# fetch_sequencer

**fetch_sequencer: clock nets**

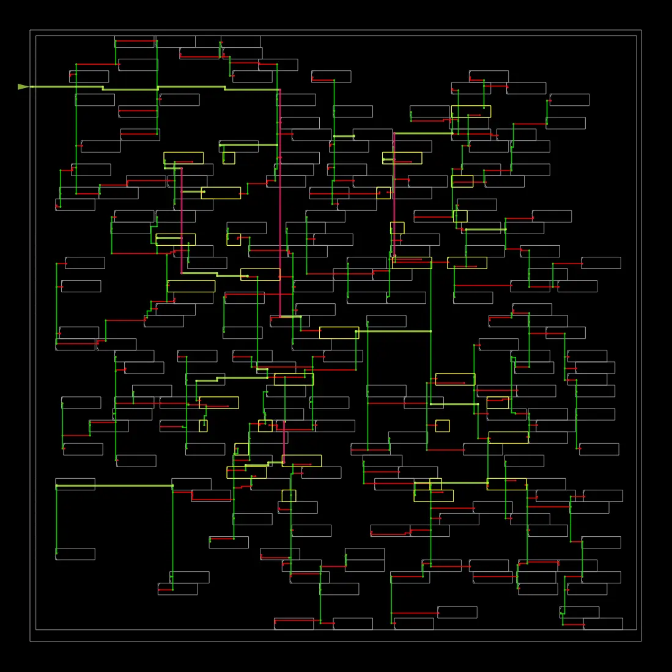

--- src/rtl/fetch_sequencer.sv ---
// Instruction fetch sequencer: owns the fetch PC, issues single-beat imem requests,
// buffers fetched words in a 2-entry prefetch queue and applies branch redirects.
module fetch_sequencer #(
  parameter logic [31:0] RESET_VECTOR = 32'h0000_0000,
  parameter int          DEPTH        = 2
) (
  input  logic        clk,
  input  logic        rst_n,
  input  logic        thumb,
  input  logic        branch_taken,
  input  logic [31:0] new_PC,
  input  logic        stall,
  output logic        imem_req,
  output logic [31:0] imem_addr,
  input  logic        imem_ack,
  input  logic [31:0] imem_rdata,
  output logic        instr_valid,
  output logic [31:0] instruction,
  output logic [31:0] instr_pc,
  output logic [31:0] current_PC,
  output logic [1:0]  dbg_state
);

  localparam int CW = $clog2(DEPTH + 1);

  typedef enum logic [1:0] {
    IDLE  = 2'd0,
    REQ   = 2'd1,
    DRAIN = 2'd2
  } state_t;

  state_t        state, state_nxt;
  logic [31:0]   fetch_pc, fetch_pc_nxt;
  logic [31:0]   target_q, target_nxt;
  logic [31:0]   br_target;
  logic [31:0]   pc_step;
  logic [CW-1:0] count;
  logic [31:0]   q_word [2];
  logic [31:0]   q_pc   [2];
  logic          push;
  logic          pop;

  // Handshake: a request is outstanding from the first cycle imem_req=1 until the
  // cycle imem_ack=1; imem_req and imem_addr hold steady throughout. imem_ack while
  // imem_req=0 is ignored. Because count only grows on an ack, imem_req in REQ
  // cannot drop while a request is outstanding.
  assign br_target = thumb ? {new_PC[31:1], 1'b0} : {new_PC[31:2], 2'b00};
  assign pc_step   = thumb ? 32'd2 : 32'd4;
  assign imem_addr = fetch_pc;

  always_comb begin
    state_nxt    = state;
    fetch_pc_nxt = fetch_pc;
    target_nxt   = target_q;
    imem_req     = 1'b0;
    push         = 1'b0;
    case (state)
      IDLE: begin
        state_nxt = REQ;
      end
      REQ: begin
        imem_req = (count < CW'(DEPTH));
        if (branch_taken) begin
          if (imem_req && !imem_ack) begin
            target_nxt = br_target;
            state_nxt  = DRAIN;
          end else begin
            fetch_pc_nxt = br_target;
          end
        end else if (imem_req && imem_ack) begin
          push         = 1'b1;
          fetch_pc_nxt = fetch_pc + pc_step;
        end
      end
      DRAIN: begin
        // Stale request must complete at its old address; its data is dropped.
        imem_req = 1'b1;
        if (imem_ack) begin
          fetch_pc_nxt = branch_taken ? br_target : target_q;
          state_nxt    = REQ;
        end else if (branch_taken) begin
          target_nxt = br_target;
        end
      end
      default: begin
        state_nxt = IDLE;
      end
    endcase
  end

  always_ff @(posedge clk or negedge rst_n) begin
    if (!rst_n) begin
      state    <= IDLE;
      fetch_pc <= RESET_VECTOR;
      target_q <= RESET_VECTOR;
    end else begin
      state    <= state_nxt;
      fetch_pc <= fetch_pc_nxt;
      target_q <= target_nxt;
    end
  end

  assign instr_valid = (count != '0);
  assign pop         = instr_valid && !stall && !branch_taken;

  // Entry 0 is always the head; a pop shifts entry 1 down.
  always_ff @(posedge clk or negedge rst_n) begin
    if (!rst_n) begin
      count     <= '0;
      q_word[0] <= '0;
      q_word[1] <= '0;
      q_pc[0]   <= '0;
      q_pc[1]   <= '0;
    end else if (branch_taken) begin
      count <= '0;
    end else begin
      case ({push, pop})
        2'b10: begin
          q_word[count[0]] <= imem_rdata;
          q_pc[count[0]]   <= fetch_pc;
          count            <= count + CW'(1);
        end
        2'b01: begin
          q_word[0] <= q_word[1];
          q_pc[0]   <= q_pc[1];
          count     <= count - CW'(1);
        end
        2'b11: begin
          if (count == CW'(1)) begin
            q_word[0] <= imem_rdata;
            q_pc[0]   <= fetch_pc;
          end else begin
            q_word[0] <= q_word[1];
            q_pc[0]   <= q_pc[1];
            q_word[1] <= imem_rdata;
            q_pc[1]   <= fetch_pc;
          end
        end
        default: begin
        end
      endcase
    end
  end

  assign instruction = q_word[0];
  assign instr_pc    = q_pc[0];
  assign current_PC  = instr_pc + (thumb ? 32'd4 : 32'd8);
  assign dbg_state   = state;

endmodule

--- config.mk ---
export PLATFORM = sky130hd
export DESIGN_NAME = fetch_sequencer
export DESIGN_NICKNAME = d
export VERILOG_FILES = /design/src/rtl/fetch_sequencer.sv
export SDC_FILE = /design/constraint.sdc
export NUM_CORES = 1
export LEC_CHECK = 0
export CAP_MARGIN = 15
export CORE_UTILIZATION = 50
export DETAILED_ROUTE_END_ITERATION = 7
export PLACE_DENSITY = 0.76
export SLEW_MARGIN = 30
export SYNTH_ARGS = -nofsm -noshare
export SYNTH_HDL_FRONTEND = slang
export SYNTH_SLANG_ARGS = --single-unit
--- constraint.sdc ---
create_clock -name clk -period 6.9 [get_ports clk]
set_clock_uncertainty 0.2 [all_clocks]
set_input_delay 1.035 -clock clk [delete_from_list [all_inputs] [get_ports clk]]
set_output_delay 1.035 -clock clk [all_outputs]
set_load 0.03 [all_outputs]
# uart_rx_sampler_flat

==> config.mk <==
export PLATFORM = sky130hd
export DESIGN_NAME = uart_rx_sampler_flat
export DESIGN_NICKNAME = d
export VERILOG_FILES = /design/src/rtl/uart_rx_sampler_if.sv /design/src/rtl/uart_rx_sampler.sv /design/src/flat_wrapper.sv
export SDC_FILE = /design/constraint.sdc
export NUM_CORES = 1
export LEC_CHECK = 0
export CAP_MARGIN = 30
export CORE_MARGIN = 2
export CORE_UTILIZATION = 53
export DETAILED_ROUTE_END_ITERATION = 6
export PLACE_DENSITY = 0.76
export SYNTH_ARGS = -nofsm -noshare
export SYNTH_HDL_FRONTEND = slang
export SYNTH_SLANG_ARGS = --single-unit
==> constraint.sdc <==
create_clock -name Clk -period 2.1 [get_ports Clk]
set_clock_uncertainty 0.05 [all_clocks]
set_input_delay 0.21 -clock Clk [delete_from_list [all_inputs] [get_ports Clk]]
set_output_delay 0.21 -clock Clk [all_outputs]
set_load 0.02 [all_outputs]
==> src/rtl/uart_rx_sampler_if.sv <==
// uart_rx_sampler_if: bundles the RX line, FSM controls and sampler outputs
interface uart_rx_sampler_if;
  logic       RX_IN;
  logic [5:0] Prescale;
  logic       Cnt_en;
  logic       Dat_samp_en;
  logic       RX_sync;
  logic [5:0] edgecount;
  logic [3:0] bitcount;
  logic       Sampled_bit;
  logic       Sample_valid;
  modport master (
    output RX_IN, Prescale, Cnt_en, Dat_samp_en,
    input  RX_sync, edgecount, bitcount, Sampled_bit, Sample_valid
  );
  modport slave (
    input  RX_IN, Prescale, Cnt_en, Dat_samp_en,
    output RX_sync, edgecount, bitcount, Sampled_bit, Sample_valid
  );
endinterface

==> src/rtl/uart_rx_sampler.sv <==
// uart_rx_sampler: synchronises RX, counts oversample edges and bits, majority-votes each bit
module uart_rx_sampler #(
  parameter int SYNC_STAGES = 2
) (
  input logic              Clk,
  input logic              Rst,
  uart_rx_sampler_if.slave bus
);
  logic [SYNC_STAGES-1:0] sync_q;
  logic [5:0] edge_q, mid, last;
  logic [3:0] bit_q;
  logic [2:0] samp_q;
  logic voted_q, valid_q, en, wrap, rx_s, maj;
  assign mid  = {1'b0, bus.Prescale[5:1]};
  assign last = bus.Prescale - 6'd1;
  assign wrap = edge_q >= last;
  assign en   = bus.Cnt_en & bus.Dat_samp_en;
  assign rx_s = sync_q[SYNC_STAGES-1];
  assign maj  = (samp_q[0] & samp_q[1]) | (samp_q[0] & samp_q[2]) | (samp_q[1] & samp_q[2]);
  // synchroniser chain, idle-high so a reset never looks like a start bit
  always_ff @(posedge Clk or negedge Rst)
    if (!Rst) sync_q <= '1;
    else sync_q <= SYNC_STAGES'({sync_q, bus.RX_IN});
  // edge/bit counters; >= lets the edge counter recover from an out-of-range count
  always_ff @(posedge Clk or negedge Rst)
    if (!Rst) begin
      edge_q <= '0;
      bit_q  <= '0;
    end else if (!bus.Cnt_en) begin
      edge_q <= '0;
      bit_q  <= '0;
    end else if (wrap) begin
      edge_q <= '0;
      bit_q  <= bit_q + {3'd0, bit_q != 4'hf};
    end else edge_q <= edge_q + 6'd1;
  // three mid-bit samples, then a registered vote two edges after the centre
  always_ff @(posedge Clk or negedge Rst)
    if (!Rst) begin
      samp_q  <= '1;
      voted_q <= 1'b1;
      valid_q <= 1'b0;
    end else begin
      samp_q[0] <= en && edge_q == mid - 6'd1 ? rx_s : samp_q[0];
      samp_q[1] <= en && edge_q == mid ? rx_s : samp_q[1];
      samp_q[2] <= en && edge_q == mid + 6'd1 ? rx_s : samp_q[2];
      voted_q   <= en && edge_q == mid + 6'd2 ? maj : voted_q;
      valid_q   <= en && edge_q == mid + 6'd2;
    end
  assign bus.RX_sync      = rx_s;
  assign bus.edgecount    = edge_q;
  assign bus.bitcount     = bit_q;
  assign bus.Sampled_bit  = voted_q;
  assign bus.Sample_valid = valid_q;
endmodule
==> src/flat_wrapper.sv <==
// flat-port wrapper written by rule: the top's interface ports become plain ports
module uart_rx_sampler_flat 
#(
  parameter int SYNC_STAGES = 2
)
  (Clk, Rst, bus_RX_IN, bus_Prescale, bus_Cnt_en, bus_Dat_samp_en, bus_RX_sync, bus_edgecount, bus_bitcount, bus_Sampled_bit, bus_Sample_valid);
  uart_rx_sampler_if bus_i ();
  input logic Clk;
  input logic Rst;
  input wire logic [$bits(bus_i.RX_IN)-1:0] bus_RX_IN;
  input wire logic [$bits(bus_i.Prescale)-1:0] bus_Prescale;
  input wire logic [$bits(bus_i.Cnt_en)-1:0] bus_Cnt_en;
  input wire logic [$bits(bus_i.Dat_samp_en)-1:0] bus_Dat_samp_en;
  output wire logic [$bits(bus_i.RX_sync)-1:0] bus_RX_sync;
  output wire logic [$bits(bus_i.edgecount)-1:0] bus_edgecount;
  output wire logic [$bits(bus_i.bitcount)-1:0] bus_bitcount;
  output wire logic [$bits(bus_i.Sampled_bit)-1:0] bus_Sampled_bit;
  output wire logic [$bits(bus_i.Sample_valid)-1:0] bus_Sample_valid;
  assign bus_i.RX_IN = bus_RX_IN;
  assign bus_i.Prescale = bus_Prescale;
  assign bus_i.Cnt_en = bus_Cnt_en;
  assign bus_i.Dat_samp_en = bus_Dat_samp_en;
  assign bus_RX_sync = bus_i.RX_sync;
  assign bus_edgecount = bus_i.edgecount;
  assign bus_bitcount = bus_i.bitcount;
  assign bus_Sampled_bit = bus_i.Sampled_bit;
  assign bus_Sample_valid = bus_i.Sample_valid;
  uart_rx_sampler #(.SYNC_STAGES(SYNC_STAGES)) u_core (.Clk(Clk), .Rst(Rst), .bus(bus_i));
endmodule
# ctrl_pipe

<file path="config.mk">
export PLATFORM = sky130hd
export DESIGN_NAME = ctrl_pipe
export DESIGN_NICKNAME = d
export VERILOG_FILES = /design/src/rtl/ctrl_pkg.sv /design/src/rtl/ctrl_pipe_hazard_detect.sv /design/src/rtl/ctrl_pipe.sv
export SDC_FILE = /design/constraint.sdc
export NUM_CORES = 1
export LEC_CHECK = 0
export CAP_MARGIN = 30
export CORE_AREA = 2 2 92 94
export CTS_CLUSTER_DIAMETER = 80
export DETAILED_ROUTE_END_ITERATION = 10
export DIE_AREA = 0 0 94 96
export GPL_TIMING_DRIVEN = 1
export PLACE_DENSITY = 0.74
export SYNTH_ARGS = -nofsm -noshare
export SYNTH_HDL_FRONTEND = slang
export SYNTH_SLANG_ARGS = --single-unit
</file>
<file path="constraint.sdc">
create_clock -name clk -period 1.95 [get_ports clk]
set_input_delay 0.585 -clock clk [delete_from_list [all_inputs] [get_ports clk]]
set_output_delay 0.585 -clock clk [all_outputs]
set_load 0.05 [all_outputs]
</file>
<file path="src/rtl/ctrl_pkg.sv">
// Shared control-word layout, stage record and opcode constants for the
// decode-to-writeback control pipeline.
package ctrl_pkg;

  localparam int CTRL_W       = 20;
  localparam int TAG_W        = 5;

  localparam int CTRL_RSVD    = 19;
  localparam int CTRL_LOAD    = 18;
  localparam int CTRL_WRE     = 17;
  localparam int CTRL_VWRE    = 16;
  localparam int CTRL_WE_A    = 15;
  localparam int CTRL_WE_B    = 14;
  localparam int CTRL_WB_SEL  = 12;
  localparam int CTRL_WB_VSEL = 10;
  localparam int CTRL_ALU_OP  = 5;
  localparam int CTRL_VALU_OP = 0;

  // Tag bit 4 selects the vector register file.
  localparam int TAG_VEC_BIT  = 4;

  typedef struct packed {
    logic       rsvd;
    logic       load;
    logic       wre;
    logic       vector_wre;
    logic       we_a;
    logic       we_b;
    logic [1:0] wb_sel;
    logic [1:0] wb_vsel;
    logic [4:0] alu_op;
    logic [4:0] valu_op;
  } ctrl_word_t;

  localparam ctrl_word_t CTRL_NOP = '0;

  typedef struct packed {
    ctrl_word_t       ctrl;
    logic [TAG_W-1:0] rd;
    logic [TAG_W-1:0] rs1;
    logic [TAG_W-1:0] rs2;
    logic             rs1_used;
    logic             rs2_used;
  } stage_t;

  localparam stage_t STAGE_NOP = '0;

  typedef enum logic [1:0] {
    FWD_RF  = 2'b00,
    FWD_MEM = 2'b01,
    FWD_WB  = 2'b10
  } fwd_sel_t;

  localparam logic [4:0] ALU_OP_NONE  = 5'd0;
  localparam logic [4:0] ALU_OP_ADDR  = 5'd2;
  localparam logic [4:0] ALU_OP_ADD   = 5'd4;
  localparam logic [4:0] VALU_OP_NONE = 5'd0;
  localparam logic [4:0] VALU_OP_VSTR = 5'h11;

  localparam logic [CTRL_W-1:0] CW_LDR  = 20'h60040;
  localparam logic [CTRL_W-1:0] CW_ADD  = 20'h21080;
  localparam logic [CTRL_W-1:0] CW_VSTR = 20'h04011;

  // True when a stage with these write enables updates the file named by tag.
  function automatic logic writes_file(input logic wre, input logic vwre,
                                       input logic [TAG_W-1:0] tag);
    return tag[TAG_VEC_BIT] ? vwre : wre;
  endfunction

endpackage

</file>
<file path="src/rtl/ctrl_pipe_hazard_detect.sv">
// Load-use interlock and EX operand forwarding select, purely combinational
// on the registered stage contents plus the decode-stage source tags.
module hazard_detect
  import ctrl_pkg::*;
(
  input  logic             ex_load,
  input  logic [TAG_W-1:0] ex_rd,
  input  logic [TAG_W-1:0] ex_rs1,
  input  logic [TAG_W-1:0] ex_rs2,
  input  logic             ex_rs1_used,
  input  logic             ex_rs2_used,
  input  logic             mem_load,
  input  logic             mem_wre,
  input  logic             mem_vwre,
  input  logic [TAG_W-1:0] mem_rd,
  input  logic             wb_wre,
  input  logic             wb_vwre,
  input  logic [TAG_W-1:0] wb_rd,
  input  logic [TAG_W-1:0] id_rs1,
  input  logic [TAG_W-1:0] id_rs2,
  input  logic             id_rs1_used,
  input  logic             id_rs2_used,
  input  logic             branch_taken,
  output logic             hazard_stall,
  output logic [1:0]       fwd_a,
  output logic [1:0]       fwd_b
);

  // A load in MEM has no result yet, so it never forwards; the interlock
  // guarantees a bubble separates it from any consumer.
  function automatic logic [1:0] pick_src(
    input logic [TAG_W-1:0] src, input logic used,
    input logic m_load, input logic m_wre, input logic m_vwre, input logic [TAG_W-1:0] m_rd,
    input logic w_wre, input logic w_vwre, input logic [TAG_W-1:0] w_rd
  );
    logic mem_hit;
    logic wb_hit;
    mem_hit = used && !m_load && (m_rd == src) && writes_file(m_wre, m_vwre, src);
    wb_hit  = used && (w_rd == src) && writes_file(w_wre, w_vwre, src);
    if (mem_hit)     return FWD_MEM;
    else if (wb_hit) return FWD_WB;
    else             return FWD_RF;
  endfunction

  logic rs1_dep;
  logic rs2_dep;

  always_comb begin
    rs1_dep      = id_rs1_used && (id_rs1 == ex_rd);
    rs2_dep      = id_rs2_used && (id_rs2 == ex_rd);
    hazard_stall = ex_load && (rs1_dep || rs2_dep) && !branch_taken;
  end

  always_comb begin
    fwd_a = pick_src(ex_rs1, ex_rs1_used, mem_load, mem_wre, mem_vwre, mem_rd,
                     wb_wre, wb_vwre, wb_rd);
    fwd_b = pick_src(ex_rs2, ex_rs2_used, mem_load, mem_wre, mem_vwre, mem_rd,
                     wb_wre, wb_vwre, wb_rd);
  end

endmodule

</file>
<file path="src/rtl/ctrl_pipe.sv">
// Control pipeline EX/MEM/WB: carries decoded control words, inserts bubbles
// on load-use and taken branches, flags reserved encodings, counts bubbles.
module ctrl_pipe
  import ctrl_pkg::*;
(
  input  logic              clk,
  input  logic              rst_n,
  input  logic [CTRL_W-1:0] id_ctrl,
  input  logic [TAG_W-1:0]  id_rd,
  input  logic [TAG_W-1:0]  id_rs1,
  input  logic [TAG_W-1:0]  id_rs2,
  input  logic              id_rs1_used,
  input  logic              id_rs2_used,
  input  logic              stall_ext,
  input  logic              branch_taken,
  output logic              hazard_stall,
  output logic [4:0]        ex_alu_op,
  output logic [4:0]        ex_valu_op,
  output logic [1:0]        fwd_a,
  output logic [1:0]        fwd_b,
  output logic              mem_load,
  output logic              mem_we_a,
  output logic              mem_we_b,
  output logic              wb_wre,
  output logic              wb_vwre,
  output logic [1:0]        wb_sel,
  output logic [1:0]        wb_vsel,
  output logic [TAG_W-1:0]  wb_rd,
  output logic              illegal,
  output logic [15:0]       bubble_cnt
);

  stage_t ex_q;
  stage_t mem_q;
  stage_t wb_q;
  stage_t id_entry;
  logic   insert_bubble;

  always_comb begin
    id_entry          = STAGE_NOP;
    id_entry.ctrl     = ctrl_word_t'(id_ctrl);
    id_entry.rd       = id_rd;
    id_entry.rs1      = id_rs1;
    id_entry.rs2      = id_rs2;
    id_entry.rs1_used = id_rs1_used;
    id_entry.rs2_used = id_rs2_used;
  end

  hazard_detect u_hazard (
    .ex_load      (ex_q.ctrl.load),
    .ex_rd        (ex_q.rd),
    .ex_rs1       (ex_q.rs1),
    .ex_rs2       (ex_q.rs2),
    .ex_rs1_used  (ex_q.rs1_used),
    .ex_rs2_used  (ex_q.rs2_used),
    .mem_load     (mem_q.ctrl.load),
    .mem_wre      (mem_q.ctrl.wre),
    .mem_vwre     (mem_q.ctrl.vector_wre),
    .mem_rd       (mem_q.rd),
    .wb_wre       (wb_q.ctrl.wre),
    .wb_vwre      (wb_q.ctrl.vector_wre),
    .wb_rd        (wb_q.rd),
    .id_rs1       (id_rs1),
    .id_rs2       (id_rs2),
    .id_rs1_used  (id_rs1_used),
    .id_rs2_used  (id_rs2_used),
    .branch_taken (branch_taken),
    .hazard_stall (hazard_stall),
    .fwd_a        (fwd_a),
    .fwd_b        (fwd_b)
  );

  assign insert_bubble = branch_taken || hazard_stall;

  // External stall freezes everything, including the bubble counter.
  always_ff @(posedge clk or negedge rst_n) begin
    if (!rst_n) begin
      ex_q       <= STAGE_NOP;
      mem_q      <= STAGE_NOP;
      wb_q       <= STAGE_NOP;
      illegal    <= 1'b0;
      bubble_cnt <= '0;
    end else if (!stall_ext) begin
      mem_q <= ex_q;
      wb_q  <= mem_q;
      if (insert_bubble) begin
        ex_q <= STAGE_NOP;
        if (bubble_cnt != 16'hFFFF) bubble_cnt <= bubble_cnt + 16'd1;
      end else if (id_ctrl[CTRL_RSVD]) begin
        ex_q    <= STAGE_NOP;
        illegal <= 1'b1;
      end else begin
        ex_q <= id_entry;
      end
    end
  end

  assign ex_alu_op  = ex_q.ctrl.alu_op;
  assign ex_valu_op = ex_q.ctrl.valu_op;
  assign mem_load   = mem_q.ctrl.load;
  assign mem_we_a   = mem_q.ctrl.we_a;
  assign mem_we_b   = mem_q.ctrl.we_b;
  assign wb_wre     = wb_q.ctrl.wre;
  assign wb_vwre    = wb_q.ctrl.vector_wre;
  assign wb_sel     = wb_q.ctrl.wb_sel;
  assign wb_vsel    = wb_q.ctrl.wb_vsel;
  assign wb_rd      = wb_q.rd;

  // WB keeps the full record for observability; only part of it drives ports.
  logic unused_wb_bits;
  assign unused_wb_bits = ^wb_q;

endmodule

</file>
# lsu_bus_ctrl

<file path="src/rtl/lsu_bus_ctrl.sv">
// lsu_bus_ctrl: single-outstanding load/store bus sequencer with lane alignment, misalignment trap and ack timeout
module lsu_bus_ctrl #(
    parameter int TIMEOUT = 255
) (
    input  logic        clk,
    input  logic        rst_n,
    input  logic        req_valid,
    input  logic        mem_write,
    input  logic [2:0]  lw_sw_op,
    input  logic [31:0] addr,
    input  logic [31:0] store_data,
    output logic        req_ready,
    output logic        stall,
    output logic        resp_valid,
    output logic [31:0] data_mem_read,
    output logic [1:0]  byte_loc,
    output logic        misaligned,
    output logic        timeout,
    output logic        bus_req,
    output logic        bus_we,
    output logic [31:0] bus_addr,
    output logic [31:0] bus_wdata,
    output logic [3:0]  bus_be,
    input  logic        bus_ack,
    input  logic [31:0] bus_rdata
);
    localparam int CW = $clog2(TIMEOUT + 1);
    typedef enum logic [1:0] {IDLE, BUS, RESP} state_t;
    state_t state, state_nx;
    logic [CW-1:0] cnt;
    logic we_q, accept, byte_op, half_op, word_op, mis, expire;
    logic [3:0] be_nx;
    logic [31:0] wdata_nx;
    assign accept     = req_valid && state == IDLE;
    assign req_ready  = state == IDLE;
    assign stall      = accept || state == BUS;
    assign resp_valid = state == RESP;
    assign byte_op    = lw_sw_op[1:0] == 2'b00;
    assign half_op    = lw_sw_op[1:0] == 2'b01;
    assign word_op    = lw_sw_op == 3'b010;
    assign mis        = (half_op && addr[0]) || (word_op && addr[1:0] != 2'b00);
    // ack has priority over the expiring counter
    assign expire     = state == BUS && !bus_ack && cnt == CW'(TIMEOUT - 1);
    always_comb begin
        be_nx    = !mem_write ? 4'hf : byte_op ? 4'b0001 << addr[1:0] : half_op ? 4'b0011 << {addr[1], 1'b0} : 4'hf;
        wdata_nx = !mem_write ? '0 : byte_op ? {4{store_data[7:0]}} : half_op ? {2{store_data[15:0]}} : store_data;
    end
    always_ff @(posedge clk or negedge rst_n)
        if (!rst_n) state <= IDLE;
        else state <= state_nx;
    always_comb begin
        state_nx = state;
        if (accept) state_nx = mis ? RESP : BUS;
        else if (state == BUS && (bus_ack || expire)) state_nx = RESP;
        else if (state == RESP) state_nx = IDLE;
    end
    always_ff @(posedge clk or negedge rst_n)
        if (!rst_n) begin
            cnt           <= '0;
            we_q          <= 1'b0;
            byte_loc      <= 2'b00;
            misaligned    <= 1'b0;
            timeout       <= 1'b0;
            data_mem_read <= '0;
            bus_req       <= 1'b0;
            bus_we        <= 1'b0;
            bus_addr      <= '0;
            bus_wdata     <= '0;
            bus_be        <= '0;
        end else if (accept) begin
            cnt           <= '0;
            we_q          <= mem_write;
            byte_loc      <= addr[1:0];
            misaligned    <= mis;
            timeout       <= 1'b0;
            data_mem_read <= '0;
            if (!mis) begin
                bus_req   <= 1'b1;
                bus_we    <= mem_write;
                bus_addr  <= {addr[31:2], 2'b00};
                bus_wdata <= wdata_nx;
                bus_be    <= be_nx;
            end
        end else if (state == BUS) begin
            cnt     <= cnt + CW'(1);
            timeout <= expire;
            if (bus_ack || expire) begin
                bus_req <= 1'b0;
                bus_we  <= 1'b0;
            end
            if (bus_ack) data_mem_read <= we_q ? '0 : bus_rdata;
        end
endmodule
</file>
<file path="config.mk">
export PLATFORM = sky130hd
export DESIGN_NAME = lsu_bus_ctrl
export DESIGN_NICKNAME = d
export VERILOG_FILES = /design/src/rtl/lsu_bus_ctrl.sv
export SDC_FILE = /design/constraint.sdc
export NUM_CORES = 1
export LEC_CHECK = 0
export ABC_AREA = 1
export CAP_MARGIN = 40
export CORE_MARGIN = 3
export CORE_UTILIZATION = 35
export DETAILED_ROUTE_END_ITERATION = 8
export PLACE_DENSITY = 0.65
export SLEW_MARGIN = 20
export SYNTH_ARGS = -nofsm -noshare
export SYNTH_HDL_FRONTEND = slang
export SYNTH_SLANG_ARGS = --single-unit
</file>
<file path="constraint.sdc">
create_clock -name clk -period 2.2 [get_ports clk]
set_clock_uncertainty 0.2 [all_clocks]
set_input_delay 0.66 -clock clk [delete_from_list [all_inputs] [get_ports clk]]
set_output_delay 0.66 -clock clk [all_outputs]
set_load 0.02 [all_outputs]
</file>
# sobel_sdram_writer

## config.mk

```make
export PLATFORM = sky130hd
export DESIGN_NAME = sobel_sdram_writer
export DESIGN_NICKNAME = d
export VERILOG_FILES = /design/src/rtl/sobel_sdram_writer.sv
export SDC_FILE = /design/constraint.sdc
export NUM_CORES = 1
export LEC_CHECK = 0
export CAP_MARGIN = 15
export CORE_ASPECT_RATIO = 1.4
export CORE_MARGIN = 2
export CORE_UTILIZATION = 50
export DETAILED_ROUTE_END_ITERATION = 16
export PLACE_DENSITY = 0.89
export SLEW_MARGIN = 40
export SYNTH_ARGS = -nofsm -noshare
export SYNTH_HDL_FRONTEND = slang
export SYNTH_SLANG_ARGS = --single-unit
export TNS_END_PERCENT = 30
```

## constraint.sdc

```tcl
create_clock -name clk -period 3.5 [get_ports clk]
set_input_delay 0.35 -clock clk [delete_from_list [all_inputs] [get_ports clk]]
set_output_delay 0.35 -clock clk [all_outputs]
set_load 0.01 [all_outputs]
```

## src/rtl/sobel_sdram_writer.sv

```systemverilog
// sobel_sdram_writer: packs pairs of Sobel FIFO bytes (raw or binarised) into 16-bit
// SDRAM word writes, one frame of H_ACTIVE*V_ACTIVE/2 words per frame_start.
module sobel_sdram_writer #(
    parameter int H_ACTIVE = 640,
    parameter int V_ACTIVE = 480,
    parameter int ADDR_W   = 18
) (
    input  logic              clk,
    input  logic              rst,
    input  logic              fifo_rdempty,
    input  logic [7:0]        fifo_dout,
    output logic              rd_fifo,
    input  logic              frame_start,
    input  logic              thresh_en,
    input  logic [7:0]        threshold,
    output logic              wr_valid,
    input  logic              wr_ready,
    output logic [ADDR_W-1:0] wr_addr,
    output logic [15:0]       wr_data,
    output logic              frame_done,
    output logic [7:0]        drop_count
);
    typedef enum logic [2:0] {IDLE, FETCH_LO, CAP_LO, FETCH_HI, CAP_HI, WRITE} state_t;
    localparam logic [ADDR_W-1:0] LAST_ADDR = ADDR_W'(H_ACTIVE * V_ACTIVE / 2 - 1);

    state_t            state_q;
    logic              wr_valid_q;
    logic [ADDR_W-1:0] wr_addr_q;
    logic [15:0]       wr_data_q;
    logic              frame_done_q;
    logic [7:0]        drop_count_q;
    logic [7:0]        pix_d;
    logic              abort_d;
    logic              busy_d;

    assign pix_d   = thresh_en ? ((fifo_dout >= threshold) ? 8'hFF : 8'h00) : fifo_dout;
    assign abort_d = frame_start && state_q != IDLE;
    assign busy_d  = state_q != FETCH_LO || wr_addr_q != '0;
    // no read while resetting or aborting, so a byte is never popped only to be thrown away
    assign rd_fifo = !rst && !frame_start && !fifo_rdempty
                     && (state_q == FETCH_LO || state_q == FETCH_HI);

    assign wr_valid   = wr_valid_q;
    assign wr_addr    = wr_addr_q;
    assign wr_data    = wr_data_q;
    assign frame_done = frame_done_q;
    assign drop_count = drop_count_q;

    always_ff @(posedge clk) begin
        if (rst) begin
            state_q      <= IDLE;
            wr_valid_q   <= 1'b0;
            wr_addr_q    <= '0;
            wr_data_q    <= '0;
            frame_done_q <= 1'b0;
            drop_count_q <= '0;
        end else begin
            frame_done_q <= 1'b0;
            if (abort_d) begin
                state_q    <= FETCH_LO;
                wr_valid_q <= 1'b0;
                wr_addr_q  <= '0;
                wr_data_q  <= '0;
                if (busy_d && drop_count_q != 8'hFF)
                    drop_count_q <= drop_count_q + 8'd1;
            end else begin
                case (state_q)
                    IDLE:     if (frame_start) state_q <= FETCH_LO;
                    FETCH_LO: if (!fifo_rdempty) state_q <= CAP_LO;
                    CAP_LO: begin
                        wr_data_q[7:0] <= pix_d;
                        state_q        <= FETCH_HI;
                    end
                    FETCH_HI: if (!fifo_rdempty) state_q <= CAP_HI;
                    CAP_HI: begin
                        wr_data_q[15:8] <= pix_d;
                        wr_valid_q      <= 1'b1;
                        state_q         <= WRITE;
                    end
                    WRITE: if (wr_ready) begin
                        wr_valid_q   <= 1'b0;
                        frame_done_q <= wr_addr_q == LAST_ADDR;
                        wr_addr_q    <= (wr_addr_q == LAST_ADDR) ? '0 : wr_addr_q + ADDR_W'(1);
                        state_q      <= (wr_addr_q == LAST_ADDR) ? IDLE : FETCH_LO;
                    end
                    default: state_q <= IDLE;
                endcase
            end
        end
    end
endmodule

```


## Gallery

Ports around the boundary.
shot_01.png
Scale: 3 px per um. Pins as bars across the die edge, other pins in gray.
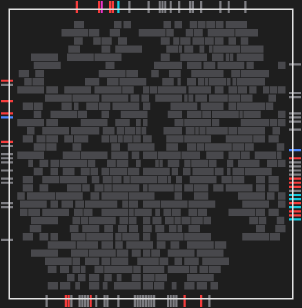
shot_02.png
Scale: 4 px per um. Pins as bars across the die edge, other pins in gray.
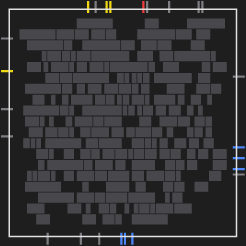
shot_03.png
Scale: 3 px per um. Pins as bars across the die edge, other pins in gray.
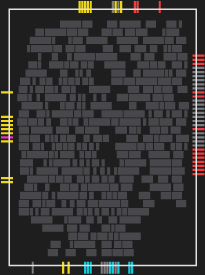
shot_04.png
Scale: 2 px per um. Pins as bars across the die edge, other pins in gray.
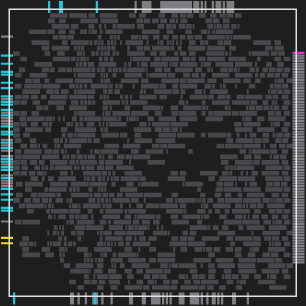
shot_05.png
Scale: 2 px per um. Pins as bars across the die edge, other pins in gray.
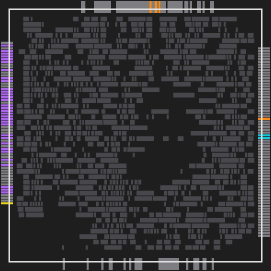
uart_rx_sampler_flat: shot_02.png
lsu_bus_ctrl: shot_05.png
sobel_sdram_writer: shot_03.png
ctrl_pipe: shot_01.png
fetch_sequencer: shot_04.png

Key to shot_01.png:
- ex_alu_op: cyan (pins 5; direction output; edge 4 right, 1 top)
- id_ctrl: red (pins 20; direction input; edge 7 right, 5 bottom, 4 left, 4 top)
- mem_we_a: magenta (pins 1; direction output; edge top)
- wb_sel: blue (pins 2; direction output; edge 1 right, 1 left)
- all pins by edge: 28 bottom, 24 right, 19 top, 16 left

**uart_rx_sampler_flat: clock nets**

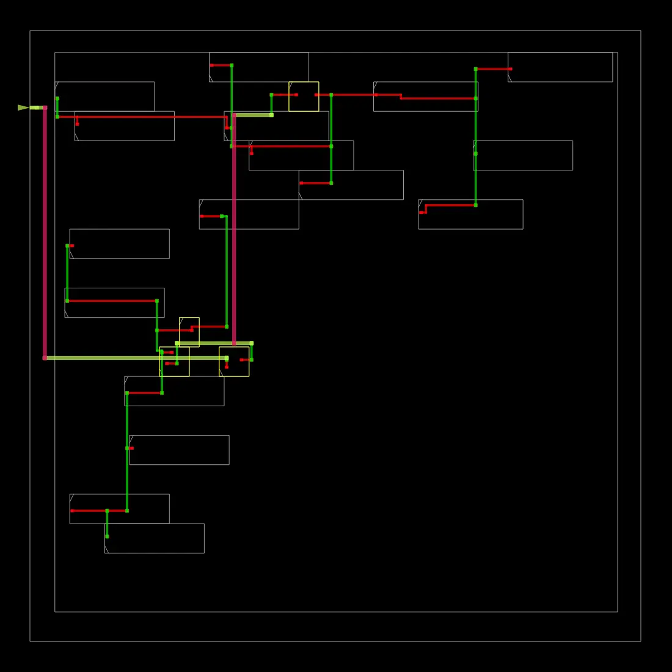
clk latency late pin: 0.30 ns
Num CTS Buffers: 3
Clk. pwr: 0.181 mW
clock net sink count: 17
Seq cells: 17

**uart_rx_sampler_flat: routed clock nets over the placement**

Scale: 10 px per um.
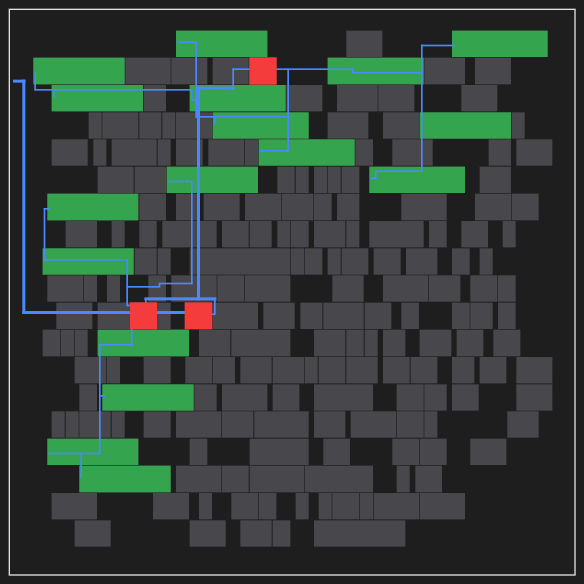
- clock wires: blue (length 234 um)
- flip-flops: green (count 17)
- clock-net drivers: red (count 3)
- routed clock nets: 4
- flops lie: spread over the die

==> deck_impl_summary.md, uart_rx_sampler_flat <==
Flow Results at a Glance

Status
  • Status: complete, no violations

Yosys
  • XOR/XNOR Area Share: 0.143
  • Synthesized area: 1460 um2
  • Distinct lib cells: 47
  • Yosys cell count: 155
  • Synth mux share: 0.0515
  • Yosys warning tally: 0
  • Register area share after synthesis: 0.297
  • Post-Syn Instances: 155

Power
  • Sequential Power: 0.393 mW
  • Logic pwr share: 0.337
  • Internal Pwr Total: 0.582 mW

Clocking
  • H-Tree Depth: 1

Timing
  • Final Max Tran Viols: 0
  • Slack of the critical path: 0.154 ns
  • Min Clock Period, post-route: 1.95 ns

Route
  • Highest metal used: met4

Place
  • Placed Instances: 218
  • Setup WS pre-CTS: -0.606 ns
  • DP HPWL: 2.61 mm

Setup path
  • Ordered list of cells on the worst path: clkbuf_2 > inv_2 > ha_2 > a21boi_4 > xnor2_2 > ha_1 > a21o_1 > a21oi_2 > o221ai_2 > buf_4 > a21o_1 > a21oi_2
  • Worst reg2reg path depth: 8
  • Critical path's top delay family: AND-OR/OR-AND gates
  • Max stage delay on crit path: 0.27 ns

Final layout
  • MI comb cells: 118
  • Synthesis-to-finish area growth: 29.7%
  • Clkbuf count: 3
  • # fillers: 215
  • Util after Layout: 0.703
  • Buffering overhead: 0.191
==> uart_rx_sampler_flat: worst paths after layout <==
path	startpoint	to	slack [ns]
max	bus_Prescale[1]	u_core.bus.bitcount[2]	0.15
min in group asynchronous	Rst	u_core.bus.Sample_valid	0.29
max in group asynchronous	Rst	u_core.bus.edgecount[3]	1.22
max reg2reg	u_core.bus.edgecount[0]	u_core.bus.bitcount[2]	0.24
min	bus_RX_IN	u_core.sync_q[0]	0.27
min reg2reg	u_core.sync_q[0]	u_core.sync_q[1]	0.31
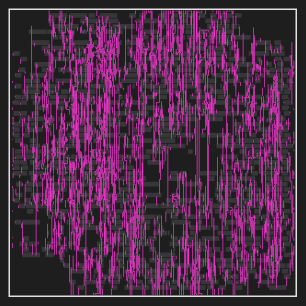
**Above:** fetch_sequencer (signal wires on met2).
Scale: 2 px per um. Cells faint in the background.
- longest straight run: 66.1 um
- main direction: vertical
- wire length on this layer: 11,800 um
- nets with wire on the layer: 956
M2 GR Usage: 0.396
Detailed Route WL: 25.1 mm
vias: 7,719

## Picture notes: 'clock nets' of fetch_sequencer
Clk. pwr: 0.962 mW
clock net sink count: 196

==> deck_impl_summary.md, fetch_sequencer <==
Flow Results at a Glance

Place
  • Placed Instances: 1,274
  • Placer Congestion: 0.836

Status
  • Status: complete, no violations

Power
  • Leakage power total: 5.42 nW
  • Sequential power share: 0.379
  • Largest power group: combinational logic

Clocking
  • Reg clk slew, reported paths: 0.07 ns
  • Clk latency late pin: 0.43 ns

Final layout
  • Reg area: 4900 um2
  • Nets: 1,110
  • Final Instance Count excl. Fillers: 1,305
  • Logic area: 4030 um2
  • Clkbuf count: 19
  • # fillers: 1,592
  • Inverters, non-clock: 74
  • Post-layout instance area: 12,300 um2

Global route
  • GR Overflow Total: 0
  • Vias in the first global route: 7,479

Min path
  • Hold_sp: instruction[30]

Setup path
  • Ordered list of cells on the worst path: clkdlybuf4s50_1 > ha_1 > inv_1 > fa_1 > nand2b_1 > nor4_1 > and2_1 > nand3_1 > xnor2_1 > clkdlybuf4s50_1

Yosys
  • Avg Cell Area, Syn: 10.8 um2
  • Top-count cell post-synth: dfrtp_1
  • Register area share after synthesis: 0.495

Floorplanning
  • Core Region: 19,500 um2

Flow run
  • Maxcap violations: 0
fetch_sequencer: kinds of logic (layout without fill, tap and decap cells):
logic type	after synthesis	in the layout	synth area share
buffers and inverters	200	319	0.105
and+or+nand+nor	173	173	0.0921
AOI/OAI and AO/OA	220	220	0.163
muxes	90	90	0.102
DFF	196	196	0.495
xor gates and xnor gates	30	30	0.0265
adders and majority gates	12	12	0.0167
fetch_sequencer: state kept, by name, indices dropped and copies added (netlist names):
name,cells
q_pc,32
instruction,32
count,2
instr_pc,32
q_word,32
dbg_state,2
imem_addr,32
target_q,32
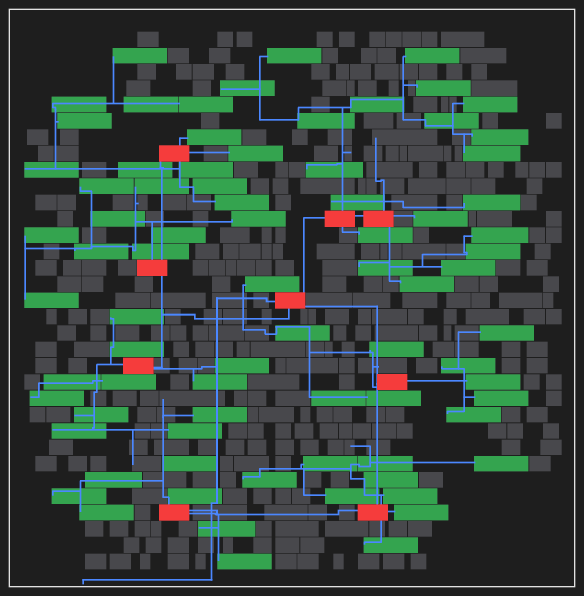
**Above:** ctrl_pipe (routed clock nets over the placement).
Scale: 6 px per um.
- clock-net drivers: red (count 9)
- clock wires: blue (length 974 um)
- flip-flops: green (count 78)
- flops lie: spread over the die

**ctrl_pipe: clock nets**

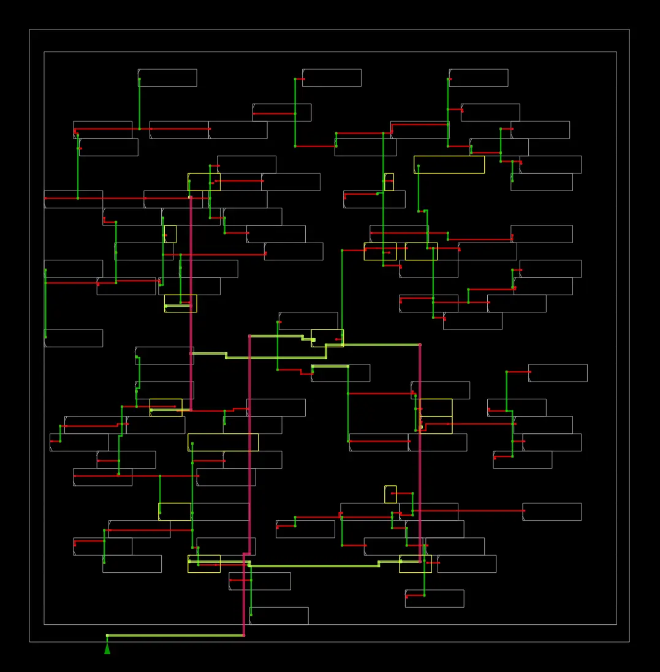
Num CTS Buffers: 9
Max Clock Skew: 0.0126 ns

==> deck_impl_summary.md, ctrl_pipe <==
Flow Results at a Glance

Status
  • Status: finished, violations left
  • Failing checks: negative setup slack

Power
  • Power per cell area: 859 nW/um2
  • Logic pwr share: 0.283
  • Clk pwr share: 0.296

Yosys
  • Post-Syn Instances: 274

Place
  • DP HPWL: 5.55 mm

Final layout
  • Inverters, non-clock: 1
  • Post-layout instance area: 5360 um2
  • Largest Register: ex_q
  • Max FFs per register: 26

Setup path
  • Terminus of the critical flop-to-flop path: ex_q[30]
  • CP max FO: 2

Global route
  • First-pass GRT wire length: 13.1 mm
  • Total GRT Usage: 0.192
  • Global Route met3 Usage: 0.0439

Timing
  • Final tally of setup violations: 52
  • Worst slew pin tran: 0.667 ns
  • Slack of the critical path: -0.485 ns
  • Hold Slack: 0.189 ns

Floorplanning
  • Core Region: 8050 um2

Clocking
  • CTS resizes: 36
  • CTS tree: yes
  • Longest Clk Path Bufs: 2

Route
  • Vias: 2,683
ctrl_pipe: power groups by stage:
stage | logic, mW | clock network (mW) | registers (mW)
after floorplan | 0.384 | 0 | 2.30
after global placement | 1.20 | 0 | 1.96
after detailed placement | 1.22 | 0 | 1.97
after CTS | 1.26 | 1.39 | 1.94
after global routing | 1.38 | 1.46 | 1.96
final | 1.30 | 1.36 | 1.94
ctrl_pipe: critical path, stage by stage:
cell	delay [ns]
clkdlybuf4s15_1	0.21
xnor2_2	0.20
and4_1	0.25
nand2_1	0.09
a21bo_4	0.24
nor2_4	0.12
buf_12	0.14
**sobel_sdram_writer: routed clock nets over the placement**

Scale: 6 px per um.
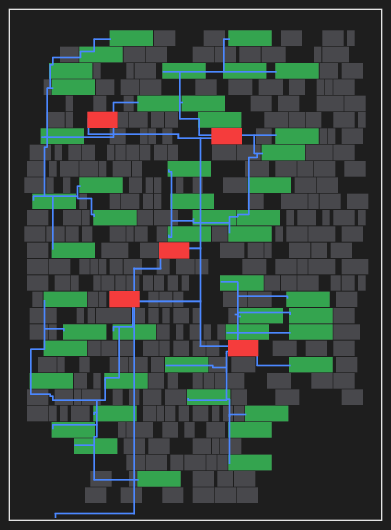
- clock-net drivers: red (count 5)
- flip-flops: green (count 47)
- clock wires: blue (length 515 um)
- flops lie: spread over the die
- routed clock nets: 6
Clk. pwr: 0.322 mW
clk latency late pin: 0.30 ns

**sobel_sdram_writer: cells colored by class**

Scale: 4 px per um. Fill, decap, tap and diode cells in gray.
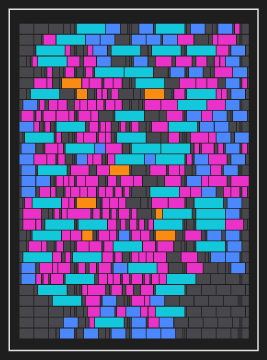
- clock drivers and dummy loads: orange (cells 8; share of their area 2.9%)
- registers: cyan (cells 47; share of their area 31%)
- remaining buffers and delay cells: blue (cells 70; share of their area 23%)
- remaining logic cells: magenta (cells 203; share of their area 44%)
num rows: 29
Util after Layout: 0.692
Core Region: 4540 um2
post-layout instance area: 3140 um2
sequential cell area share: 0.300

==> deck_impl_summary.md, sobel_sdram_writer <==
Flow Results at a Glance

Status
  • Status: complete, no violations

Timing
  • Setup_tns: 0 ns
  • Final Max Tran Viols: 0
  • Hold Fails Final Rpt: 0

Min path
  • Hold WC Path Type: flip-flop to flip-flop
  • Hold path depth: 2

Route
  • Metal2 WL: 2.99 mm
  • Post-route ant nets: 0
  • Detailed Route WL: 5.69 mm
  • Mean routed wirelength per cell: 14.6 um
  • Vias: 2,207
  • Highest metal used: met4
  • Number of remaining DRC errors: 0
  • Drt via density: 5.66

Power
  • Clk pwr share: 0.303
  • Sequential Power: 0.569 mW
  • Sw frac: 0.267
  • Power per cell area: 338 nW/um2
  • Psw: 0.283 mW
  • Largest power group: registers
  • Sequential power share: 0.536

Global route
  • Vias in the first global route: 2,067
  • Largest net degree at the start of global routing: 19
  • First-pass GRT wire length: 9.31 mm
  • Global route hottest layer: met2
  • Total GRT Usage: 0.229
  • Antenna violations before repair: 0

Final layout
  • Reg area: 941 um2
  • Commonest Layout Cell: clkdlybuf4s50_1
  • Buffering overhead: 0.220
  • ClkCell Share: 0.0283
  • Synthesis-to-finish area growth: 34.2%
  • Seq cells: 47
  • Final Instance Count excl. Fillers: 390
  • Inverters, non-clock: 14

Clocking
  • Clock net sink count: 47
  • Post-CTS Hold Fix Bufs: 0
  • Num CTS Buffers: 5
  • Reg clk slew, reported paths: 0.09 ns
  • Setup Fix Bufs, Post-CTS: 0

Setup path
  • CP max FO: 12
  • Crit. End Element: output port
  • Setup CP Type: flip-flop to output port
  • CP endpoint: rd_fifo
  • Worst reg2reg path depth: 5

Floorplanning
  • Tap Count: 62

Yosys
  • Async SR Flop Fraction: 0
  • Top-count cell post-synth: dfxtp_1
  • Post-Syn Nets: 293
  • EDFF count, synth: 0
  • Yosys warning tally: 0
  • Register area share after synthesis: 0.402
## sobel_sdram_writer: flip-flops by register name, summed over array words and instances, names as in the netlist
signal and flops:
drop_count 8, frame_done 1, state_q 3, wr_addr 18, wr_data 16, wr_valid 1
## sobel_sdram_writer: critical path, cell delays in order, from the launching register on
cell and delay [ns]:
dfxtp_1 0.52, or2b_2 0.36, nor4_1 0.22, clkdlybuf4s50_1 0.62
**lsu_bus_ctrl: signal wires on met2**

Scale: 3 px per um. Cells faint in the background.
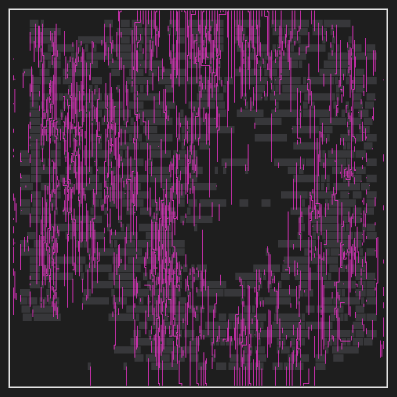
- nets with wire on the layer: 777
- main direction: vertical
- share of all routed wire: 48%
Detailed Route WL: 15.2 mm
M2 GR Usage: 0.320

==> deck_impl_summary.md, lsu_bus_ctrl <==
Flow Results at a Glance

Clocking
  • CTS root buf: clkbuf_16
  • Setup Fix Bufs, Post-CTS: 0
  • Clock net sink count: 115

Yosys
  • Top cells by count, synth: 322 x nand2_1, 115 x dfrtp_1, 38 x o21ai_0
  • Seq cells post-synth: 115
  • Main flop type: dfrtp_1
  • Cell type with the largest total area: dfrtp_1

Power
  • Sw frac: 0.395

Final layout
  • Reg area: 2880 um2
  • Biggest regs: bus_wdata (32), data_mem_read (32), bus_addr (30)
  • Synthesis-to-finish area growth: 59.3%
  • Util after Layout: 0.572
  • Final Instance Count excl. Fillers: 1,041
  • Buffering overhead: 0.292
  • Logic share of the area: 0.229

Flow run
  • Maxcap violations: 0

Route
  • Met1 WL: 6.29 mm
  • Mean routed wirelength per cell: 14.6 um
  • First-pass DRT Iterations: 4

Min path
  • Worst Hold Path EP: bus_be[3]

Global route
  • Met1 usage: 0.243
  • GR Overflow Total: 0
  • Total GRT Usage: 0.198

Status
  • Status: complete, no violations

Setup path
  • Crit-path slowest cell: dfrtp_1
  • Worst R2R Start: state[1]

Timing
  • Min Clock Period, post-route: 2.13 ns
## lsu_bus_ctrl: critical path, delay by kind of cell (launching register included)
kind,cells,cell delay (ns)
buf+inv,1,0.32
flops,1,0.40
simple gates,1,0.14
## lsu_bus_ctrl: what timing repair did
action / 4_1_cts / 5_1_grt
pin swaps: 1 / 0
endpoints found under the hold margin: 18 / 0
gates resized: 116 / 3
hold buffers: 1 / 0
gates cloned: 1 / 0
endpoints found under the setup margin: 116 / 21

# record_serializer

**record_serializer: ports around the boundary**

Scale: 1 px per um. Pins as bars across the die edge, other pins in gray.
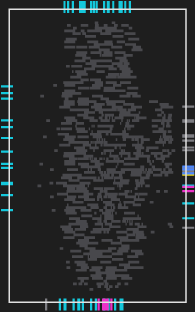

## src/rtl/record_serializer.sv

```systemverilog
// record_serializer
//
// Queues fixed-width records arriving as one-cycle strobes in a small FIFO and
// emits each record MSB-first as a stream of bytes over a valid/ready interface.
// The input side cannot be stalled, so records arriving at a full FIFO are
// dropped and counted instead.
//
// Ports:
//   clk         system clock
//   reset       asynchronous, active-high reset
//   in_data     record payload, sampled while in_valid is high
//   in_valid    single-cycle record strobe
//   tx_data     current output byte
//   tx_valid    tx_data is valid
//   tx_ready    downstream accepts tx_data this cycle
//   fifo_level  records currently stored (0..DEPTH), excluding the one being sent
//   overflow    sticky flag, set when a record is dropped
//   drop_count  number of dropped records, saturating at 255

module record_serializer #(
   parameter int unsigned AW    = 48,
   parameter int unsigned DEPTH = 4
) (
   input  logic                     clk,
   input  logic                     reset,
   input  logic [AW-1:0]            in_data,
   input  logic                     in_valid,
   output logic [7:0]               tx_data,
   output logic                     tx_valid,
   input  logic                     tx_ready,
   output logic [$clog2(DEPTH):0]   fifo_level,
   output logic                     overflow,
   output logic [7:0]               drop_count
);

   localparam int unsigned NB = AW / 8;
   localparam int unsigned PW = $clog2(DEPTH);
   localparam int unsigned LW = PW + 1;
   localparam int unsigned IW = (NB > 1) ? $clog2(NB) : 1;

   localparam logic [LW-1:0] FullLvl = LW'(DEPTH);
   localparam logic [IW-1:0] LastIdx = IW'(NB - 1);

   typedef enum logic [0:0] {StIdle, StSend} state_e;

   state_e           state_q, state_d;
   logic [AW-1:0]    mem [DEPTH];
   logic [PW-1:0]    wr_ptr_q, rd_ptr_q;
   logic [LW-1:0]    level_q;
   logic [AW-1:0]    shreg_q;
   logic [IW-1:0]    idx_q;
   logic             overflow_q;
   logic [7:0]       drop_q;

   logic             pop;
   logic             xfer;
   logic             accept;
   logic             reject;

   // Event decode. A pop frees a slot in the same cycle, so a write at full
   // still lands when the reader is taking a record.
   always_comb begin
      pop    = (state_q == StIdle) && (level_q != '0);
      xfer   = (state_q == StSend) && tx_ready;
      accept = in_valid && ((level_q < FullLvl) || pop);
      reject = in_valid && !accept;
   end

   // ---------------------------------------------------------------- reader FSM
   always_ff @(posedge clk or posedge reset) begin
      if (reset) begin
         state_q <= StIdle;
      end else begin
         state_q <= state_d;
      end
   end

   always_comb begin
      state_d = state_q;
      case (state_q)
         StIdle: begin
            if (level_q != '0) begin
               state_d = StSend;
            end
         end
         StSend: begin
            if (xfer && (idx_q == LastIdx)) begin
               state_d = StIdle;
            end
         end
         default: state_d = StIdle;
      endcase
   end

   // Outputs come straight from registered state; tx_ready only affects the
   // next state, never the current outputs.
   always_comb begin
      tx_valid = (state_q == StSend);
      tx_data  = shreg_q[AW-1 -: 8];
   end

   // ---------------------------------------------------------------- datapath
   always_ff @(posedge clk or posedge reset) begin
      if (reset) begin
         shreg_q  <= '0;
         idx_q    <= '0;
         rd_ptr_q <= '0;
      end else if (pop) begin
         // Non-blocking read sees the pre-write contents if a write hits the
         // same slot this cycle.
         shreg_q  <= mem[rd_ptr_q];
         idx_q    <= '0;
         rd_ptr_q <= rd_ptr_q + PW'(1);
      end else if (xfer && (idx_q != LastIdx)) begin
         shreg_q  <= shreg_q << 8;
         idx_q    <= idx_q + IW'(1);
      end
   end

   // Storage is not reset; the pointers and level define what is valid.
   always_ff @(posedge clk) begin
      if (accept) begin
         mem[wr_ptr_q] <= in_data;
      end
   end

   always_ff @(posedge clk or posedge reset) begin
      if (reset) begin
         wr_ptr_q <= '0;
         level_q  <= '0;
      end else begin
         if (accept) begin
            wr_ptr_q <= wr_ptr_q + PW'(1);
         end
         case ({accept, pop})
            2'b10:   level_q <= level_q + LW'(1);
            2'b01:   level_q <= level_q - LW'(1);
            default: level_q <= level_q;
         endcase
      end
   end

   always_ff @(posedge clk or posedge reset) begin
      if (reset) begin
         overflow_q <= 1'b0;
         drop_q     <= '0;
      end else if (reject) begin
         overflow_q <= 1'b1;
         if (drop_q != 8'hFF) begin
            drop_q <= drop_q + 8'd1;
         end
      end
   end

   assign fifo_level = level_q;
   assign overflow   = overflow_q;
   assign drop_count = drop_q;

endmodule

```

## config.mk

```make
export PLATFORM = sky130hd
export DESIGN_NAME = record_serializer
export DESIGN_NICKNAME = d
export VERILOG_FILES = /design/src/rtl/record_serializer.sv
export SDC_FILE = /design/constraint.sdc
export NUM_CORES = 1
export LEC_CHECK = 0
export ABC_CLOCK_PERIOD_IN_PS = 5980
export CORE_ASPECT_RATIO = 1.75
export CORE_MARGIN = 10
export CORE_UTILIZATION = 24
export CTS_CLUSTER_DIAMETER = 60
export CTS_CLUSTER_SIZE = 25
export DETAILED_ROUTE_END_ITERATION = 7
export GPL_ROUTABILITY_DRIVEN = 1
export PLACE_DENSITY = 0.5
export SLEW_MARGIN = 15
export SYNTH_ARGS = -nofsm -noshare
export SYNTH_HDL_FRONTEND = slang
export SYNTH_SLANG_ARGS = --single-unit
export TNS_END_PERCENT = 100
```

## constraint.sdc

```tcl
create_clock -name clk -period 5.98 [get_ports clk]
set_input_delay 1.196 -clock clk [delete_from_list [all_inputs] [get_ports clk]]
set_output_delay 1.196 -clock clk [all_outputs]
set_load 0.03 [all_outputs]
```

# prime_sweep_ctrl

`src/rtl/prime_sweep_ctrl.sv`:
```
// -----------------------------------------------------------------------------
// prime_sweep_ctrl
//
// Purpose
//   Sequencer for a purely combinational prime detector. An accepted start
//   walks a candidate over [lo..hi]. The candidate is driven out on o_cand, and
//   i_is_prime is sampled in the same cycle. Every prime that is found goes out
//   on a valid/ready stream. A running prime count is kept for the current or
//   last sweep.
//
// Optional feature
//   PRIME_SWEEP_MAP_EN : when defined, adds o_prime_map. Bit[cand] is set for
//                        each prime found. The map is cleared on an accepted
//                        start and held through DONE. When the macro is
//                        undefined, the port and the register are absent.
//
// Ports
//   i_clk          in   1          single clock, rising edge
//   i_rst          in   1          synchronous, active-high reset
//   i_start        in   1          begin sweep; sampled only in IDLE or DONE
//   i_lo           in   WIDTH      first candidate, latched on accepted start
//   i_hi           in   WIDTH      last candidate (inclusive), latched on start
//   o_cand         out  WIDTH      candidate driven to the detector input
//   i_is_prime     in   1          detector result for o_cand, same cycle
//   o_prime_valid  out  1          o_prime_data holds a prime
//   o_prime_data   out  WIDTH      prime value
//   i_prime_ready  in   1          consumer accepts when valid && ready
//   o_busy         out  1          high in SCAN or EMIT
//   o_done         out  1          level; high in DONE until next accepted start
//   o_prime_count  out  CNT_W      primes found in the current/last sweep
//   o_prime_map    out  2**WIDTH   only with PRIME_SWEEP_MAP_EN
//   o_state        out  2          debug view of the FSM state
//
// Handshake: a transfer happens on the rising edge where o_prime_valid and
// i_prime_ready are both high. Once o_prime_valid is raised, it and
// o_prime_data stay unchanged until that transfer. Valid never depends on ready.
// Reset is the only exception: it drops valid without a transfer.
// -----------------------------------------------------------------------------
module prime_sweep_ctrl #(
    parameter int WIDTH = 4,
    parameter int CNT_W = WIDTH + 1
) (
    input  logic                  i_clk,
    input  logic                  i_rst,
    input  logic                  i_start,
    input  logic [WIDTH-1:0]      i_lo,
    input  logic [WIDTH-1:0]      i_hi,
    output logic [WIDTH-1:0]      o_cand,
    input  logic                  i_is_prime,
    output logic                  o_prime_valid,
    output logic [WIDTH-1:0]      o_prime_data,
    input  logic                  i_prime_ready,
    output logic                  o_busy,
    output logic                  o_done,
    output logic [CNT_W-1:0]      o_prime_count,
`ifdef PRIME_SWEEP_MAP_EN
    output logic [(2**WIDTH)-1:0] o_prime_map,
`endif
    output logic [1:0]            o_state
);

    localparam logic [1:0] S_IDLE = 2'd0;
    localparam logic [1:0] S_SCAN = 2'd1;
    localparam logic [1:0] S_EMIT = 2'd2;
    localparam logic [1:0] S_DONE = 2'd3;

    logic [1:0]       r_state;
    logic [1:0]       w_next_state;
    logic [WIDTH-1:0] r_cand;
    logic [WIDTH-1:0] r_hi;
    logic             r_prime_valid;
    logic [WIDTH-1:0] r_prime_data;
    logic             r_busy;
    logic             r_done;
    logic [CNT_W-1:0] r_count;
    logic             w_last;
    logic             w_xfer;
    logic             w_count_max;
`ifdef PRIME_SWEEP_MAP_EN
    logic [(2**WIDTH)-1:0] r_map;
`endif

    // The sweep ends by comparing against hi before any increment. A sweep
    // that ends at the top of the range therefore never wraps cand back to 0.
    assign w_last      = (r_cand == r_hi);
    assign w_xfer      = r_prime_valid && i_prime_ready;
    assign w_count_max = (r_count == {CNT_W{1'b1}});

    always_comb begin
        w_next_state = r_state;
        case (r_state)
            S_IDLE, S_DONE: begin
                if (i_start) begin
                    w_next_state = (i_lo <= i_hi) ? S_SCAN : S_DONE;
                end
            end
            S_SCAN: begin
                if (i_is_prime) begin
                    w_next_state = S_EMIT;
                end else if (w_last) begin
                    w_next_state = S_DONE;
                end
            end
            S_EMIT: begin
                if (w_xfer) begin
                    w_next_state = w_last ? S_DONE : S_SCAN;
                end
            end
            default: w_next_state = S_IDLE;
        endcase
    end

    always_ff @(posedge i_clk) begin
        if (i_rst) begin
            r_state       <= S_IDLE;
            r_cand        <= '0;
            r_hi          <= '0;
            r_prime_valid <= 1'b0;
            r_prime_data  <= '0;
            r_busy        <= 1'b0;
            r_done        <= 1'b0;
            r_count       <= '0;
`ifdef PRIME_SWEEP_MAP_EN
            r_map         <= '0;
`endif
        end else begin
            r_state <= w_next_state;
            // busy and done are registered decodes of the next state, so they
            // switch on the same edge as the state.
            r_busy  <= (w_next_state == S_SCAN) || (w_next_state == S_EMIT);
            r_done  <= (w_next_state == S_DONE);

            case (r_state)
                S_IDLE, S_DONE: begin
                    if (i_start) begin
                        r_hi    <= i_hi;
                        r_count <= '0;
`ifdef PRIME_SWEEP_MAP_EN
                        r_map   <= '0;
`endif
                        if (i_lo <= i_hi) begin
                            r_cand <= i_lo;
                        end
                    end
                end
                S_SCAN: begin
                    if (i_is_prime) begin
                        // cand is frozen during EMIT. The same cand is then
                        // used for the post-transfer step.
                        r_prime_data  <= r_cand;
                        r_prime_valid <= 1'b1;
                        if (!w_count_max) begin
                            r_count <= r_count + 1'b1;
                        end
`ifdef PRIME_SWEEP_MAP_EN
                        r_map[r_cand] <= 1'b1;
`endif
                    end else if (!w_last) begin
                        r_cand <= r_cand + 1'b1;
                    end
                end
                S_EMIT: begin
                    if (w_xfer) begin
                        r_prime_valid <= 1'b0;
                        if (!w_last) begin
                            r_cand <= r_cand + 1'b1;
                        end
                    end
                end
                default: begin
                    r_prime_valid <= 1'b0;
                end
            endcase
        end
    end

    assign o_cand        = r_cand;
    assign o_prime_valid = r_prime_valid;
    assign o_prime_data  = r_prime_data;
    assign o_busy        = r_busy;
    assign o_done        = r_done;
    assign o_prime_count = r_count;
    assign o_state       = r_state;
`ifdef PRIME_SWEEP_MAP_EN
    assign o_prime_map   = r_map;
`endif

endmodule

```
`config.mk`:
```
export PLATFORM = sky130hd
export DESIGN_NAME = prime_sweep_ctrl
export DESIGN_NICKNAME = d
export VERILOG_FILES = /design/src/rtl/prime_sweep_ctrl.sv
export SDC_FILE = /design/constraint.sdc
export NUM_CORES = 1
export LEC_CHECK = 0
export CAP_MARGIN = 30
export CORE_ASPECT_RATIO = 1.1
export CORE_MARGIN = 1
export CORE_UTILIZATION = 35
export DETAILED_ROUTE_END_ITERATION = 6
export GPL_TIMING_DRIVEN = 0
export PLACE_DENSITY_LB_ADDON = 0.2
export SYNTH_ARGS = -nofsm -noshare
export SYNTH_HDL_FRONTEND = slang
export SYNTH_SLANG_ARGS = --single-unit
```
`constraint.sdc`:
```
create_clock -name i_clk -period 2.5 [get_ports i_clk]
set_clock_uncertainty 0.15 [all_clocks]
set_input_delay 0.625 -clock i_clk [delete_from_list [all_inputs] [get_ports i_clk]]
set_output_delay 0.625 -clock i_clk [all_outputs]
set_load 0.01 [all_outputs]
```
# axi_rd_arbiter

===== src/rtl/axi_rd_arbiter.sv =====
// rtl/axi_rd_arbiter.sv - shares one AXI4 read channel between Icache and Dcache; AXI_RD_ARB_RR_EN selects round-robin
module axi_rd_arbiter #(
  parameter int ADDR_W    = 32,
  parameter int DATA_W    = 32,
  parameter int ID_W      = 4,
  parameter int ICACHE_ID = 0,
  parameter int DCACHE_ID = 1
) (
  input  logic              clk,
  input  logic              rst,
  // Icache requester
  input  logic              i_arvalid,
  input  logic [ADDR_W-1:0] i_araddr,
  input  logic [7:0]        i_arlen,
  output logic              i_arready,
  output logic              i_rvalid,
  output logic [DATA_W-1:0] i_rdata,
  output logic              i_rlast,
  input  logic              i_rready,
  // Dcache requester
  input  logic              d_arvalid,
  input  logic [ADDR_W-1:0] d_araddr,
  input  logic [7:0]        d_arlen,
  output logic              d_arready,
  output logic              d_rvalid,
  output logic [DATA_W-1:0] d_rdata,
  output logic              d_rlast,
  input  logic              d_rready,
  // AXI master read channel
  output logic              arvalid,
  output logic [ADDR_W-1:0] araddr,
  output logic [7:0]        arlen,
  output logic [ID_W-1:0]   arid,
  output logic [2:0]        arsize,
  output logic [1:0]        arburst,
  input  logic              arready,
  input  logic              rvalid,
  input  logic [DATA_W-1:0] rdata,
  input  logic              rlast,
  input  logic [ID_W-1:0]   rid,
  output logic              rready
);

  typedef enum logic [1:0] {
    S_IDLE = 2'd0,
    S_AR   = 2'd1,
    S_RD   = 2'd2
  } state_t;

  state_t state;
  logic   grant_d;
  logic   req_any;
  logic   pick_d;
  logic   in_rd;
  logic   beat_done;
  logic   unused_rid;

`ifdef AXI_RD_ARB_RR_EN
  logic   last_grant_d;
`endif

  // Only one burst is ever outstanding, so the returned ID carries no information.
  assign unused_rid = ^rid;

  assign arsize  = 3'b010;
  assign arburst = 2'b01;

  // Pick the winner while idle; reset masks the accept pulses so every output is quiet during reset
  always_comb begin
    req_any = 1'b0;
    pick_d  = 1'b0;
    if (state == S_IDLE && !rst) begin
      req_any = i_arvalid | d_arvalid;
`ifdef AXI_RD_ARB_RR_EN
      if (i_arvalid && d_arvalid) begin
        pick_d = ~last_grant_d;
      end else begin
        pick_d = d_arvalid;
      end
`else
      pick_d = d_arvalid;
`endif
    end
  end

  assign d_arready = req_any & pick_d;
  assign i_arready = req_any & ~pick_d;

  // R beats go only to the owner of the burst, and only while the data phase is active
  assign in_rd     = (state == S_RD);
  assign rready    = in_rd & (grant_d ? d_rready : i_rready);
  assign i_rvalid  = in_rd & ~grant_d & rvalid;
  assign i_rlast   = in_rd & ~grant_d & rlast;
  assign d_rvalid  = in_rd & grant_d & rvalid;
  assign d_rlast   = in_rd & grant_d & rlast;
  assign i_rdata   = in_rd ? rdata : '0;
  assign d_rdata   = in_rd ? rdata : '0;
  assign beat_done = rvalid & rready & rlast;

  // Channel FSM: latch the winner's request, present it on AR, then stay until the last beat
  always_ff @(posedge clk or posedge rst) begin
    if (rst) begin
      state   <= S_IDLE;
      grant_d <= 1'b0;
      arvalid <= 1'b0;
      araddr  <= '0;
      arlen   <= '0;
      arid    <= '0;
    end else begin
      case (state)
        S_IDLE: begin
          if (req_any) begin
            grant_d <= pick_d;
            arvalid <= 1'b1;
            araddr  <= pick_d ? d_araddr : i_araddr;
            arlen   <= pick_d ? d_arlen : i_arlen;
            arid    <= pick_d ? ID_W'(DCACHE_ID) : ID_W'(ICACHE_ID);
            state   <= S_AR;
          end
        end
        S_AR: begin
          if (arready) begin
            arvalid <= 1'b0;
            state   <= S_RD;
          end
        end
        S_RD: begin
          if (beat_done) begin
            state <= S_IDLE;
          end
        end
        default: begin
          arvalid <= 1'b0;
          state   <= S_IDLE;
        end
      endcase
    end
  end

`ifdef AXI_RD_ARB_RR_EN
  // Remember the most recent winner so that contending requesters alternate
  always_ff @(posedge clk or posedge rst) begin
    if (rst) begin
      last_grant_d <= 1'b0;
    end else if (req_any) begin
      last_grant_d <= pick_d;
    end
  end
`endif

endmodule


===== config.mk =====
export PLATFORM = sky130hd
export DESIGN_NAME = axi_rd_arbiter
export DESIGN_NICKNAME = d
export VERILOG_FILES = /design/src/rtl/axi_rd_arbiter.sv
export SDC_FILE = /design/constraint.sdc
export NUM_CORES = 1
export LEC_CHECK = 0
export CAP_MARGIN = 20
export CORE_MARGIN = 10
export CORE_UTILIZATION = 25
export CTS_BUF_LIST = sky130_fd_sc_hd__clkbuf_4
export CTS_CLUSTER_DIAMETER = 100
export DETAILED_ROUTE_END_ITERATION = 7
export GPL_TIMING_DRIVEN = 0
export PLACE_DENSITY = 0.81
export SLEW_MARGIN = 20
export SYNTH_ARGS = -nofsm -noshare
export SYNTH_HDL_FRONTEND = slang
export SYNTH_SLANG_ARGS = --single-unit

===== constraint.sdc =====
create_clock -name clk -period 3.6 [get_ports clk]
set_input_delay 0.72 -clock clk [delete_from_list [all_inputs] [get_ports clk]]
set_output_delay 0.72 -clock clk [all_outputs]
set_load 0.1 [all_outputs]

# led_mode_mux

==> src/rtl/led_pkg.sv <==
// Shared types and default sizing for the LED output stage.
// Mode index type and crossfade FSM states.
package led_pkg;

  localparam int LED_W_DEF     = 8;
  localparam int NUM_MODES_DEF = 4;
  localparam int MODE_W_DEF    = $clog2(NUM_MODES_DEF);

  typedef logic [MODE_W_DEF-1:0] mode_idx_t;

  typedef enum logic {
    IDLE,
    FADE
  } led_state_e;

endpackage

==> src/rtl/led_pwm_gate.sv <==
// Free-running PWM counter with level compare.
// o_on is high for i_level of every PERIOD clocks.
module led_pwm_gate #(
  parameter int PERIOD = 16,
  parameter int W      = $clog2(PERIOD) + 1
) (
  input  logic         clk,
  input  logic         rst,
  input  logic [W-1:0] i_level,
  output logic         o_on
);

  logic [W-1:0] r_cnt;

  always_ff @(posedge clk or posedge rst) begin
    if (rst) begin
      r_cnt <= '0;
    end else if (r_cnt == W'(PERIOD - 1)) begin
      r_cnt <= '0;
    end else begin
      r_cnt <= r_cnt + 1'b1;
    end
  end

  assign o_on = (r_cnt < i_level);

endmodule

==> src/rtl/led_mode_mux.sv <==
// LED output stage: mode select, old->new crossfade on mode change,
// and global brightness gating into a registered LED drive.
module led_mode_mux
  import led_pkg::*;
#(
  parameter int NUM_MODES   = NUM_MODES_DEF,
  parameter int LED_W       = LED_W_DEF,
  parameter int FADE_STEPS  = 16,
  parameter int STEP_CYCLES = 24000
) (
  input  logic                         clk,
  input  logic                         rst,
  input  logic                         mode_next,
  input  logic [NUM_MODES*LED_W-1:0]   mode_in,
  input  logic [3:0]                   bright,
  output logic [LED_W-1:0]             led_out,
  output logic [$clog2(NUM_MODES)-1:0] mode_cur,
  output logic                         busy
);

  localparam int MW = $clog2(NUM_MODES);
  localparam int BW = $clog2(FADE_STEPS) + 1;
  localparam int SW = (STEP_CYCLES > 1) ? $clog2(STEP_CYCLES) : 1;

  led_state_e       r_state, w_state_nx;
  logic [MW-1:0]    r_mode, w_mode_nx;
  logic [MW-1:0]    r_old, w_old_nx;
  logic [BW-1:0]    r_lvl, w_lvl_nx;
  logic [SW-1:0]    r_step, w_step_nx;
  logic             r_pend, w_pend_nx;
  logic [LED_W-1:0] r_led;
  logic [LED_W-1:0] w_new, w_prev, w_pat;
  logic             w_blend_on, w_dim_on, w_gate, w_wrap;
  logic [MW-1:0]    w_mode_inc;

  led_pwm_gate #(
    .PERIOD (FADE_STEPS),
    .W      (BW)
  ) u_blend (
    .clk     (clk),
    .rst     (rst),
    .i_level (r_lvl),
    .o_on    (w_blend_on)
  );

  led_pwm_gate #(
    .PERIOD (16),
    .W      (4)
  ) u_dim (
    .clk     (clk),
    .rst     (rst),
    .i_level (bright),
    .o_on    (w_dim_on)
  );

  // old/new are indices, so live driver changes show through mid-fade
  assign w_new  = mode_in[int'(r_mode)*LED_W +: LED_W];
  assign w_prev = mode_in[int'(r_old)*LED_W +: LED_W];
  assign w_pat  = (r_state == FADE && !w_blend_on) ? w_prev : w_new;
  assign w_gate = (bright == 4'hF) | w_dim_on;

  assign w_wrap = (r_step == SW'(STEP_CYCLES - 1));
  assign w_mode_inc = (r_mode == MW'(NUM_MODES - 1)) ?
                      '0 : r_mode + 1'b1;

  always_comb begin
    w_state_nx = r_state;
    w_mode_nx  = r_mode;
    w_old_nx   = r_old;
    w_lvl_nx   = r_lvl;
    w_step_nx  = r_step;
    w_pend_nx  = r_pend;
    unique case (r_state)
      IDLE: begin
        if (mode_next | r_pend) begin
          w_old_nx   = r_mode;
          w_mode_nx  = w_mode_inc;
          w_lvl_nx   = '0;
          w_step_nx  = '0;
          w_pend_nx  = 1'b0;
          w_state_nx = FADE;
        end
      end
      FADE: begin
        if (mode_next) w_pend_nx = 1'b1;
        if (w_wrap) begin
          w_step_nx = '0;
          if (r_lvl == BW'(FADE_STEPS - 1)) begin
            w_state_nx = IDLE;
          end else begin
            w_lvl_nx = r_lvl + 1'b1;
          end
        end else begin
          w_step_nx = r_step + 1'b1;
        end
      end
      default: w_state_nx = IDLE;
    endcase
  end

  always_ff @(posedge clk or posedge rst) begin
    if (rst) begin
      r_state <= IDLE;
      r_mode  <= '0;
      r_old   <= '0;
      r_lvl   <= '0;
      r_step  <= '0;
      r_pend  <= 1'b0;
      r_led   <= '0;
    end else begin
      r_state <= w_state_nx;
      r_mode  <= w_mode_nx;
      r_old   <= w_old_nx;
      r_lvl   <= w_lvl_nx;
      r_step  <= w_step_nx;
      r_pend  <= w_pend_nx;
      r_led   <= w_pat & {LED_W{w_gate}};
    end
  end

  assign led_out  = r_led;
  assign mode_cur = r_mode;
  assign busy     = (r_state == FADE);

endmodule

==> config.mk <==
export PLATFORM = sky130hd
export DESIGN_NAME = led_mode_mux
export DESIGN_NICKNAME = d
export VERILOG_FILES = /design/src/rtl/led_pkg.sv /design/src/rtl/led_pwm_gate.sv /design/src/rtl/led_mode_mux.sv
export SDC_FILE = /design/constraint.sdc
export NUM_CORES = 1
export LEC_CHECK = 0
export CAP_MARGIN = 20
export CELL_PAD_IN_SITES_DETAIL_PLACEMENT = 2
export CELL_PAD_IN_SITES_GLOBAL_PLACEMENT = 2
export CORE_ASPECT_RATIO = 1.1
export CORE_MARGIN = 8
export CORE_UTILIZATION = 31
export DETAILED_ROUTE_END_ITERATION = 6
export PLACE_DENSITY_LB_ADDON = 0.1
export SYNTH_ARGS = -nofsm -noshare
export SYNTH_HDL_FRONTEND = slang
export SYNTH_SLANG_ARGS = --single-unit
==> constraint.sdc <==
create_clock -name clk -period 3.1 [get_ports clk]
set_clock_uncertainty 0.1 [all_clocks]
set_input_delay 0.465 -clock clk [delete_from_list [all_inputs] [get_ports clk]]
set_output_delay 0.465 -clock clk [all_outputs]
set_load 0.02 [all_outputs]
**axi_rd_arbiter: signal wires on met2**

Scale: 3 px per um. Cells faint in the background.
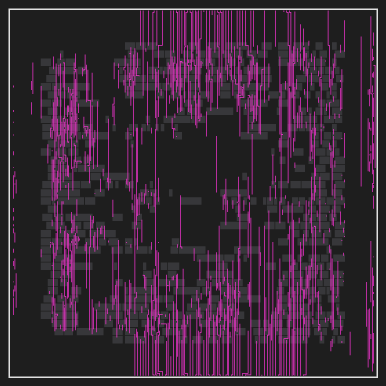
- nets with wire on the layer: 564
- main direction: vertical
- longest straight run: 52.4 um
- share of all routed wire: 51%
- wire length on this layer: 6,410 um

==> deck_impl_summary.md, axi_rd_arbiter <==
Flow Results at a Glance

Global route
  • First-pass GRT wire length: 18.5 mm

Final layout
  • Leading cell kind: non-clock buffers

Route
  • Met3 wire length: 1.47 mm
  • Number of remaining DRC errors: 0

Clocking
  • Num CTS Buffers: 5
  • CTS tree: yes
  • CTS resizes: 64

Yosys
  • Avg Cell Area, Syn: 9.66 um2
  • EDFF count, synth: 0
  • Async SR Flop Fraction: 1.00
  • Main logic family after synthesis: AND-OR/OR-AND gates

Status
  • Status: complete, no violations

Min path
  • Hold_sp: arvalid
==> axi_rd_arbiter: through the flow <==
stage	instances	utilization	setup TNS, ns	cell area (um2)
final	655	0.499	0	5110
after global routing	655	0.499	-0.104	5110
after CTS	654	0.506	-0.00559	5180
after detailed placement	646	0.504	-0.946	5150
after global placement	645	0.502	-0.874	5130
after floorplan	276	-	0	2630
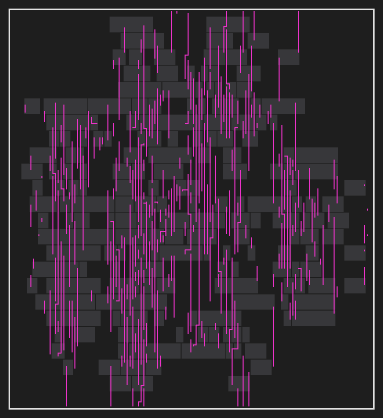
**Above:** prime_sweep_ctrl (signal wires on met2).
Scale: 6 px per um. Cells faint in the background.
- nets with wire on the layer: 192
- share of all routed wire: 52%
Detailed Route WL: 3.19 mm
M2 GR Usage: 0.337

==> deck_impl_summary.md, prime_sweep_ctrl <==
Flow Results at a Glance

Route
  • First-pass DRT Iterations: 4
  • Vias: 1,267

Yosys
  • Top area cell types: dfxtp_1 33%, ha_1 9.5%, a21oi_1 6.8%, nand2_1 5.4%, nor2_1 4.3%
  • Chip Area, Yosys: 1320 um2
  • Register area share after synthesis: 0.334
  • XOR/XNOR Area Share: 0.0266

Final layout
  • Nets: 223
  • Reg area: 440 um2

Floorplanning
  • Tap Count: 50

Status
  • Status: complete, no violations

Clocking
  • H-Tree Depth: 1
  • Longest Clk Path Bufs: 2

Place
  • Placer Congestion: 0.775
  • DP HPWL: 2.41 mm

Timing
  • Final Max Tran Viols: 0

Setup path
  • Ordered list of cells on the worst path: clkdlybuf4s50_1 > ha_4 > nand4_1 > o21ai_2 > nor2_2 > nand2_1 > buf_4 > buf_4 > buf_4 > a311oi_2

Global route
  • Antenna violations before repair: 0
## prime_sweep_ctrl: stage by stage
stage	setup WS, ns	TNS [ns]
floorplan	0.0234	0
detailed placement	-0.631	-3.03
global placement	-0.629	-3.03
global route	-0.00102	-0.00102
CTS	0.0197	0
finish	0.138	0
## prime_sweep_ctrl: path summary, 6_finish.rpt
kind	from	end	slack, ns
worst min-delay path	o_prime_data[3]	o_prime_data[3]	0.31
worst max register to register	o_state[0]	o_busy	0.19
worst max-delay path	i_lo[3]	o_state[1]	0.14
worst min register to register	o_prime_data[3]	o_prime_data[3]	0.31
**led_mode_mux: routed clock nets over the placement**

Scale: 6 px per um.
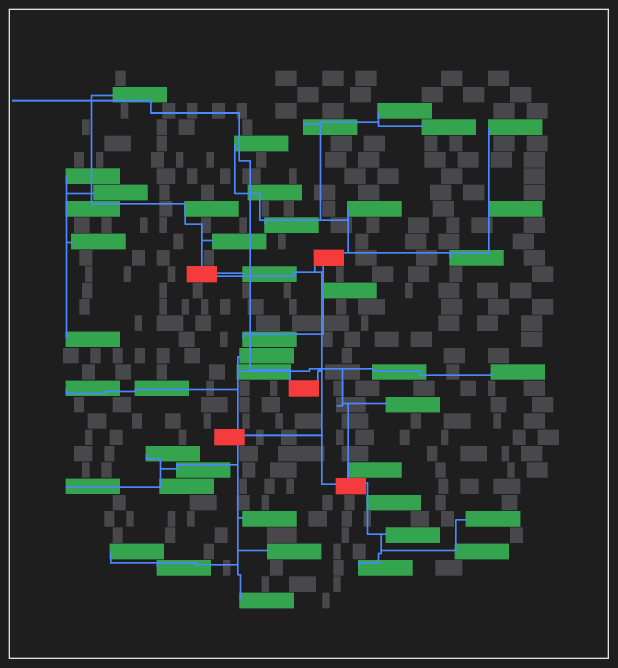
- flip-flops: green (count 43)
- clock wires: blue (length 683 um)
- clock-net drivers: red (count 5)
- routed clock nets: 6
- flops lie: spread over the die

==> deck_impl_summary.md, led_mode_mux <==
Flow Results at a Glance

Yosys
  • Max-area cell share: 0.452
  • Yosys cell count: 240
  • Synthesized area: 2380 um2
  • Main logic family after synthesis: AND-OR/OR-AND gates
  • Chip Area, Yosys: 2380 um2
  • Post-Syn Nets: 292
  • Seq cells post-synth: 43
  • Register area share after synthesis: 0.452
  • Top area cell types: dfrtp_1 45%, ha_1 6.8%, mux2i_1 6.7%, nand2_1 4.4%, o21ai_0 4.2%
  • Cell type with the largest total area: dfrtp_1

Final layout
  • Nonclk buf count: 54
  • Sequential cell area share: 0.349
  • Logic share of the area: 0.392
  • Final Instance Count excl. Fillers: 399
  • Layout cells sized above 1: 0.0748
  • Seq cells: 43

Floorplanning
  • Die area: 10,700 um2
  • Die Height: 108 um
  • Initial Util: 0.319
  • Die width: 99.6 um
  • Tap Count: 105

Setup path
  • Startpoint types: flip-flop
  • Worst reg2reg path depth: 9
  • Setup crit start: r_lvl[2]
  • CP max FO: 16
  • Crit. End Element: flip-flop
  • Worst Path Arrival: 2.61 ns
  • Setup CP Type: flip-flop to flip-flop
  • Crit path buf inv count: 2

Min path
  • Hold_sp: r_lvl[4]
  • Hold WC Path Type: flip-flop to flip-flop
  • Hold path depth: 2
  • Worst Hold Path EP: r_lvl[4]

Status
  • Status: complete, no violations

Timing
  • Max_slew headroom: 0.517
  • Hold Fails Final Rpt: 0
  • Slack of the critical path: 0.566 ns
  • Max Fclk: 395 MHz
  • RSZ-0062 raised after global routing: no
  • Final tally of setup violations: 0

Route
  • Number of remaining DRC errors: 0
  • Vias: 2,003
  • Post-route ant nets: 0
  • Detailed Route WL: 6.82 mm

Global route
  • Largest net degree at the start of global routing: 44
  • GR Overflow Total: 0

Clocking
  • Reg clk slew, reported paths: 0.09 ns
  • Longest Clk Path Bufs: 2

Place
  • Setup WS pre-CTS: 0.489 ns
  • DP Area: 2990 um2
  • Placer Congestion: 0.723
led_mode_mux: per-layer routing:
layer,up-vias,wire length [um],GRT usage
li1,961,-,-
met1,993,3090,0.164
met2,41,3300,0.229
met3,8,318,0.0347
met4,0,100,0.0422
met5,-,0,0
led_mode_mux: flip-flops by register name, indices dropped and copies added, names as in the netlist:
name,flops
busy,1
r_old,2
u_blend.r_cnt,5
r_step,15
led_out,8
mode_cur,2
r_lvl,5
r_pend,1
u_dim.r_cnt,4
**record_serializer: clock nets**

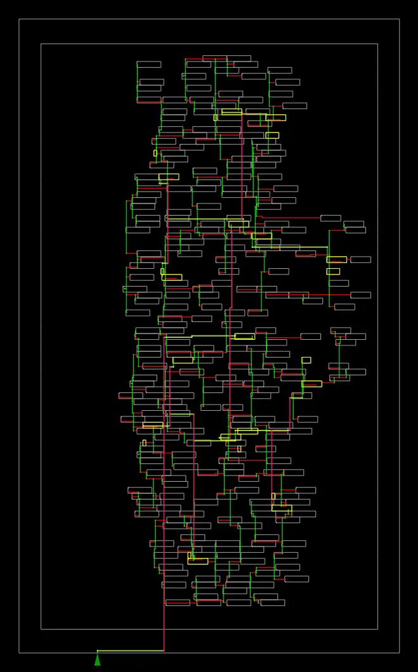
Seq cells: 260
clock net sink count: 260
clkbuf count: 22
Num CTS Buffers: 15

About 'ports around the boundary' of record_serializer:
- tx_valid: yellow (pins 1; direction output; edge right)
- fifo_level: blue (pins 3; direction output; edge right)
- in_data: cyan (pins 48; direction input; edge 18 top, 14 bottom, 13 left, 3 right)
- tx_data: magenta (pins 8; direction output; edge 6 bottom, 2 right)
Die Height: 292 um
input/output buffers: 72
die width: 175 um

==> deck_impl_summary.md, record_serializer <==
Flow Results at a Glance

Status
  • Status: complete, no violations

Global route
  • GR Overflow Total: 0
  • Met1 usage: 0.0954
  • M2 GR Usage: 0.162

Yosys
  • Adder share: 0.0119
  • Main flop type: edfxtp_1
  • EDFF count, synth: 192

Setup path
  • Crit-path slowest cell: inv_1
  • CP required: 6.40 ns
  • Worst Path Arrival: 3.45 ns
  • Cell count along the critical path: 9

Final layout
  • Synthesis-to-finish area growth: 16.8%
  • Leading cell kind: sequential cells
  • Sequential cell area share: 0.632
  • Post-layout instance area: 11,800 um2
  • Largest Register: mem

Route
  • First-pass DRT Iterations: 5
  • Drt via density: 4.24

Floorplanning
  • Initial Util: 0.242
  • Tap Count: 555
  • # IOs: 73
  • Core Region: 41,700 um2

Min path
  • Hold_sp: overflow

Timing
  • Final Max Tran Viols: 0
  • RSZ-0062 raised after global routing: no
  • Max_slew headroom: 0.284

Clocking
  • Clk latency late pin: 0.50 ns
  • Setup Fix Bufs, Post-CTS: 0

Place
  • Placer Congestion: 0.732
-- record_serializer: path summary, 6_finish.rpt --
check | slack [ns] | to
worst max-delay path | 2.95 | fifo_level[2]
worst min-delay path | 0.48 | overflow
worst max register to register | 2.95 | fifo_level[2]
worst min register to register | 0.48 | overflow
max in group asynchronous | 3.99 | rd_ptr_q[0]
min in group asynchronous | 1.25 | shreg_q[35]
-- record_serializer: layer usage --
metal / wire [um] / up-vias
met4: 607 / 0
met5: 0 / -
met3: 938 / 25
met1: 8380 / 2680
met2: 12500 / 85
li1: - / 2341

==> gallery <==
Ports around the boundary.
image #1
Scale: 2 px per um. Pins as bars across the die edge, other pins in gray.
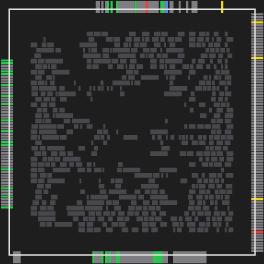
image #2
Scale: 2 px per um. Pins as bars across the die edge, other pins in gray.
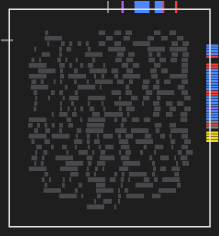
image #3
Scale: 4 px per um. Pins as bars across the die edge, other pins in gray.
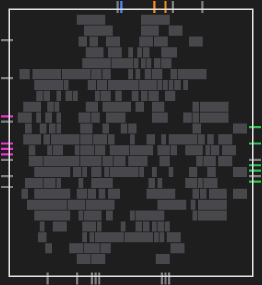
- image #2 = led_mode_mux
- image #1 = axi_rd_arbiter
- image #3 = prime_sweep_ctrl
- fewest pins: image #3
- largest die: image #1

Key to image #1:
- rlast: blue (pins 1; direction input; edge top)
- arburst: red (pins 2; direction output; edge 1 right, 1 top)
- arid: yellow (pins 4; direction output; edge 3 right, 1 top)
- araddr: green (pins 32; direction output; edge 15 left, 11 bottom, 6 top)


# line_fill_ctrl_flat

**line_fill_ctrl_flat: signal wires on met2**

Scale: 4 px per um. Cells faint in the background.
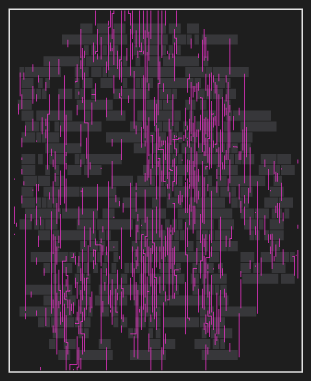

==> src/rtl/line_fill_ctrl_if.sv <==
`default_nettype none
// ============================================================================
//  Module   : line_fill_ctrl_if
//  Brief    : Pixel-source, line-FIFO write and frame-status signals of the
//             line fill controller, bundled with master/slave views.
//  Revision : 1.0 - initial release
// ============================================================================
interface line_fill_ctrl_if #(
   parameter int DW     = 16,
   parameter int V_DISP = 720
);
   logic                      frame_start;
   logic [DW-1:0]             src_data;
   logic                      src_valid;
   logic                      src_ready;
   logic [11:0]               fifo_wr_cnt;
   logic                      fifo_full;
   logic                      fifo_wr_en;
   logic [DW-1:0]             fifo_wr_data;
   logic                      vs_out;
   logic [$clog2(V_DISP)-1:0] line_cnt;
   logic                      busy;
   logic                      frame_err;

   // The controller side
   modport slave (
      input  frame_start, src_data, src_valid, fifo_wr_cnt, fifo_full,
      output src_ready, fifo_wr_en, fifo_wr_data, vs_out, line_cnt, busy,
             frame_err
   );

   // The environment side: pixel source, FIFO and frame sequencing
   modport master (
      output frame_start, src_data, src_valid, fifo_wr_cnt, fifo_full,
      input  src_ready, fifo_wr_en, fifo_wr_data, vs_out, line_cnt, busy,
             frame_err
   );
endinterface
`default_nettype wire

==> src/rtl/line_fill_ctrl.sv <==
`default_nettype none
// ============================================================================
//  Module   : line_fill_ctrl
//  Brief    : Write-side controller of the per-line video FIFO. Moves pixels
//             into the FIFO in whole lines only, once there is room for a
//             complete line, and pulses vs_out after each frame's last line.
//  Revision : 1.0 - initial release
// ============================================================================
module line_fill_ctrl #(
   parameter int H_DISP     = 1280,
   parameter int V_DISP     = 720,
   parameter int DW         = 16,
   parameter int FIFO_DEPTH = 2048,
   parameter int MARGIN     = 4,
   parameter int VS_W       = 4
) (
   input  logic            clk,
   input  logic            rst,
   line_fill_ctrl_if.slave bus
);

   localparam int H_W = $clog2(H_DISP);
   localparam int V_W = $clog2(V_DISP);
   localparam int P_W = $clog2(VS_W + 1);

   localparam logic [H_W-1:0] c_H_LAST = H_W'(H_DISP - 1);
   localparam logic [V_W-1:0] c_V_LAST = V_W'(V_DISP - 1);
   localparam logic [P_W-1:0] c_P_LAST = P_W'(VS_W - 1);
   // A line may start only when a full line plus the count-latency margin fits
   localparam logic [12:0]    c_THRESH = 13'(FIFO_DEPTH - H_DISP - MARGIN);

   typedef enum logic [2:0] {
      S_IDLE  = 3'd0,
      S_CHECK = 3'd1,
      S_FILL  = 3'd2,
      S_LEND  = 3'd3,
      S_FEND  = 3'd4
   } state_t;

   state_t          r_state;
   state_t          w_state_nxt;
   logic [H_W-1:0]  r_h_cnt;
   logic [V_W-1:0]  r_v_cnt;
   logic [P_W-1:0]  r_pulse_cnt;
   logic            r_wr_en;
   logic [DW-1:0]   r_wr_data;
   logic            r_frame_err;
   logic            w_src_ready;
   logic            w_vs;
   logic            w_accept;
   logic            w_room;

   // Room for one more line, and no write still in flight that the count
   // has not yet reflected
   assign w_room   = ({1'b0, bus.fifo_wr_cnt} <= c_THRESH) && !r_wr_en;
   assign w_accept = bus.src_valid && w_src_ready;

   // State register
   always_ff @(posedge clk or posedge rst) begin
      if (rst) r_state <= S_IDLE;
      else     r_state <= w_state_nxt;
   end

   // Next-state decode and state-derived handshake/pulse outputs
   always_comb begin
      w_state_nxt = r_state;
      w_src_ready = 1'b0;
      w_vs        = 1'b0;
      case (r_state)
         S_IDLE:  if (bus.frame_start) w_state_nxt = S_CHECK;
         S_CHECK: if (w_room) w_state_nxt = S_FILL;
         S_FILL: begin
            w_src_ready = !bus.fifo_full;
            if (bus.src_valid && !bus.fifo_full && (r_h_cnt == c_H_LAST))
               w_state_nxt = S_LEND;
         end
         S_LEND:  w_state_nxt = (r_v_cnt == c_V_LAST) ? S_FEND : S_CHECK;
         S_FEND: begin
            w_vs = 1'b1;
            if (r_pulse_cnt == c_P_LAST) w_state_nxt = S_IDLE;
         end
         default: w_state_nxt = S_IDLE;
      endcase
   end

   // Registered FIFO write port: each accepted beat is written one cycle later
   always_ff @(posedge clk or posedge rst) begin
      if (rst) begin
         r_wr_en   <= 1'b0;
         r_wr_data <= '0;
      end else begin
         r_wr_en <= w_accept;
         if (w_accept) r_wr_data <= bus.src_data;
      end
   end

   // Pixel, line and vs-pulse counters; all hold at their terminal values
   always_ff @(posedge clk or posedge rst) begin
      if (rst) begin
         r_h_cnt     <= '0;
         r_v_cnt     <= '0;
         r_pulse_cnt <= '0;
      end else begin
         case (r_state)
            S_IDLE:  if (bus.frame_start) r_v_cnt <= '0;
            S_CHECK: r_h_cnt <= '0;
            S_FILL:  if (w_accept && (r_h_cnt != c_H_LAST)) r_h_cnt <= r_h_cnt + 1'b1;
            S_LEND:  if (r_v_cnt != c_V_LAST) r_v_cnt <= r_v_cnt + 1'b1;
            S_FEND: begin
               if (r_pulse_cnt == c_P_LAST) begin
                  r_pulse_cnt <= '0;
                  r_v_cnt     <= '0;
               end else begin
                  r_pulse_cnt <= r_pulse_cnt + 1'b1;
               end
            end
            default: ;
         endcase
      end
   end

   // Sticky record of a frame_start that arrived while a frame was running
   always_ff @(posedge clk or posedge rst) begin
      if (rst)                                       r_frame_err <= 1'b0;
      else if (bus.frame_start && r_state != S_IDLE) r_frame_err <= 1'b1;
   end

   assign bus.src_ready    = w_src_ready;
   assign bus.fifo_wr_en   = r_wr_en;
   assign bus.fifo_wr_data = r_wr_data;
   assign bus.vs_out       = w_vs;
   assign bus.line_cnt     = r_v_cnt;
   assign bus.busy         = (r_state != S_IDLE);
   assign bus.frame_err    = r_frame_err;

endmodule
`default_nettype wire

==> src/flat_wrapper.sv <==
// flat-port wrapper written by rule: the top's interface ports become plain ports
module line_fill_ctrl_flat 
#(
   parameter int H_DISP     = 1280,
   parameter int V_DISP     = 720,
   parameter int DW         = 16,
   parameter int FIFO_DEPTH = 2048,
   parameter int MARGIN     = 4,
   parameter int VS_W       = 4
)
  (clk, rst, bus_frame_start, bus_src_data, bus_src_valid, bus_fifo_wr_cnt, bus_fifo_full, bus_src_ready, bus_fifo_wr_en, bus_fifo_wr_data, bus_vs_out, bus_line_cnt, bus_busy, bus_frame_err);
  line_fill_ctrl_if #(.DW(DW), .V_DISP(V_DISP)) bus_i ();
  input  logic clk;
  input  logic rst;
  input wire logic [$bits(bus_i.frame_start)-1:0] bus_frame_start;
  input wire logic [$bits(bus_i.src_data)-1:0] bus_src_data;
  input wire logic [$bits(bus_i.src_valid)-1:0] bus_src_valid;
  input wire logic [$bits(bus_i.fifo_wr_cnt)-1:0] bus_fifo_wr_cnt;
  input wire logic [$bits(bus_i.fifo_full)-1:0] bus_fifo_full;
  output wire logic [$bits(bus_i.src_ready)-1:0] bus_src_ready;
  output wire logic [$bits(bus_i.fifo_wr_en)-1:0] bus_fifo_wr_en;
  output wire logic [$bits(bus_i.fifo_wr_data)-1:0] bus_fifo_wr_data;
  output wire logic [$bits(bus_i.vs_out)-1:0] bus_vs_out;
  output wire logic [$bits(bus_i.line_cnt)-1:0] bus_line_cnt;
  output wire logic [$bits(bus_i.busy)-1:0] bus_busy;
  output wire logic [$bits(bus_i.frame_err)-1:0] bus_frame_err;
  assign bus_i.frame_start = bus_frame_start;
  assign bus_i.src_data = bus_src_data;
  assign bus_i.src_valid = bus_src_valid;
  assign bus_i.fifo_wr_cnt = bus_fifo_wr_cnt;
  assign bus_i.fifo_full = bus_fifo_full;
  assign bus_src_ready = bus_i.src_ready;
  assign bus_fifo_wr_en = bus_i.fifo_wr_en;
  assign bus_fifo_wr_data = bus_i.fifo_wr_data;
  assign bus_vs_out = bus_i.vs_out;
  assign bus_line_cnt = bus_i.line_cnt;
  assign bus_busy = bus_i.busy;
  assign bus_frame_err = bus_i.frame_err;
  line_fill_ctrl #(.H_DISP(H_DISP), .V_DISP(V_DISP), .DW(DW), .FIFO_DEPTH(FIFO_DEPTH), .MARGIN(MARGIN), .VS_W(VS_W)) u_core (.clk(clk), .rst(rst), .bus(bus_i));
endmodule
==> config.mk <==
export PLATFORM = sky130hd
export DESIGN_NAME = line_fill_ctrl_flat
export DESIGN_NICKNAME = d
export VERILOG_FILES = /design/src/rtl/line_fill_ctrl_if.sv /design/src/rtl/line_fill_ctrl.sv /design/src/flat_wrapper.sv
export SDC_FILE = /design/constraint.sdc
export NUM_CORES = 1
export LEC_CHECK = 0
export ABC_AREA = 1
export CAP_MARGIN = 20
export CORE_ASPECT_RATIO = 1.25
export CORE_MARGIN = 1.5
export CORE_UTILIZATION = 40
export CTS_CLUSTER_SIZE = 20
export DETAILED_ROUTE_END_ITERATION = 7
export GPL_TIMING_DRIVEN = 0
export PLACE_DENSITY = 0.69
export SYNTH_ARGS = -nofsm -noshare
export SYNTH_HDL_FRONTEND = slang
export SYNTH_SLANG_ARGS = --single-unit
==> constraint.sdc <==
create_clock -name clk -period 1.6 [get_ports clk]
set_input_delay 0.4 -clock clk [delete_from_list [all_inputs] [get_ports clk]]
set_output_delay 0.4 -clock clk [all_outputs]
set_load 0.02 [all_outputs]
# load_store_unit

## config.mk

```make
export PLATFORM = sky130hd
export DESIGN_NAME = load_store_unit
export DESIGN_NICKNAME = d
export VERILOG_FILES = /design/src/rtl/load_store_unit.sv
export SDC_FILE = /design/constraint.sdc
export NUM_CORES = 1
export LEC_CHECK = 0
export CORE_MARGIN = 2
export CORE_UTILIZATION = 35
export CTS_CLUSTER_SIZE = 24
export DETAILED_ROUTE_END_ITERATION = 7
export GPL_TIMING_DRIVEN = 0
export PLACE_DENSITY = 0.71
export SETUP_SLACK_MARGIN = 0.15
export SYNTH_ARGS = -nofsm -noshare
export SYNTH_HDL_FRONTEND = slang
export SYNTH_SLANG_ARGS = --single-unit
```

## constraint.sdc

```tcl
create_clock -name clk -period 4.6 [get_ports clk]
set_input_delay 0.92 -clock clk [delete_from_list [all_inputs] [get_ports clk]]
set_output_delay 0.92 -clock clk [all_outputs]
set_load 0.005 [all_outputs]
```

## src/rtl/load_store_unit.sv

```systemverilog
// load_store_unit
//   RV32I-style load/store unit in front of a single-ported word memory.
//   The memory reads combinationally and writes on the rising edge.
//   Sub-word stores are handled as a read-modify-write: read the old word,
//   merge the new lane in, then write the whole word back.
//
// Ports
//   clk, rst_n          clock, asynchronous active-low reset
//   req_valid/req_ready request handshake (ready only while idle)
//   req_write           1 = store, 0 = load
//   req_funct3          RV32I size/sign code (LB/LH/LW/LBU/LHU, SB/SH/SW)
//   req_addr            byte address (ADDR_WIDTH+2 bits)
//   req_wdata           store data, right-aligned
//   resp_valid          one-cycle completion pulse
//   resp_rdata          extended load result (0 for stores, 0 when idle)
//   resp_err            request rejected, no memory access took place
//   mem_*               word-memory interface (word address, enables, data)
//
// Configuration
//   LSU_MISALIGN_TRAP_EN  when defined, misaligned halfword/word accesses are
//                         rejected with resp_err; otherwise the low address
//                         bits are ignored for those sizes.

module load_store_unit #(
  parameter int DATA_WIDTH = 32,
  parameter int ADDR_WIDTH = 8
) (
  input  logic                  clk,
  input  logic                  rst_n,
  input  logic                  req_valid,
  output logic                  req_ready,
  input  logic                  req_write,
  input  logic [2:0]            req_funct3,
  input  logic [ADDR_WIDTH+1:0] req_addr,
  input  logic [DATA_WIDTH-1:0] req_wdata,
  output logic                  resp_valid,
  output logic [DATA_WIDTH-1:0] resp_rdata,
  output logic                  resp_err,
  output logic                  mem_write_en,
  output logic                  mem_read_en,
  output logic [ADDR_WIDTH-1:0] mem_addr,
  output logic [DATA_WIDTH-1:0] mem_write_data,
  input  logic [DATA_WIDTH-1:0] mem_read_data
);

  typedef enum logic [1:0] {
    IDLE   = 2'd0,
    ACCESS = 2'd1,
    MERGE  = 2'd2,
    RESP   = 2'd3
  } state_t;

  state_t state;
  state_t state_next;

  // Request fields captured at the accept edge
  logic                  write_q;
  logic [2:0]            funct3_q;
  logic [ADDR_WIDTH+1:0] addr_q;
  logic [DATA_WIDTH-1:0] wdata_q;

  // Working registers
  logic [DATA_WIDTH-1:0] merge_q;
  logic [DATA_WIDTH-1:0] rdata_q;
  logic                  err_q;

  logic                  accept;
  logic                  funct3_illegal;
  logic                  misaligned;
  logic                  reject;
  logic                  is_word_store;
  logic [7:0]            load_byte;
  logic [15:0]           load_half;
  logic [DATA_WIDTH-1:0] load_data;
  logic [DATA_WIDTH-1:0] merge_word;

  // Legal loads are 0,1,2,4,5; legal stores are 0,1,2.
  assign funct3_illegal = req_write ? (req_funct3 > 3'd2)
                                    : ((req_funct3 == 3'd3) || (req_funct3[2:1] == 2'b11));

`ifdef LSU_MISALIGN_TRAP_EN
  // Size is carried in funct3[1:0] for both loads and stores.
  assign misaligned = ((req_funct3[1:0] == 2'd1) && req_addr[0]) ||
                      ((req_funct3[1:0] == 2'd2) && (req_addr[1:0] != 2'd0));
`else
  assign misaligned = 1'b0;
`endif

  assign reject        = funct3_illegal || misaligned;
  assign accept        = req_valid && (state == IDLE);
  assign is_word_store = write_q && (funct3_q[1:0] == 2'd2);

  // Lane extraction for loads; funct3[2] selects zero extension.
  always_comb begin
    load_byte = 8'd0;
    case (addr_q[1:0])
      2'd0:    load_byte = mem_read_data[7:0];
      2'd1:    load_byte = mem_read_data[15:8];
      2'd2:    load_byte = mem_read_data[23:16];
      default: load_byte = mem_read_data[31:24];
    endcase
    load_half = addr_q[1] ? mem_read_data[31:16] : mem_read_data[15:0];
    load_data = mem_read_data;
    case (funct3_q[1:0])
      2'd0:    load_data = {{24{load_byte[7] & ~funct3_q[2]}}, load_byte};
      2'd1:    load_data = {{16{load_half[15] & ~funct3_q[2]}}, load_half};
      default: load_data = mem_read_data;
    endcase
  end

  // New word for SB/SH: old word with the addressed lane replaced.
  always_comb begin
    merge_word = mem_read_data;
    if (funct3_q[1:0] == 2'd0) begin
      case (addr_q[1:0])
        2'd0:    merge_word[7:0]   = wdata_q[7:0];
        2'd1:    merge_word[15:8]  = wdata_q[7:0];
        2'd2:    merge_word[23:16] = wdata_q[7:0];
        default: merge_word[31:24] = wdata_q[7:0];
      endcase
    end else if (addr_q[1]) begin
      merge_word[31:16] = wdata_q[15:0];
    end else begin
      merge_word[15:0] = wdata_q[15:0];
    end
  end

  always_ff @(posedge clk or negedge rst_n) begin
    if (!rst_n) begin
      state <= IDLE;
    end else begin
      state <= state_next;
    end
  end

  // Rejected requests skip straight to RESP; word stores and loads finish
  // in ACCESS; sub-word stores need an extra MERGE cycle for the write.
  always_comb begin
    state_next = state;
    case (state)
      IDLE: begin
        if (accept) begin
          state_next = reject ? RESP : ACCESS;
        end
      end
      ACCESS: begin
        if (!write_q || is_word_store) begin
          state_next = RESP;
        end else begin
          state_next = MERGE;
        end
      end
      MERGE:   state_next = RESP;
      default: state_next = IDLE;
    endcase
  end

  always_ff @(posedge clk or negedge rst_n) begin
    if (!rst_n) begin
      write_q  <= 1'b0;
      funct3_q <= 3'd0;
      addr_q   <= '0;
      wdata_q  <= '0;
      merge_q  <= '0;
      rdata_q  <= '0;
      err_q    <= 1'b0;
    end else begin
      if (accept) begin
        write_q  <= req_write;
        funct3_q <= req_funct3;
        addr_q   <= req_addr;
        wdata_q  <= req_wdata;
        rdata_q  <= '0;
        err_q    <= reject;
      end else if (state == ACCESS) begin
        if (!write_q) begin
          rdata_q <= load_data;
        end else if (!is_word_store) begin
          merge_q <= merge_word;
        end
      end
    end
  end

  // Memory strobes come from the state (plus latched op type), so an
  // asynchronous reset drops them immediately and aborts any pending write.
  always_comb begin
    mem_read_en    = 1'b0;
    mem_write_en   = 1'b0;
    mem_addr       = '0;
    mem_write_data = '0;
    if (state == ACCESS) begin
      mem_addr = addr_q[ADDR_WIDTH+1:2];
      if (is_word_store) begin
        mem_write_en   = 1'b1;
        mem_write_data = wdata_q;
      end else begin
        mem_read_en = 1'b1;
      end
    end else if (state == MERGE) begin
      mem_addr       = addr_q[ADDR_WIDTH+1:2];
      mem_write_en   = 1'b1;
      mem_write_data = merge_q;
    end
  end

  // req_ready is held low while reset is asserted even though the state is IDLE.
  assign req_ready  = (state == IDLE) && rst_n;
  assign resp_valid = (state == RESP);
  assign resp_rdata = resp_valid ? rdata_q : '0;
  assign resp_err   = resp_valid ? err_q : 1'b0;

endmodule
```

# vga_timing_gen

`src/rtl/vga_timing_gen.sv`:
```
// 640x480 VGA raster generator: divides the board clock down to a pixel enable,
// scans hCount/vCount, and decodes sync, visible-window and end-of-frame pulses.
module vga_timing_gen #(
  parameter int CLK_DIV     = 4,
  parameter int H_TOTAL     = 800,
  parameter int H_SYNC      = 96,
  parameter int H_VIS_START = 144,
  parameter int H_VIS_END   = 783,
  parameter int V_TOTAL     = 525,
  parameter int V_SYNC      = 2,
  parameter int V_VIS_START = 35,
  parameter int V_VIS_END   = 514
) (
  input  logic       clk,
  input  logic       rst,
  output logic       pix_en,
  output logic [9:0] hCount,
  output logic [9:0] vCount,
  output logic       bright,
  output logic       hSync,
  output logic       vSync,
  output logic       frame_tick
);

  localparam int DIV_W = (CLK_DIV > 2) ? $clog2(CLK_DIV) : 1;
  localparam logic [DIV_W-1:0] DIV_LAST = DIV_W'(CLK_DIV - 1);
  localparam logic [9:0] H_LAST = 10'(H_TOTAL - 1);
  localparam logic [9:0] V_LAST = 10'(V_TOTAL - 1);

  logic [DIV_W-1:0] div_q, div_d;
  logic             pix_en_q, pix_en_d;
  logic [9:0]       h_q, h_d;
  logic [9:0]       v_q, v_d;
  logic             frame_tick_q, frame_tick_d;
  logic             line_end;
  logic             frame_end;

  always_comb begin
    div_d        = (div_q == DIV_LAST) ? '0 : div_q + 1'b1;
    line_end     = pix_en_q && (h_q == H_LAST);
    frame_end    = line_end && (v_q == V_LAST);
    h_d          = h_q;
    v_d          = v_q;
    if (pix_en_q) begin
      h_d = line_end ? 10'd0 : h_q + 10'd1;
    end
    if (line_end) begin
      v_d = (v_q == V_LAST) ? 10'd0 : v_q + 10'd1;
    end
    // pix_en lines up with the divider reaching 0, so the reset value of the
    // divider never produces a pulse.
    pix_en_d     = (div_d == '0);
    frame_tick_d = frame_end;
    if (rst) begin
      div_d        = '0;
      pix_en_d     = 1'b0;
      h_d          = 10'd0;
      v_d          = 10'd0;
      frame_tick_d = 1'b0;
    end
  end

  always_ff @(posedge clk) begin
    div_q        <= div_d;
    pix_en_q     <= pix_en_d;
    h_q          <= h_d;
    v_q          <= v_d;
    frame_tick_q <= frame_tick_d;
  end

  assign pix_en     = pix_en_q;
  assign hCount     = h_q;
  assign vCount     = v_q;
  assign frame_tick = frame_tick_q;
  assign hSync      = ~(h_q < 10'(H_SYNC));
  assign vSync      = ~(v_q < 10'(V_SYNC));
  assign bright     = (h_q >= 10'(H_VIS_START)) && (h_q <= 10'(H_VIS_END)) &&
                      (v_q >= 10'(V_VIS_START)) && (v_q <= 10'(V_VIS_END));

endmodule

```
`config.mk`:
```
export PLATFORM = sky130hd
export DESIGN_NAME = vga_timing_gen
export DESIGN_NICKNAME = d
export VERILOG_FILES = /design/src/rtl/vga_timing_gen.sv
export SDC_FILE = /design/constraint.sdc
export NUM_CORES = 1
export LEC_CHECK = 0
export CORE_MARGIN = 8
export CORE_UTILIZATION = 50
export CTS_CLUSTER_SIZE = 28
export DETAILED_ROUTE_END_ITERATION = 10
export GPL_TIMING_DRIVEN = 0
export PLACE_DENSITY = 0.83
export SLEW_MARGIN = 20
export SYNTH_ARGS = -nofsm -noshare
export SYNTH_HDL_FRONTEND = slang
export SYNTH_SLANG_ARGS = --single-unit
```
`constraint.sdc`:
```
create_clock -name clk -period 3.5 [get_ports clk]
set_input_delay 0.35 -clock clk [delete_from_list [all_inputs] [get_ports clk]]
set_output_delay 0.35 -clock clk [all_outputs]
set_load 0.01 [all_outputs]
```

## Gallery

Cells colored by class.
picture 1
Scale: 4 px per um. Fill, decap, tap and diode cells in gray.
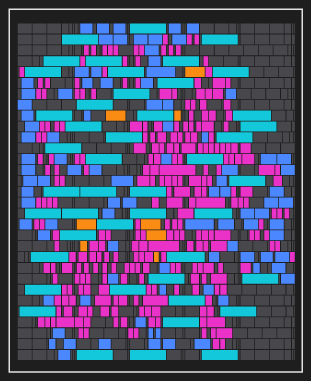
picture 2
Scale: 6 px per um. Fill, decap, tap and diode cells in gray.
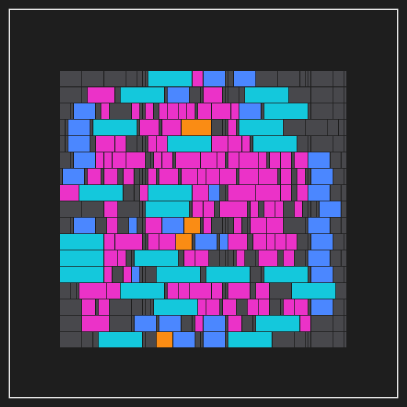
picture 3
Scale: 3 px per um. Fill, decap, tap and diode cells in gray.
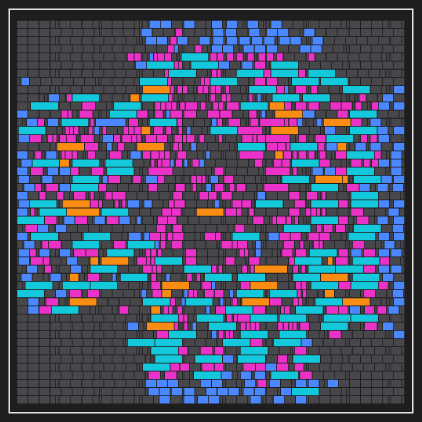
vga_timing_gen is picture 2.
load_store_unit is picture 3.
line_fill_ctrl_flat is picture 1.
The one with the largest die is picture 3.
The one with the lowest utilization is picture 3.

Key to picture 3:
- clock drivers and dummy loads: orange (cells 32; share of their area 7.3%)
- remaining buffers and delay cells: blue (cells 201; share of their area 22%)
- remaining logic cells: magenta (cells 383; share of their area 35%)
- registers: cyan (cells 113; share of their area 35%)

**line_fill_ctrl_flat: clock nets**

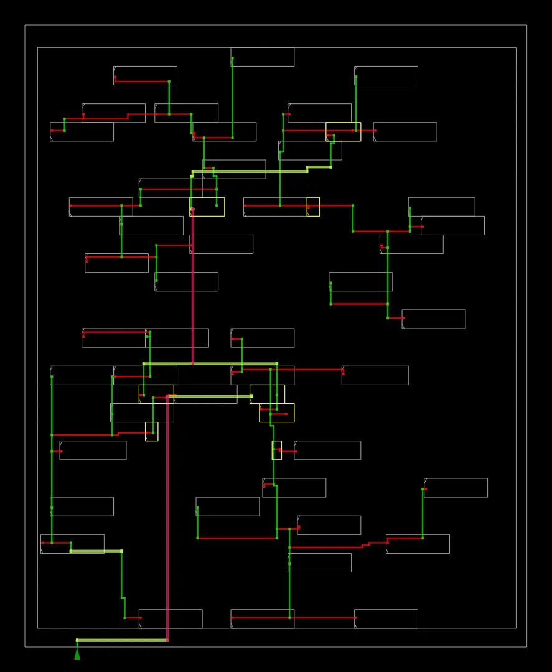
Max Clock Skew: 0.00957 ns
Seq cells: 45
Num CTS Buffers: 5
clock net sink count: 45
clk latency late pin: 0.30 ns

Notes on 'signal wires on met2' of line_fill_ctrl_flat above:
- longest straight run: 33.0 um
- main direction: vertical
M2 GR Usage: 0.271
Detailed Route WL: 5.73 mm
vias: 2,322

==> deck_impl_summary.md, line_fill_ctrl_flat <==
Flow Results at a Glance

Status
  • Status: finished, violations left
  • Failing checks: negative setup slack

Flow run
  • Maxcap violations: 0

Place
  • DP HPWL: 4.02 mm
  • Placed Instances: 463
  • Placer Congestion: 0.858
  • Setup WS pre-CTS: -0.331 ns
  • DP Area: 3190 um2

Final layout
  • Buffering overhead: 0.242
  • Nonclk buf count: 93
  • Layout cells sized above 1: 0.190
  • Max FFs per register: 16
  • Nets: 445
  • Logic area: 1210 um2
  • Synthesis-to-finish area growth: 42.7%
  • Clkbuf count: 6
  • # fillers: 523
  • Commonest Layout Cell: nand2_1
  • Most frequent cells in the layout: 117 x nand2_1, 41 x dfrtp_1, 32 x clkdlybuf4s50_1

Floorplanning
  • Die width: 72.9 um
  • Core Region: 5860 um2
  • Tap Count: 82

Yosys
  • Main logic family after synthesis: simple AND/OR/NAND/NOR gates
  • Async SR Flop Fraction: 1.00
  • Yosys cell count: 317
  • AO/OA Area Share: 0.0779
  • Top cells by count, synth: 119 x nand2_1, 45 x dfrtp_1, 29 x nand3_1
  • Synth mux share: 0
  • EDFF count, synth: 0
  • Synthesized area: 2440 um2
  • Yosys warning tally: 0
  • Post-Syn Nets: 353
  • Distinct lib cells: 28
  • Simple Share, Synth: 0.368

Power
  • Total power: 4.35 mW
  • Clk pwr share: 0.160
  • Clk. pwr: 0.694 mW
  • Internal Pwr Total: 2.58 mW
  • Sw frac: 0.405
  • Psw: 1.76 mW
  • P_comb: 2.09 mW
  • Sequential Power: 1.56 mW

Setup path
  • Max stage delay on crit path: 0.44 ns
  • CP max FO: 3
  • Setup crit start: u_core.r_state[0]
  • CP endpoint: bus_src_ready
  • Startpoint types: flip-flop
  • Cell count along the critical path: 5

Timing
  • Final Max Tran Viols: 0
  • Worst slew pin tran: 0.349 ns
  • Slack of the critical path: -0.0460 ns
  • Min Clock Period, post-route: 1.65 ns
  • Final tally of setup violations: 2
  • RSZ-0062 raised after global routing: yes

Global route
  • Global Route met3 Usage: 0.0547
  • Largest net degree at the start of global routing: 35
  • Global route hottest layer: met2
  • GR Overflow Total: 0
  • Vias in the first global route: 2,089
  • Met1 usage: 0.233

Route
  • Met3 wire length: 448 um
  • Highest metal used: met4

Clocking
  • Longest Clk Path Bufs: 2
==> line_fill_ctrl_flat: timing repair <==
item,CTS,global route
pin swaps,4,7
gates cloned,0,1
gates resized,51,19
setup endpoints to repair,51,19
setup buffers,10,10
endpoints found under the hold margin,0,0
==> line_fill_ctrl_flat: logic make-up (layout without fill, tap and decap cells) <==
| group | count (synthesis) | count (layout) |
|---|---|---|
| buf+inv | 37 | 130 |
| flops | 45 | 45 |
| fa+ha+maj | 3 | 3 |
| xor+xnor | 3 | 3 |
| compound gates | 31 | 31 |
| simple gates | 198 | 198 |
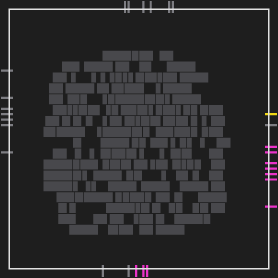
**Above:** vga_timing_gen (ports around the boundary).
Scale: 4 px per um. Pins as bars across the die edge, other pins in gray.
- bright: yellow (pins 1; direction output; edge right)
- vCount: magenta (pins 10; direction output; edge 7 right, 3 bottom)

==> deck_impl_summary.md, vga_timing_gen <==
Flow Results at a Glance

Min path
  • Hold_sp: div_q[0]

Global route
  • GR Overflow Total: 0

Setup path
  • Crit. End Element: output port
  • Worst Path Arrival: 2.30 ns
  • Worst R2R Start: pix_en
  • Terminus of the critical flop-to-flop path: vCount[2]

Yosys
  • Avg Cell Area, Syn: 8.45 um2
  • Synth mux share: 0.0170
  • Register area share after synthesis: 0.409
  • EDFF count, synth: 0
  • Top-count cell post-synth: dfxtp_1

Clocking
  • Setup Fix Bufs, Post-CTS: 0
  • Num CTS Buffers: 3
  • Clk latency late pin: 0.31 ns
  • Clock net sink count: 24

Final layout
  • Reg area: 480 um2
  • Antenna diodes: 0
  • ClkCell Share: 0.0241
  • # fillers: 193

Status
  • Status: complete, no violations

Timing
  • Setup_tns: 0 ns

Place
  • DP HPWL: 2.06 mm

Route
  • Mean routed wirelength per cell: 14.0 um

Floorplanning
  • Die width: 64.5 um

Power
  • Sw frac: 0.207
## vga_timing_gen: worst max-delay path, stage by stage, from the launching register on
cell,delay (ns)
dfxtp_1,0.38
or3_1,0.44
nor3_1,0.22
nand3_1,0.11
a221oi_1,0.26
clkdlybuf4s50_1,0.59
## vga_timing_gen: layer usage
metal / global-route usage / vias to the layer above / share of wire
met5: 0 / - / 0
met4: 0.0572 / 0 / 0.013
met3: 0.0447 / 4 / 0.074
met2: 0.225 / 52 / 0.47
met1: 0.154 / 510 / 0.44
li1: - / 555 / -
**load_store_unit: ports around the boundary**

Scale: 2 px per um. Pins as bars across the die edge, other pins in gray.
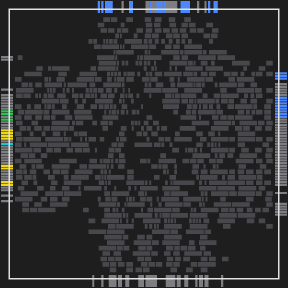
- mem_addr: yellow (pins 8; direction output; edge left)
- mem_read_en: cyan (pins 1; direction output; edge left)
- req_funct3: green (pins 3; direction input; edge left)
- resp_rdata: blue (pins 32; direction output; edge 21 top, 11 right)
Die Height: 134 um
input/output buffers: 157
die width: 134 um

**load_store_unit: signal wires on met2**

Scale: 3 px per um. Cells faint in the background.
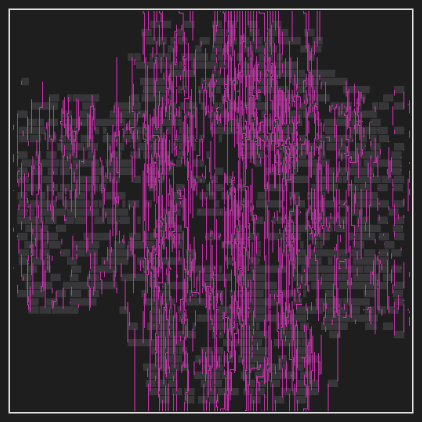
- longest straight run: 38.6 um
- wire length on this layer: 9,080 um
- nets with wire on the layer: 711
- main direction: vertical
- share of all routed wire: 47%

==> deck_impl_summary.md, load_store_unit <==
Flow Results at a Glance

Route
  • Mean routed wirelength per cell: 20.5 um
  • Post-route ant nets: 0
  • Detailed Route WL: 19.5 mm
  • Drt via density: 5.53
  • Highest metal used: met4
  • Met3 wire length: 1.56 mm
  • First-pass DRT Iterations: 6

Power
  • Sequential power share: 0.321
  • Peak supply drop: 404 uV
  • P_comb: 2.45 mW
  • Leakage power total: 3.55 nW

Timing
  • RSZ-0062 raised after global routing: no
  • Max_slew headroom: 0.523
  • Max Clock Skew: 0.00954 ns
  • Setup_tns: 0 ns
  • Hold Fails Final Rpt: 0

Yosys
  • Post-Syn Nets: 624
  • Main flop type: dfrtp_1
  • Register area share after synthesis: 0.478
  • Top-count cell post-synth: dfrtp_1
  • EDFF count, synth: 0
  • Yosys cell count: 539
  • Post-Syn Instances: 539
  • Synth mux share: 0.160

Setup path
  • Worst reg2reg path depth: 7
  • CP max FO: 10

Final layout
  • Commonest Layout Cell: clkdlybuf4s50_1
  • Layout cells sized above 1: 0.166
  • ClkCell Share: 0.0709
  • Inverters, non-clock: 6

Place
  • DP HPWL: 14.7 mm

Flow run
  • Log Warnings: 29

Status
  • Status: complete, no violations

Floorplanning
  • Tap Count: 220

Clocking
  • CTS root buf: clkbuf_16
  • Longest Clk Path Bufs: 2
## load_store_unit: metrics by stage
stage / utilization / setup slack (ns) / instances / area [um2]
finish: 0.507 / 0.769 / 949 / 8380
global route: 0.507 / 0.500 / 949 / 8380
floorplan: - / 2.20 / 539 / 5910
detailed placement: 0.471 / 1.20 / 917 / 7790
global placement: 0.470 / -2.29 / 916 / 7760
CTS: 0.507 / 0.736 / 949 / 8380
## load_store_unit: worst min-delay path: cells and delay by family, from the launching register on
kind             cells  cell delay (ns)
DFF                  1             0.34
and+or+nand+nor      2             0.10


==> gallery <==
Signal wires on met2.
(a)
Scale: 4 px per um. Cells faint in the background.
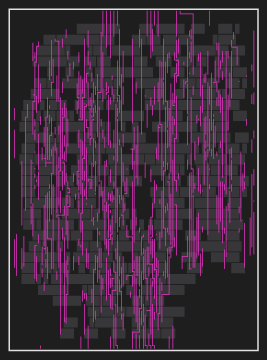
(b)
Scale: 4 px per um. Cells faint in the background.
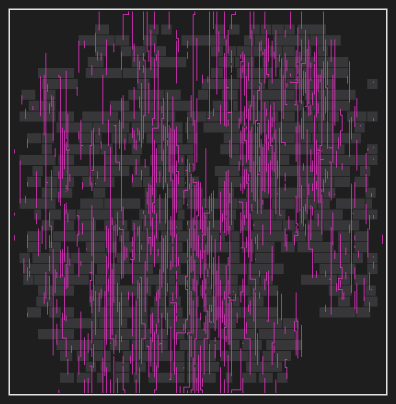
(c)
Scale: 6 px per um. Cells faint in the background.
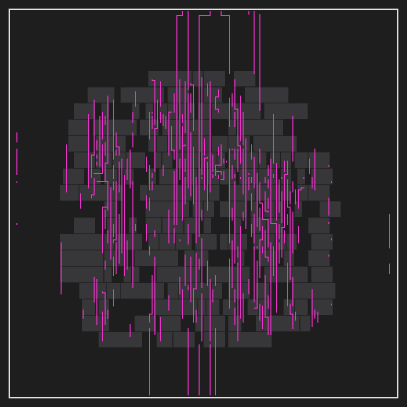
(d)
Scale: 3 px per um. Cells faint in the background.
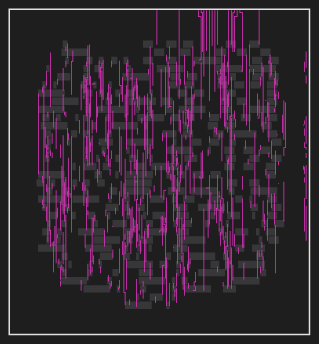
(e)
Scale: 6 px per um. Cells faint in the background.
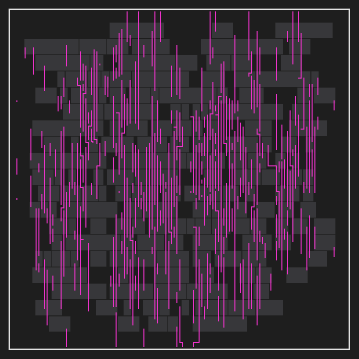
(f)
Scale: 1.5 px per um. Cells faint in the background.
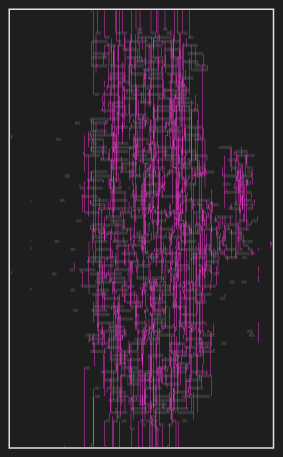
(a) comes from sobel_sdram_writer.
(e) comes from uart_rx_sampler_flat.
(b) comes from ctrl_pipe.
(d) comes from led_mode_mux.
(c) comes from vga_timing_gen.
(f) comes from record_serializer.

Key to (b):
- wire length on this layer: 4,530 um
- nets with wire on the layer: 419
- main direction: vertical
- share of all routed wire: 52%


==> notes/layouts.md <==
Pictures saved along the way, in no particular order.

Clock nets.
Plate I
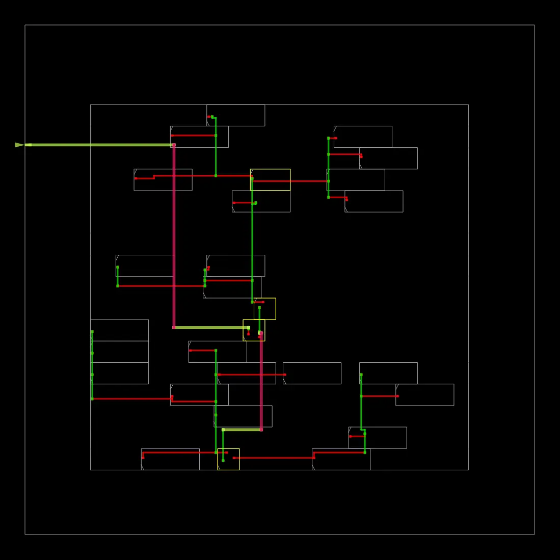
Plate II
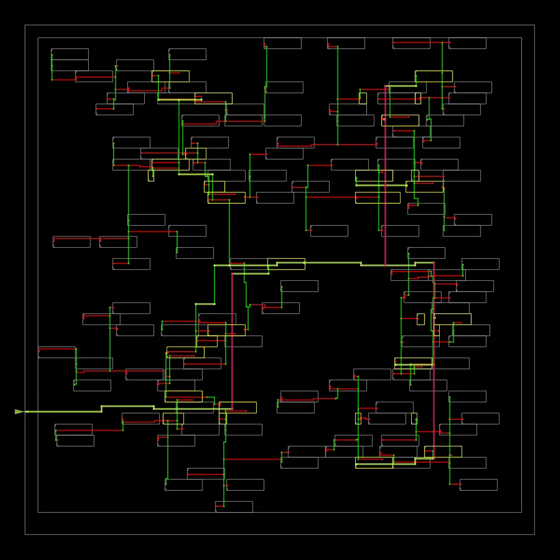
Plate III
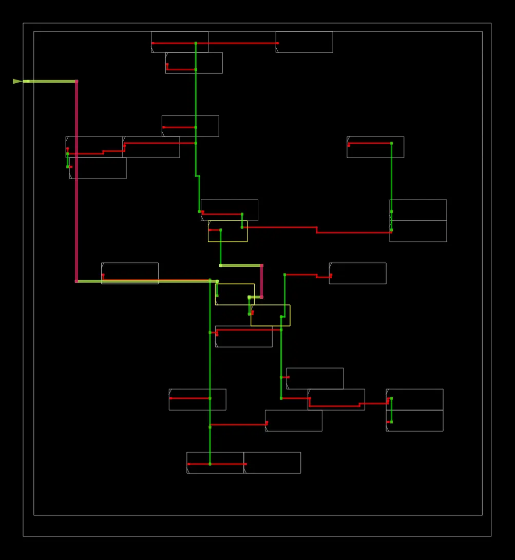
Plate IV
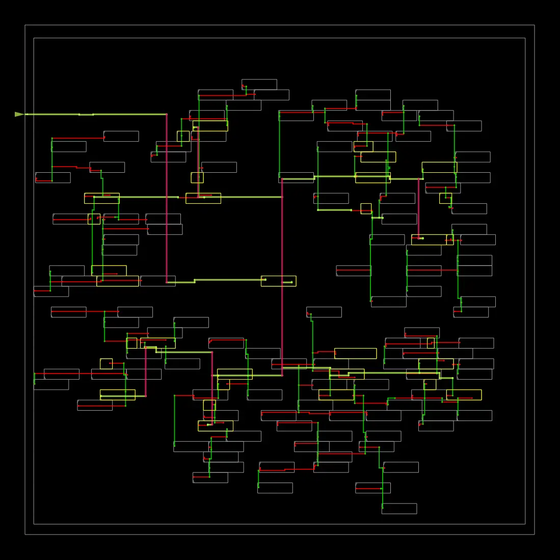
Plate V
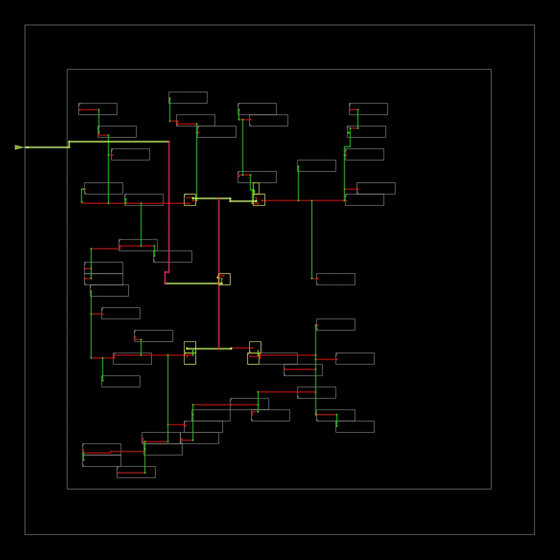
Plate VI
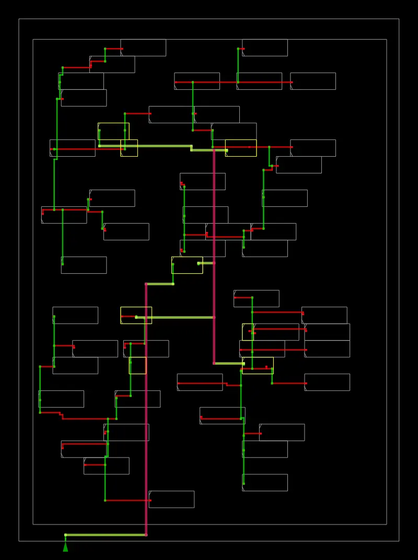
load_store_unit: Plate IV
axi_rd_arbiter: Plate V
sobel_sdram_writer: Plate VI
vga_timing_gen: Plate I
prime_sweep_ctrl: Plate III
lsu_bus_ctrl: Plate II
Of these, most clock buffers: Plate II

Power is estimated from default activity; no workload was simulated.
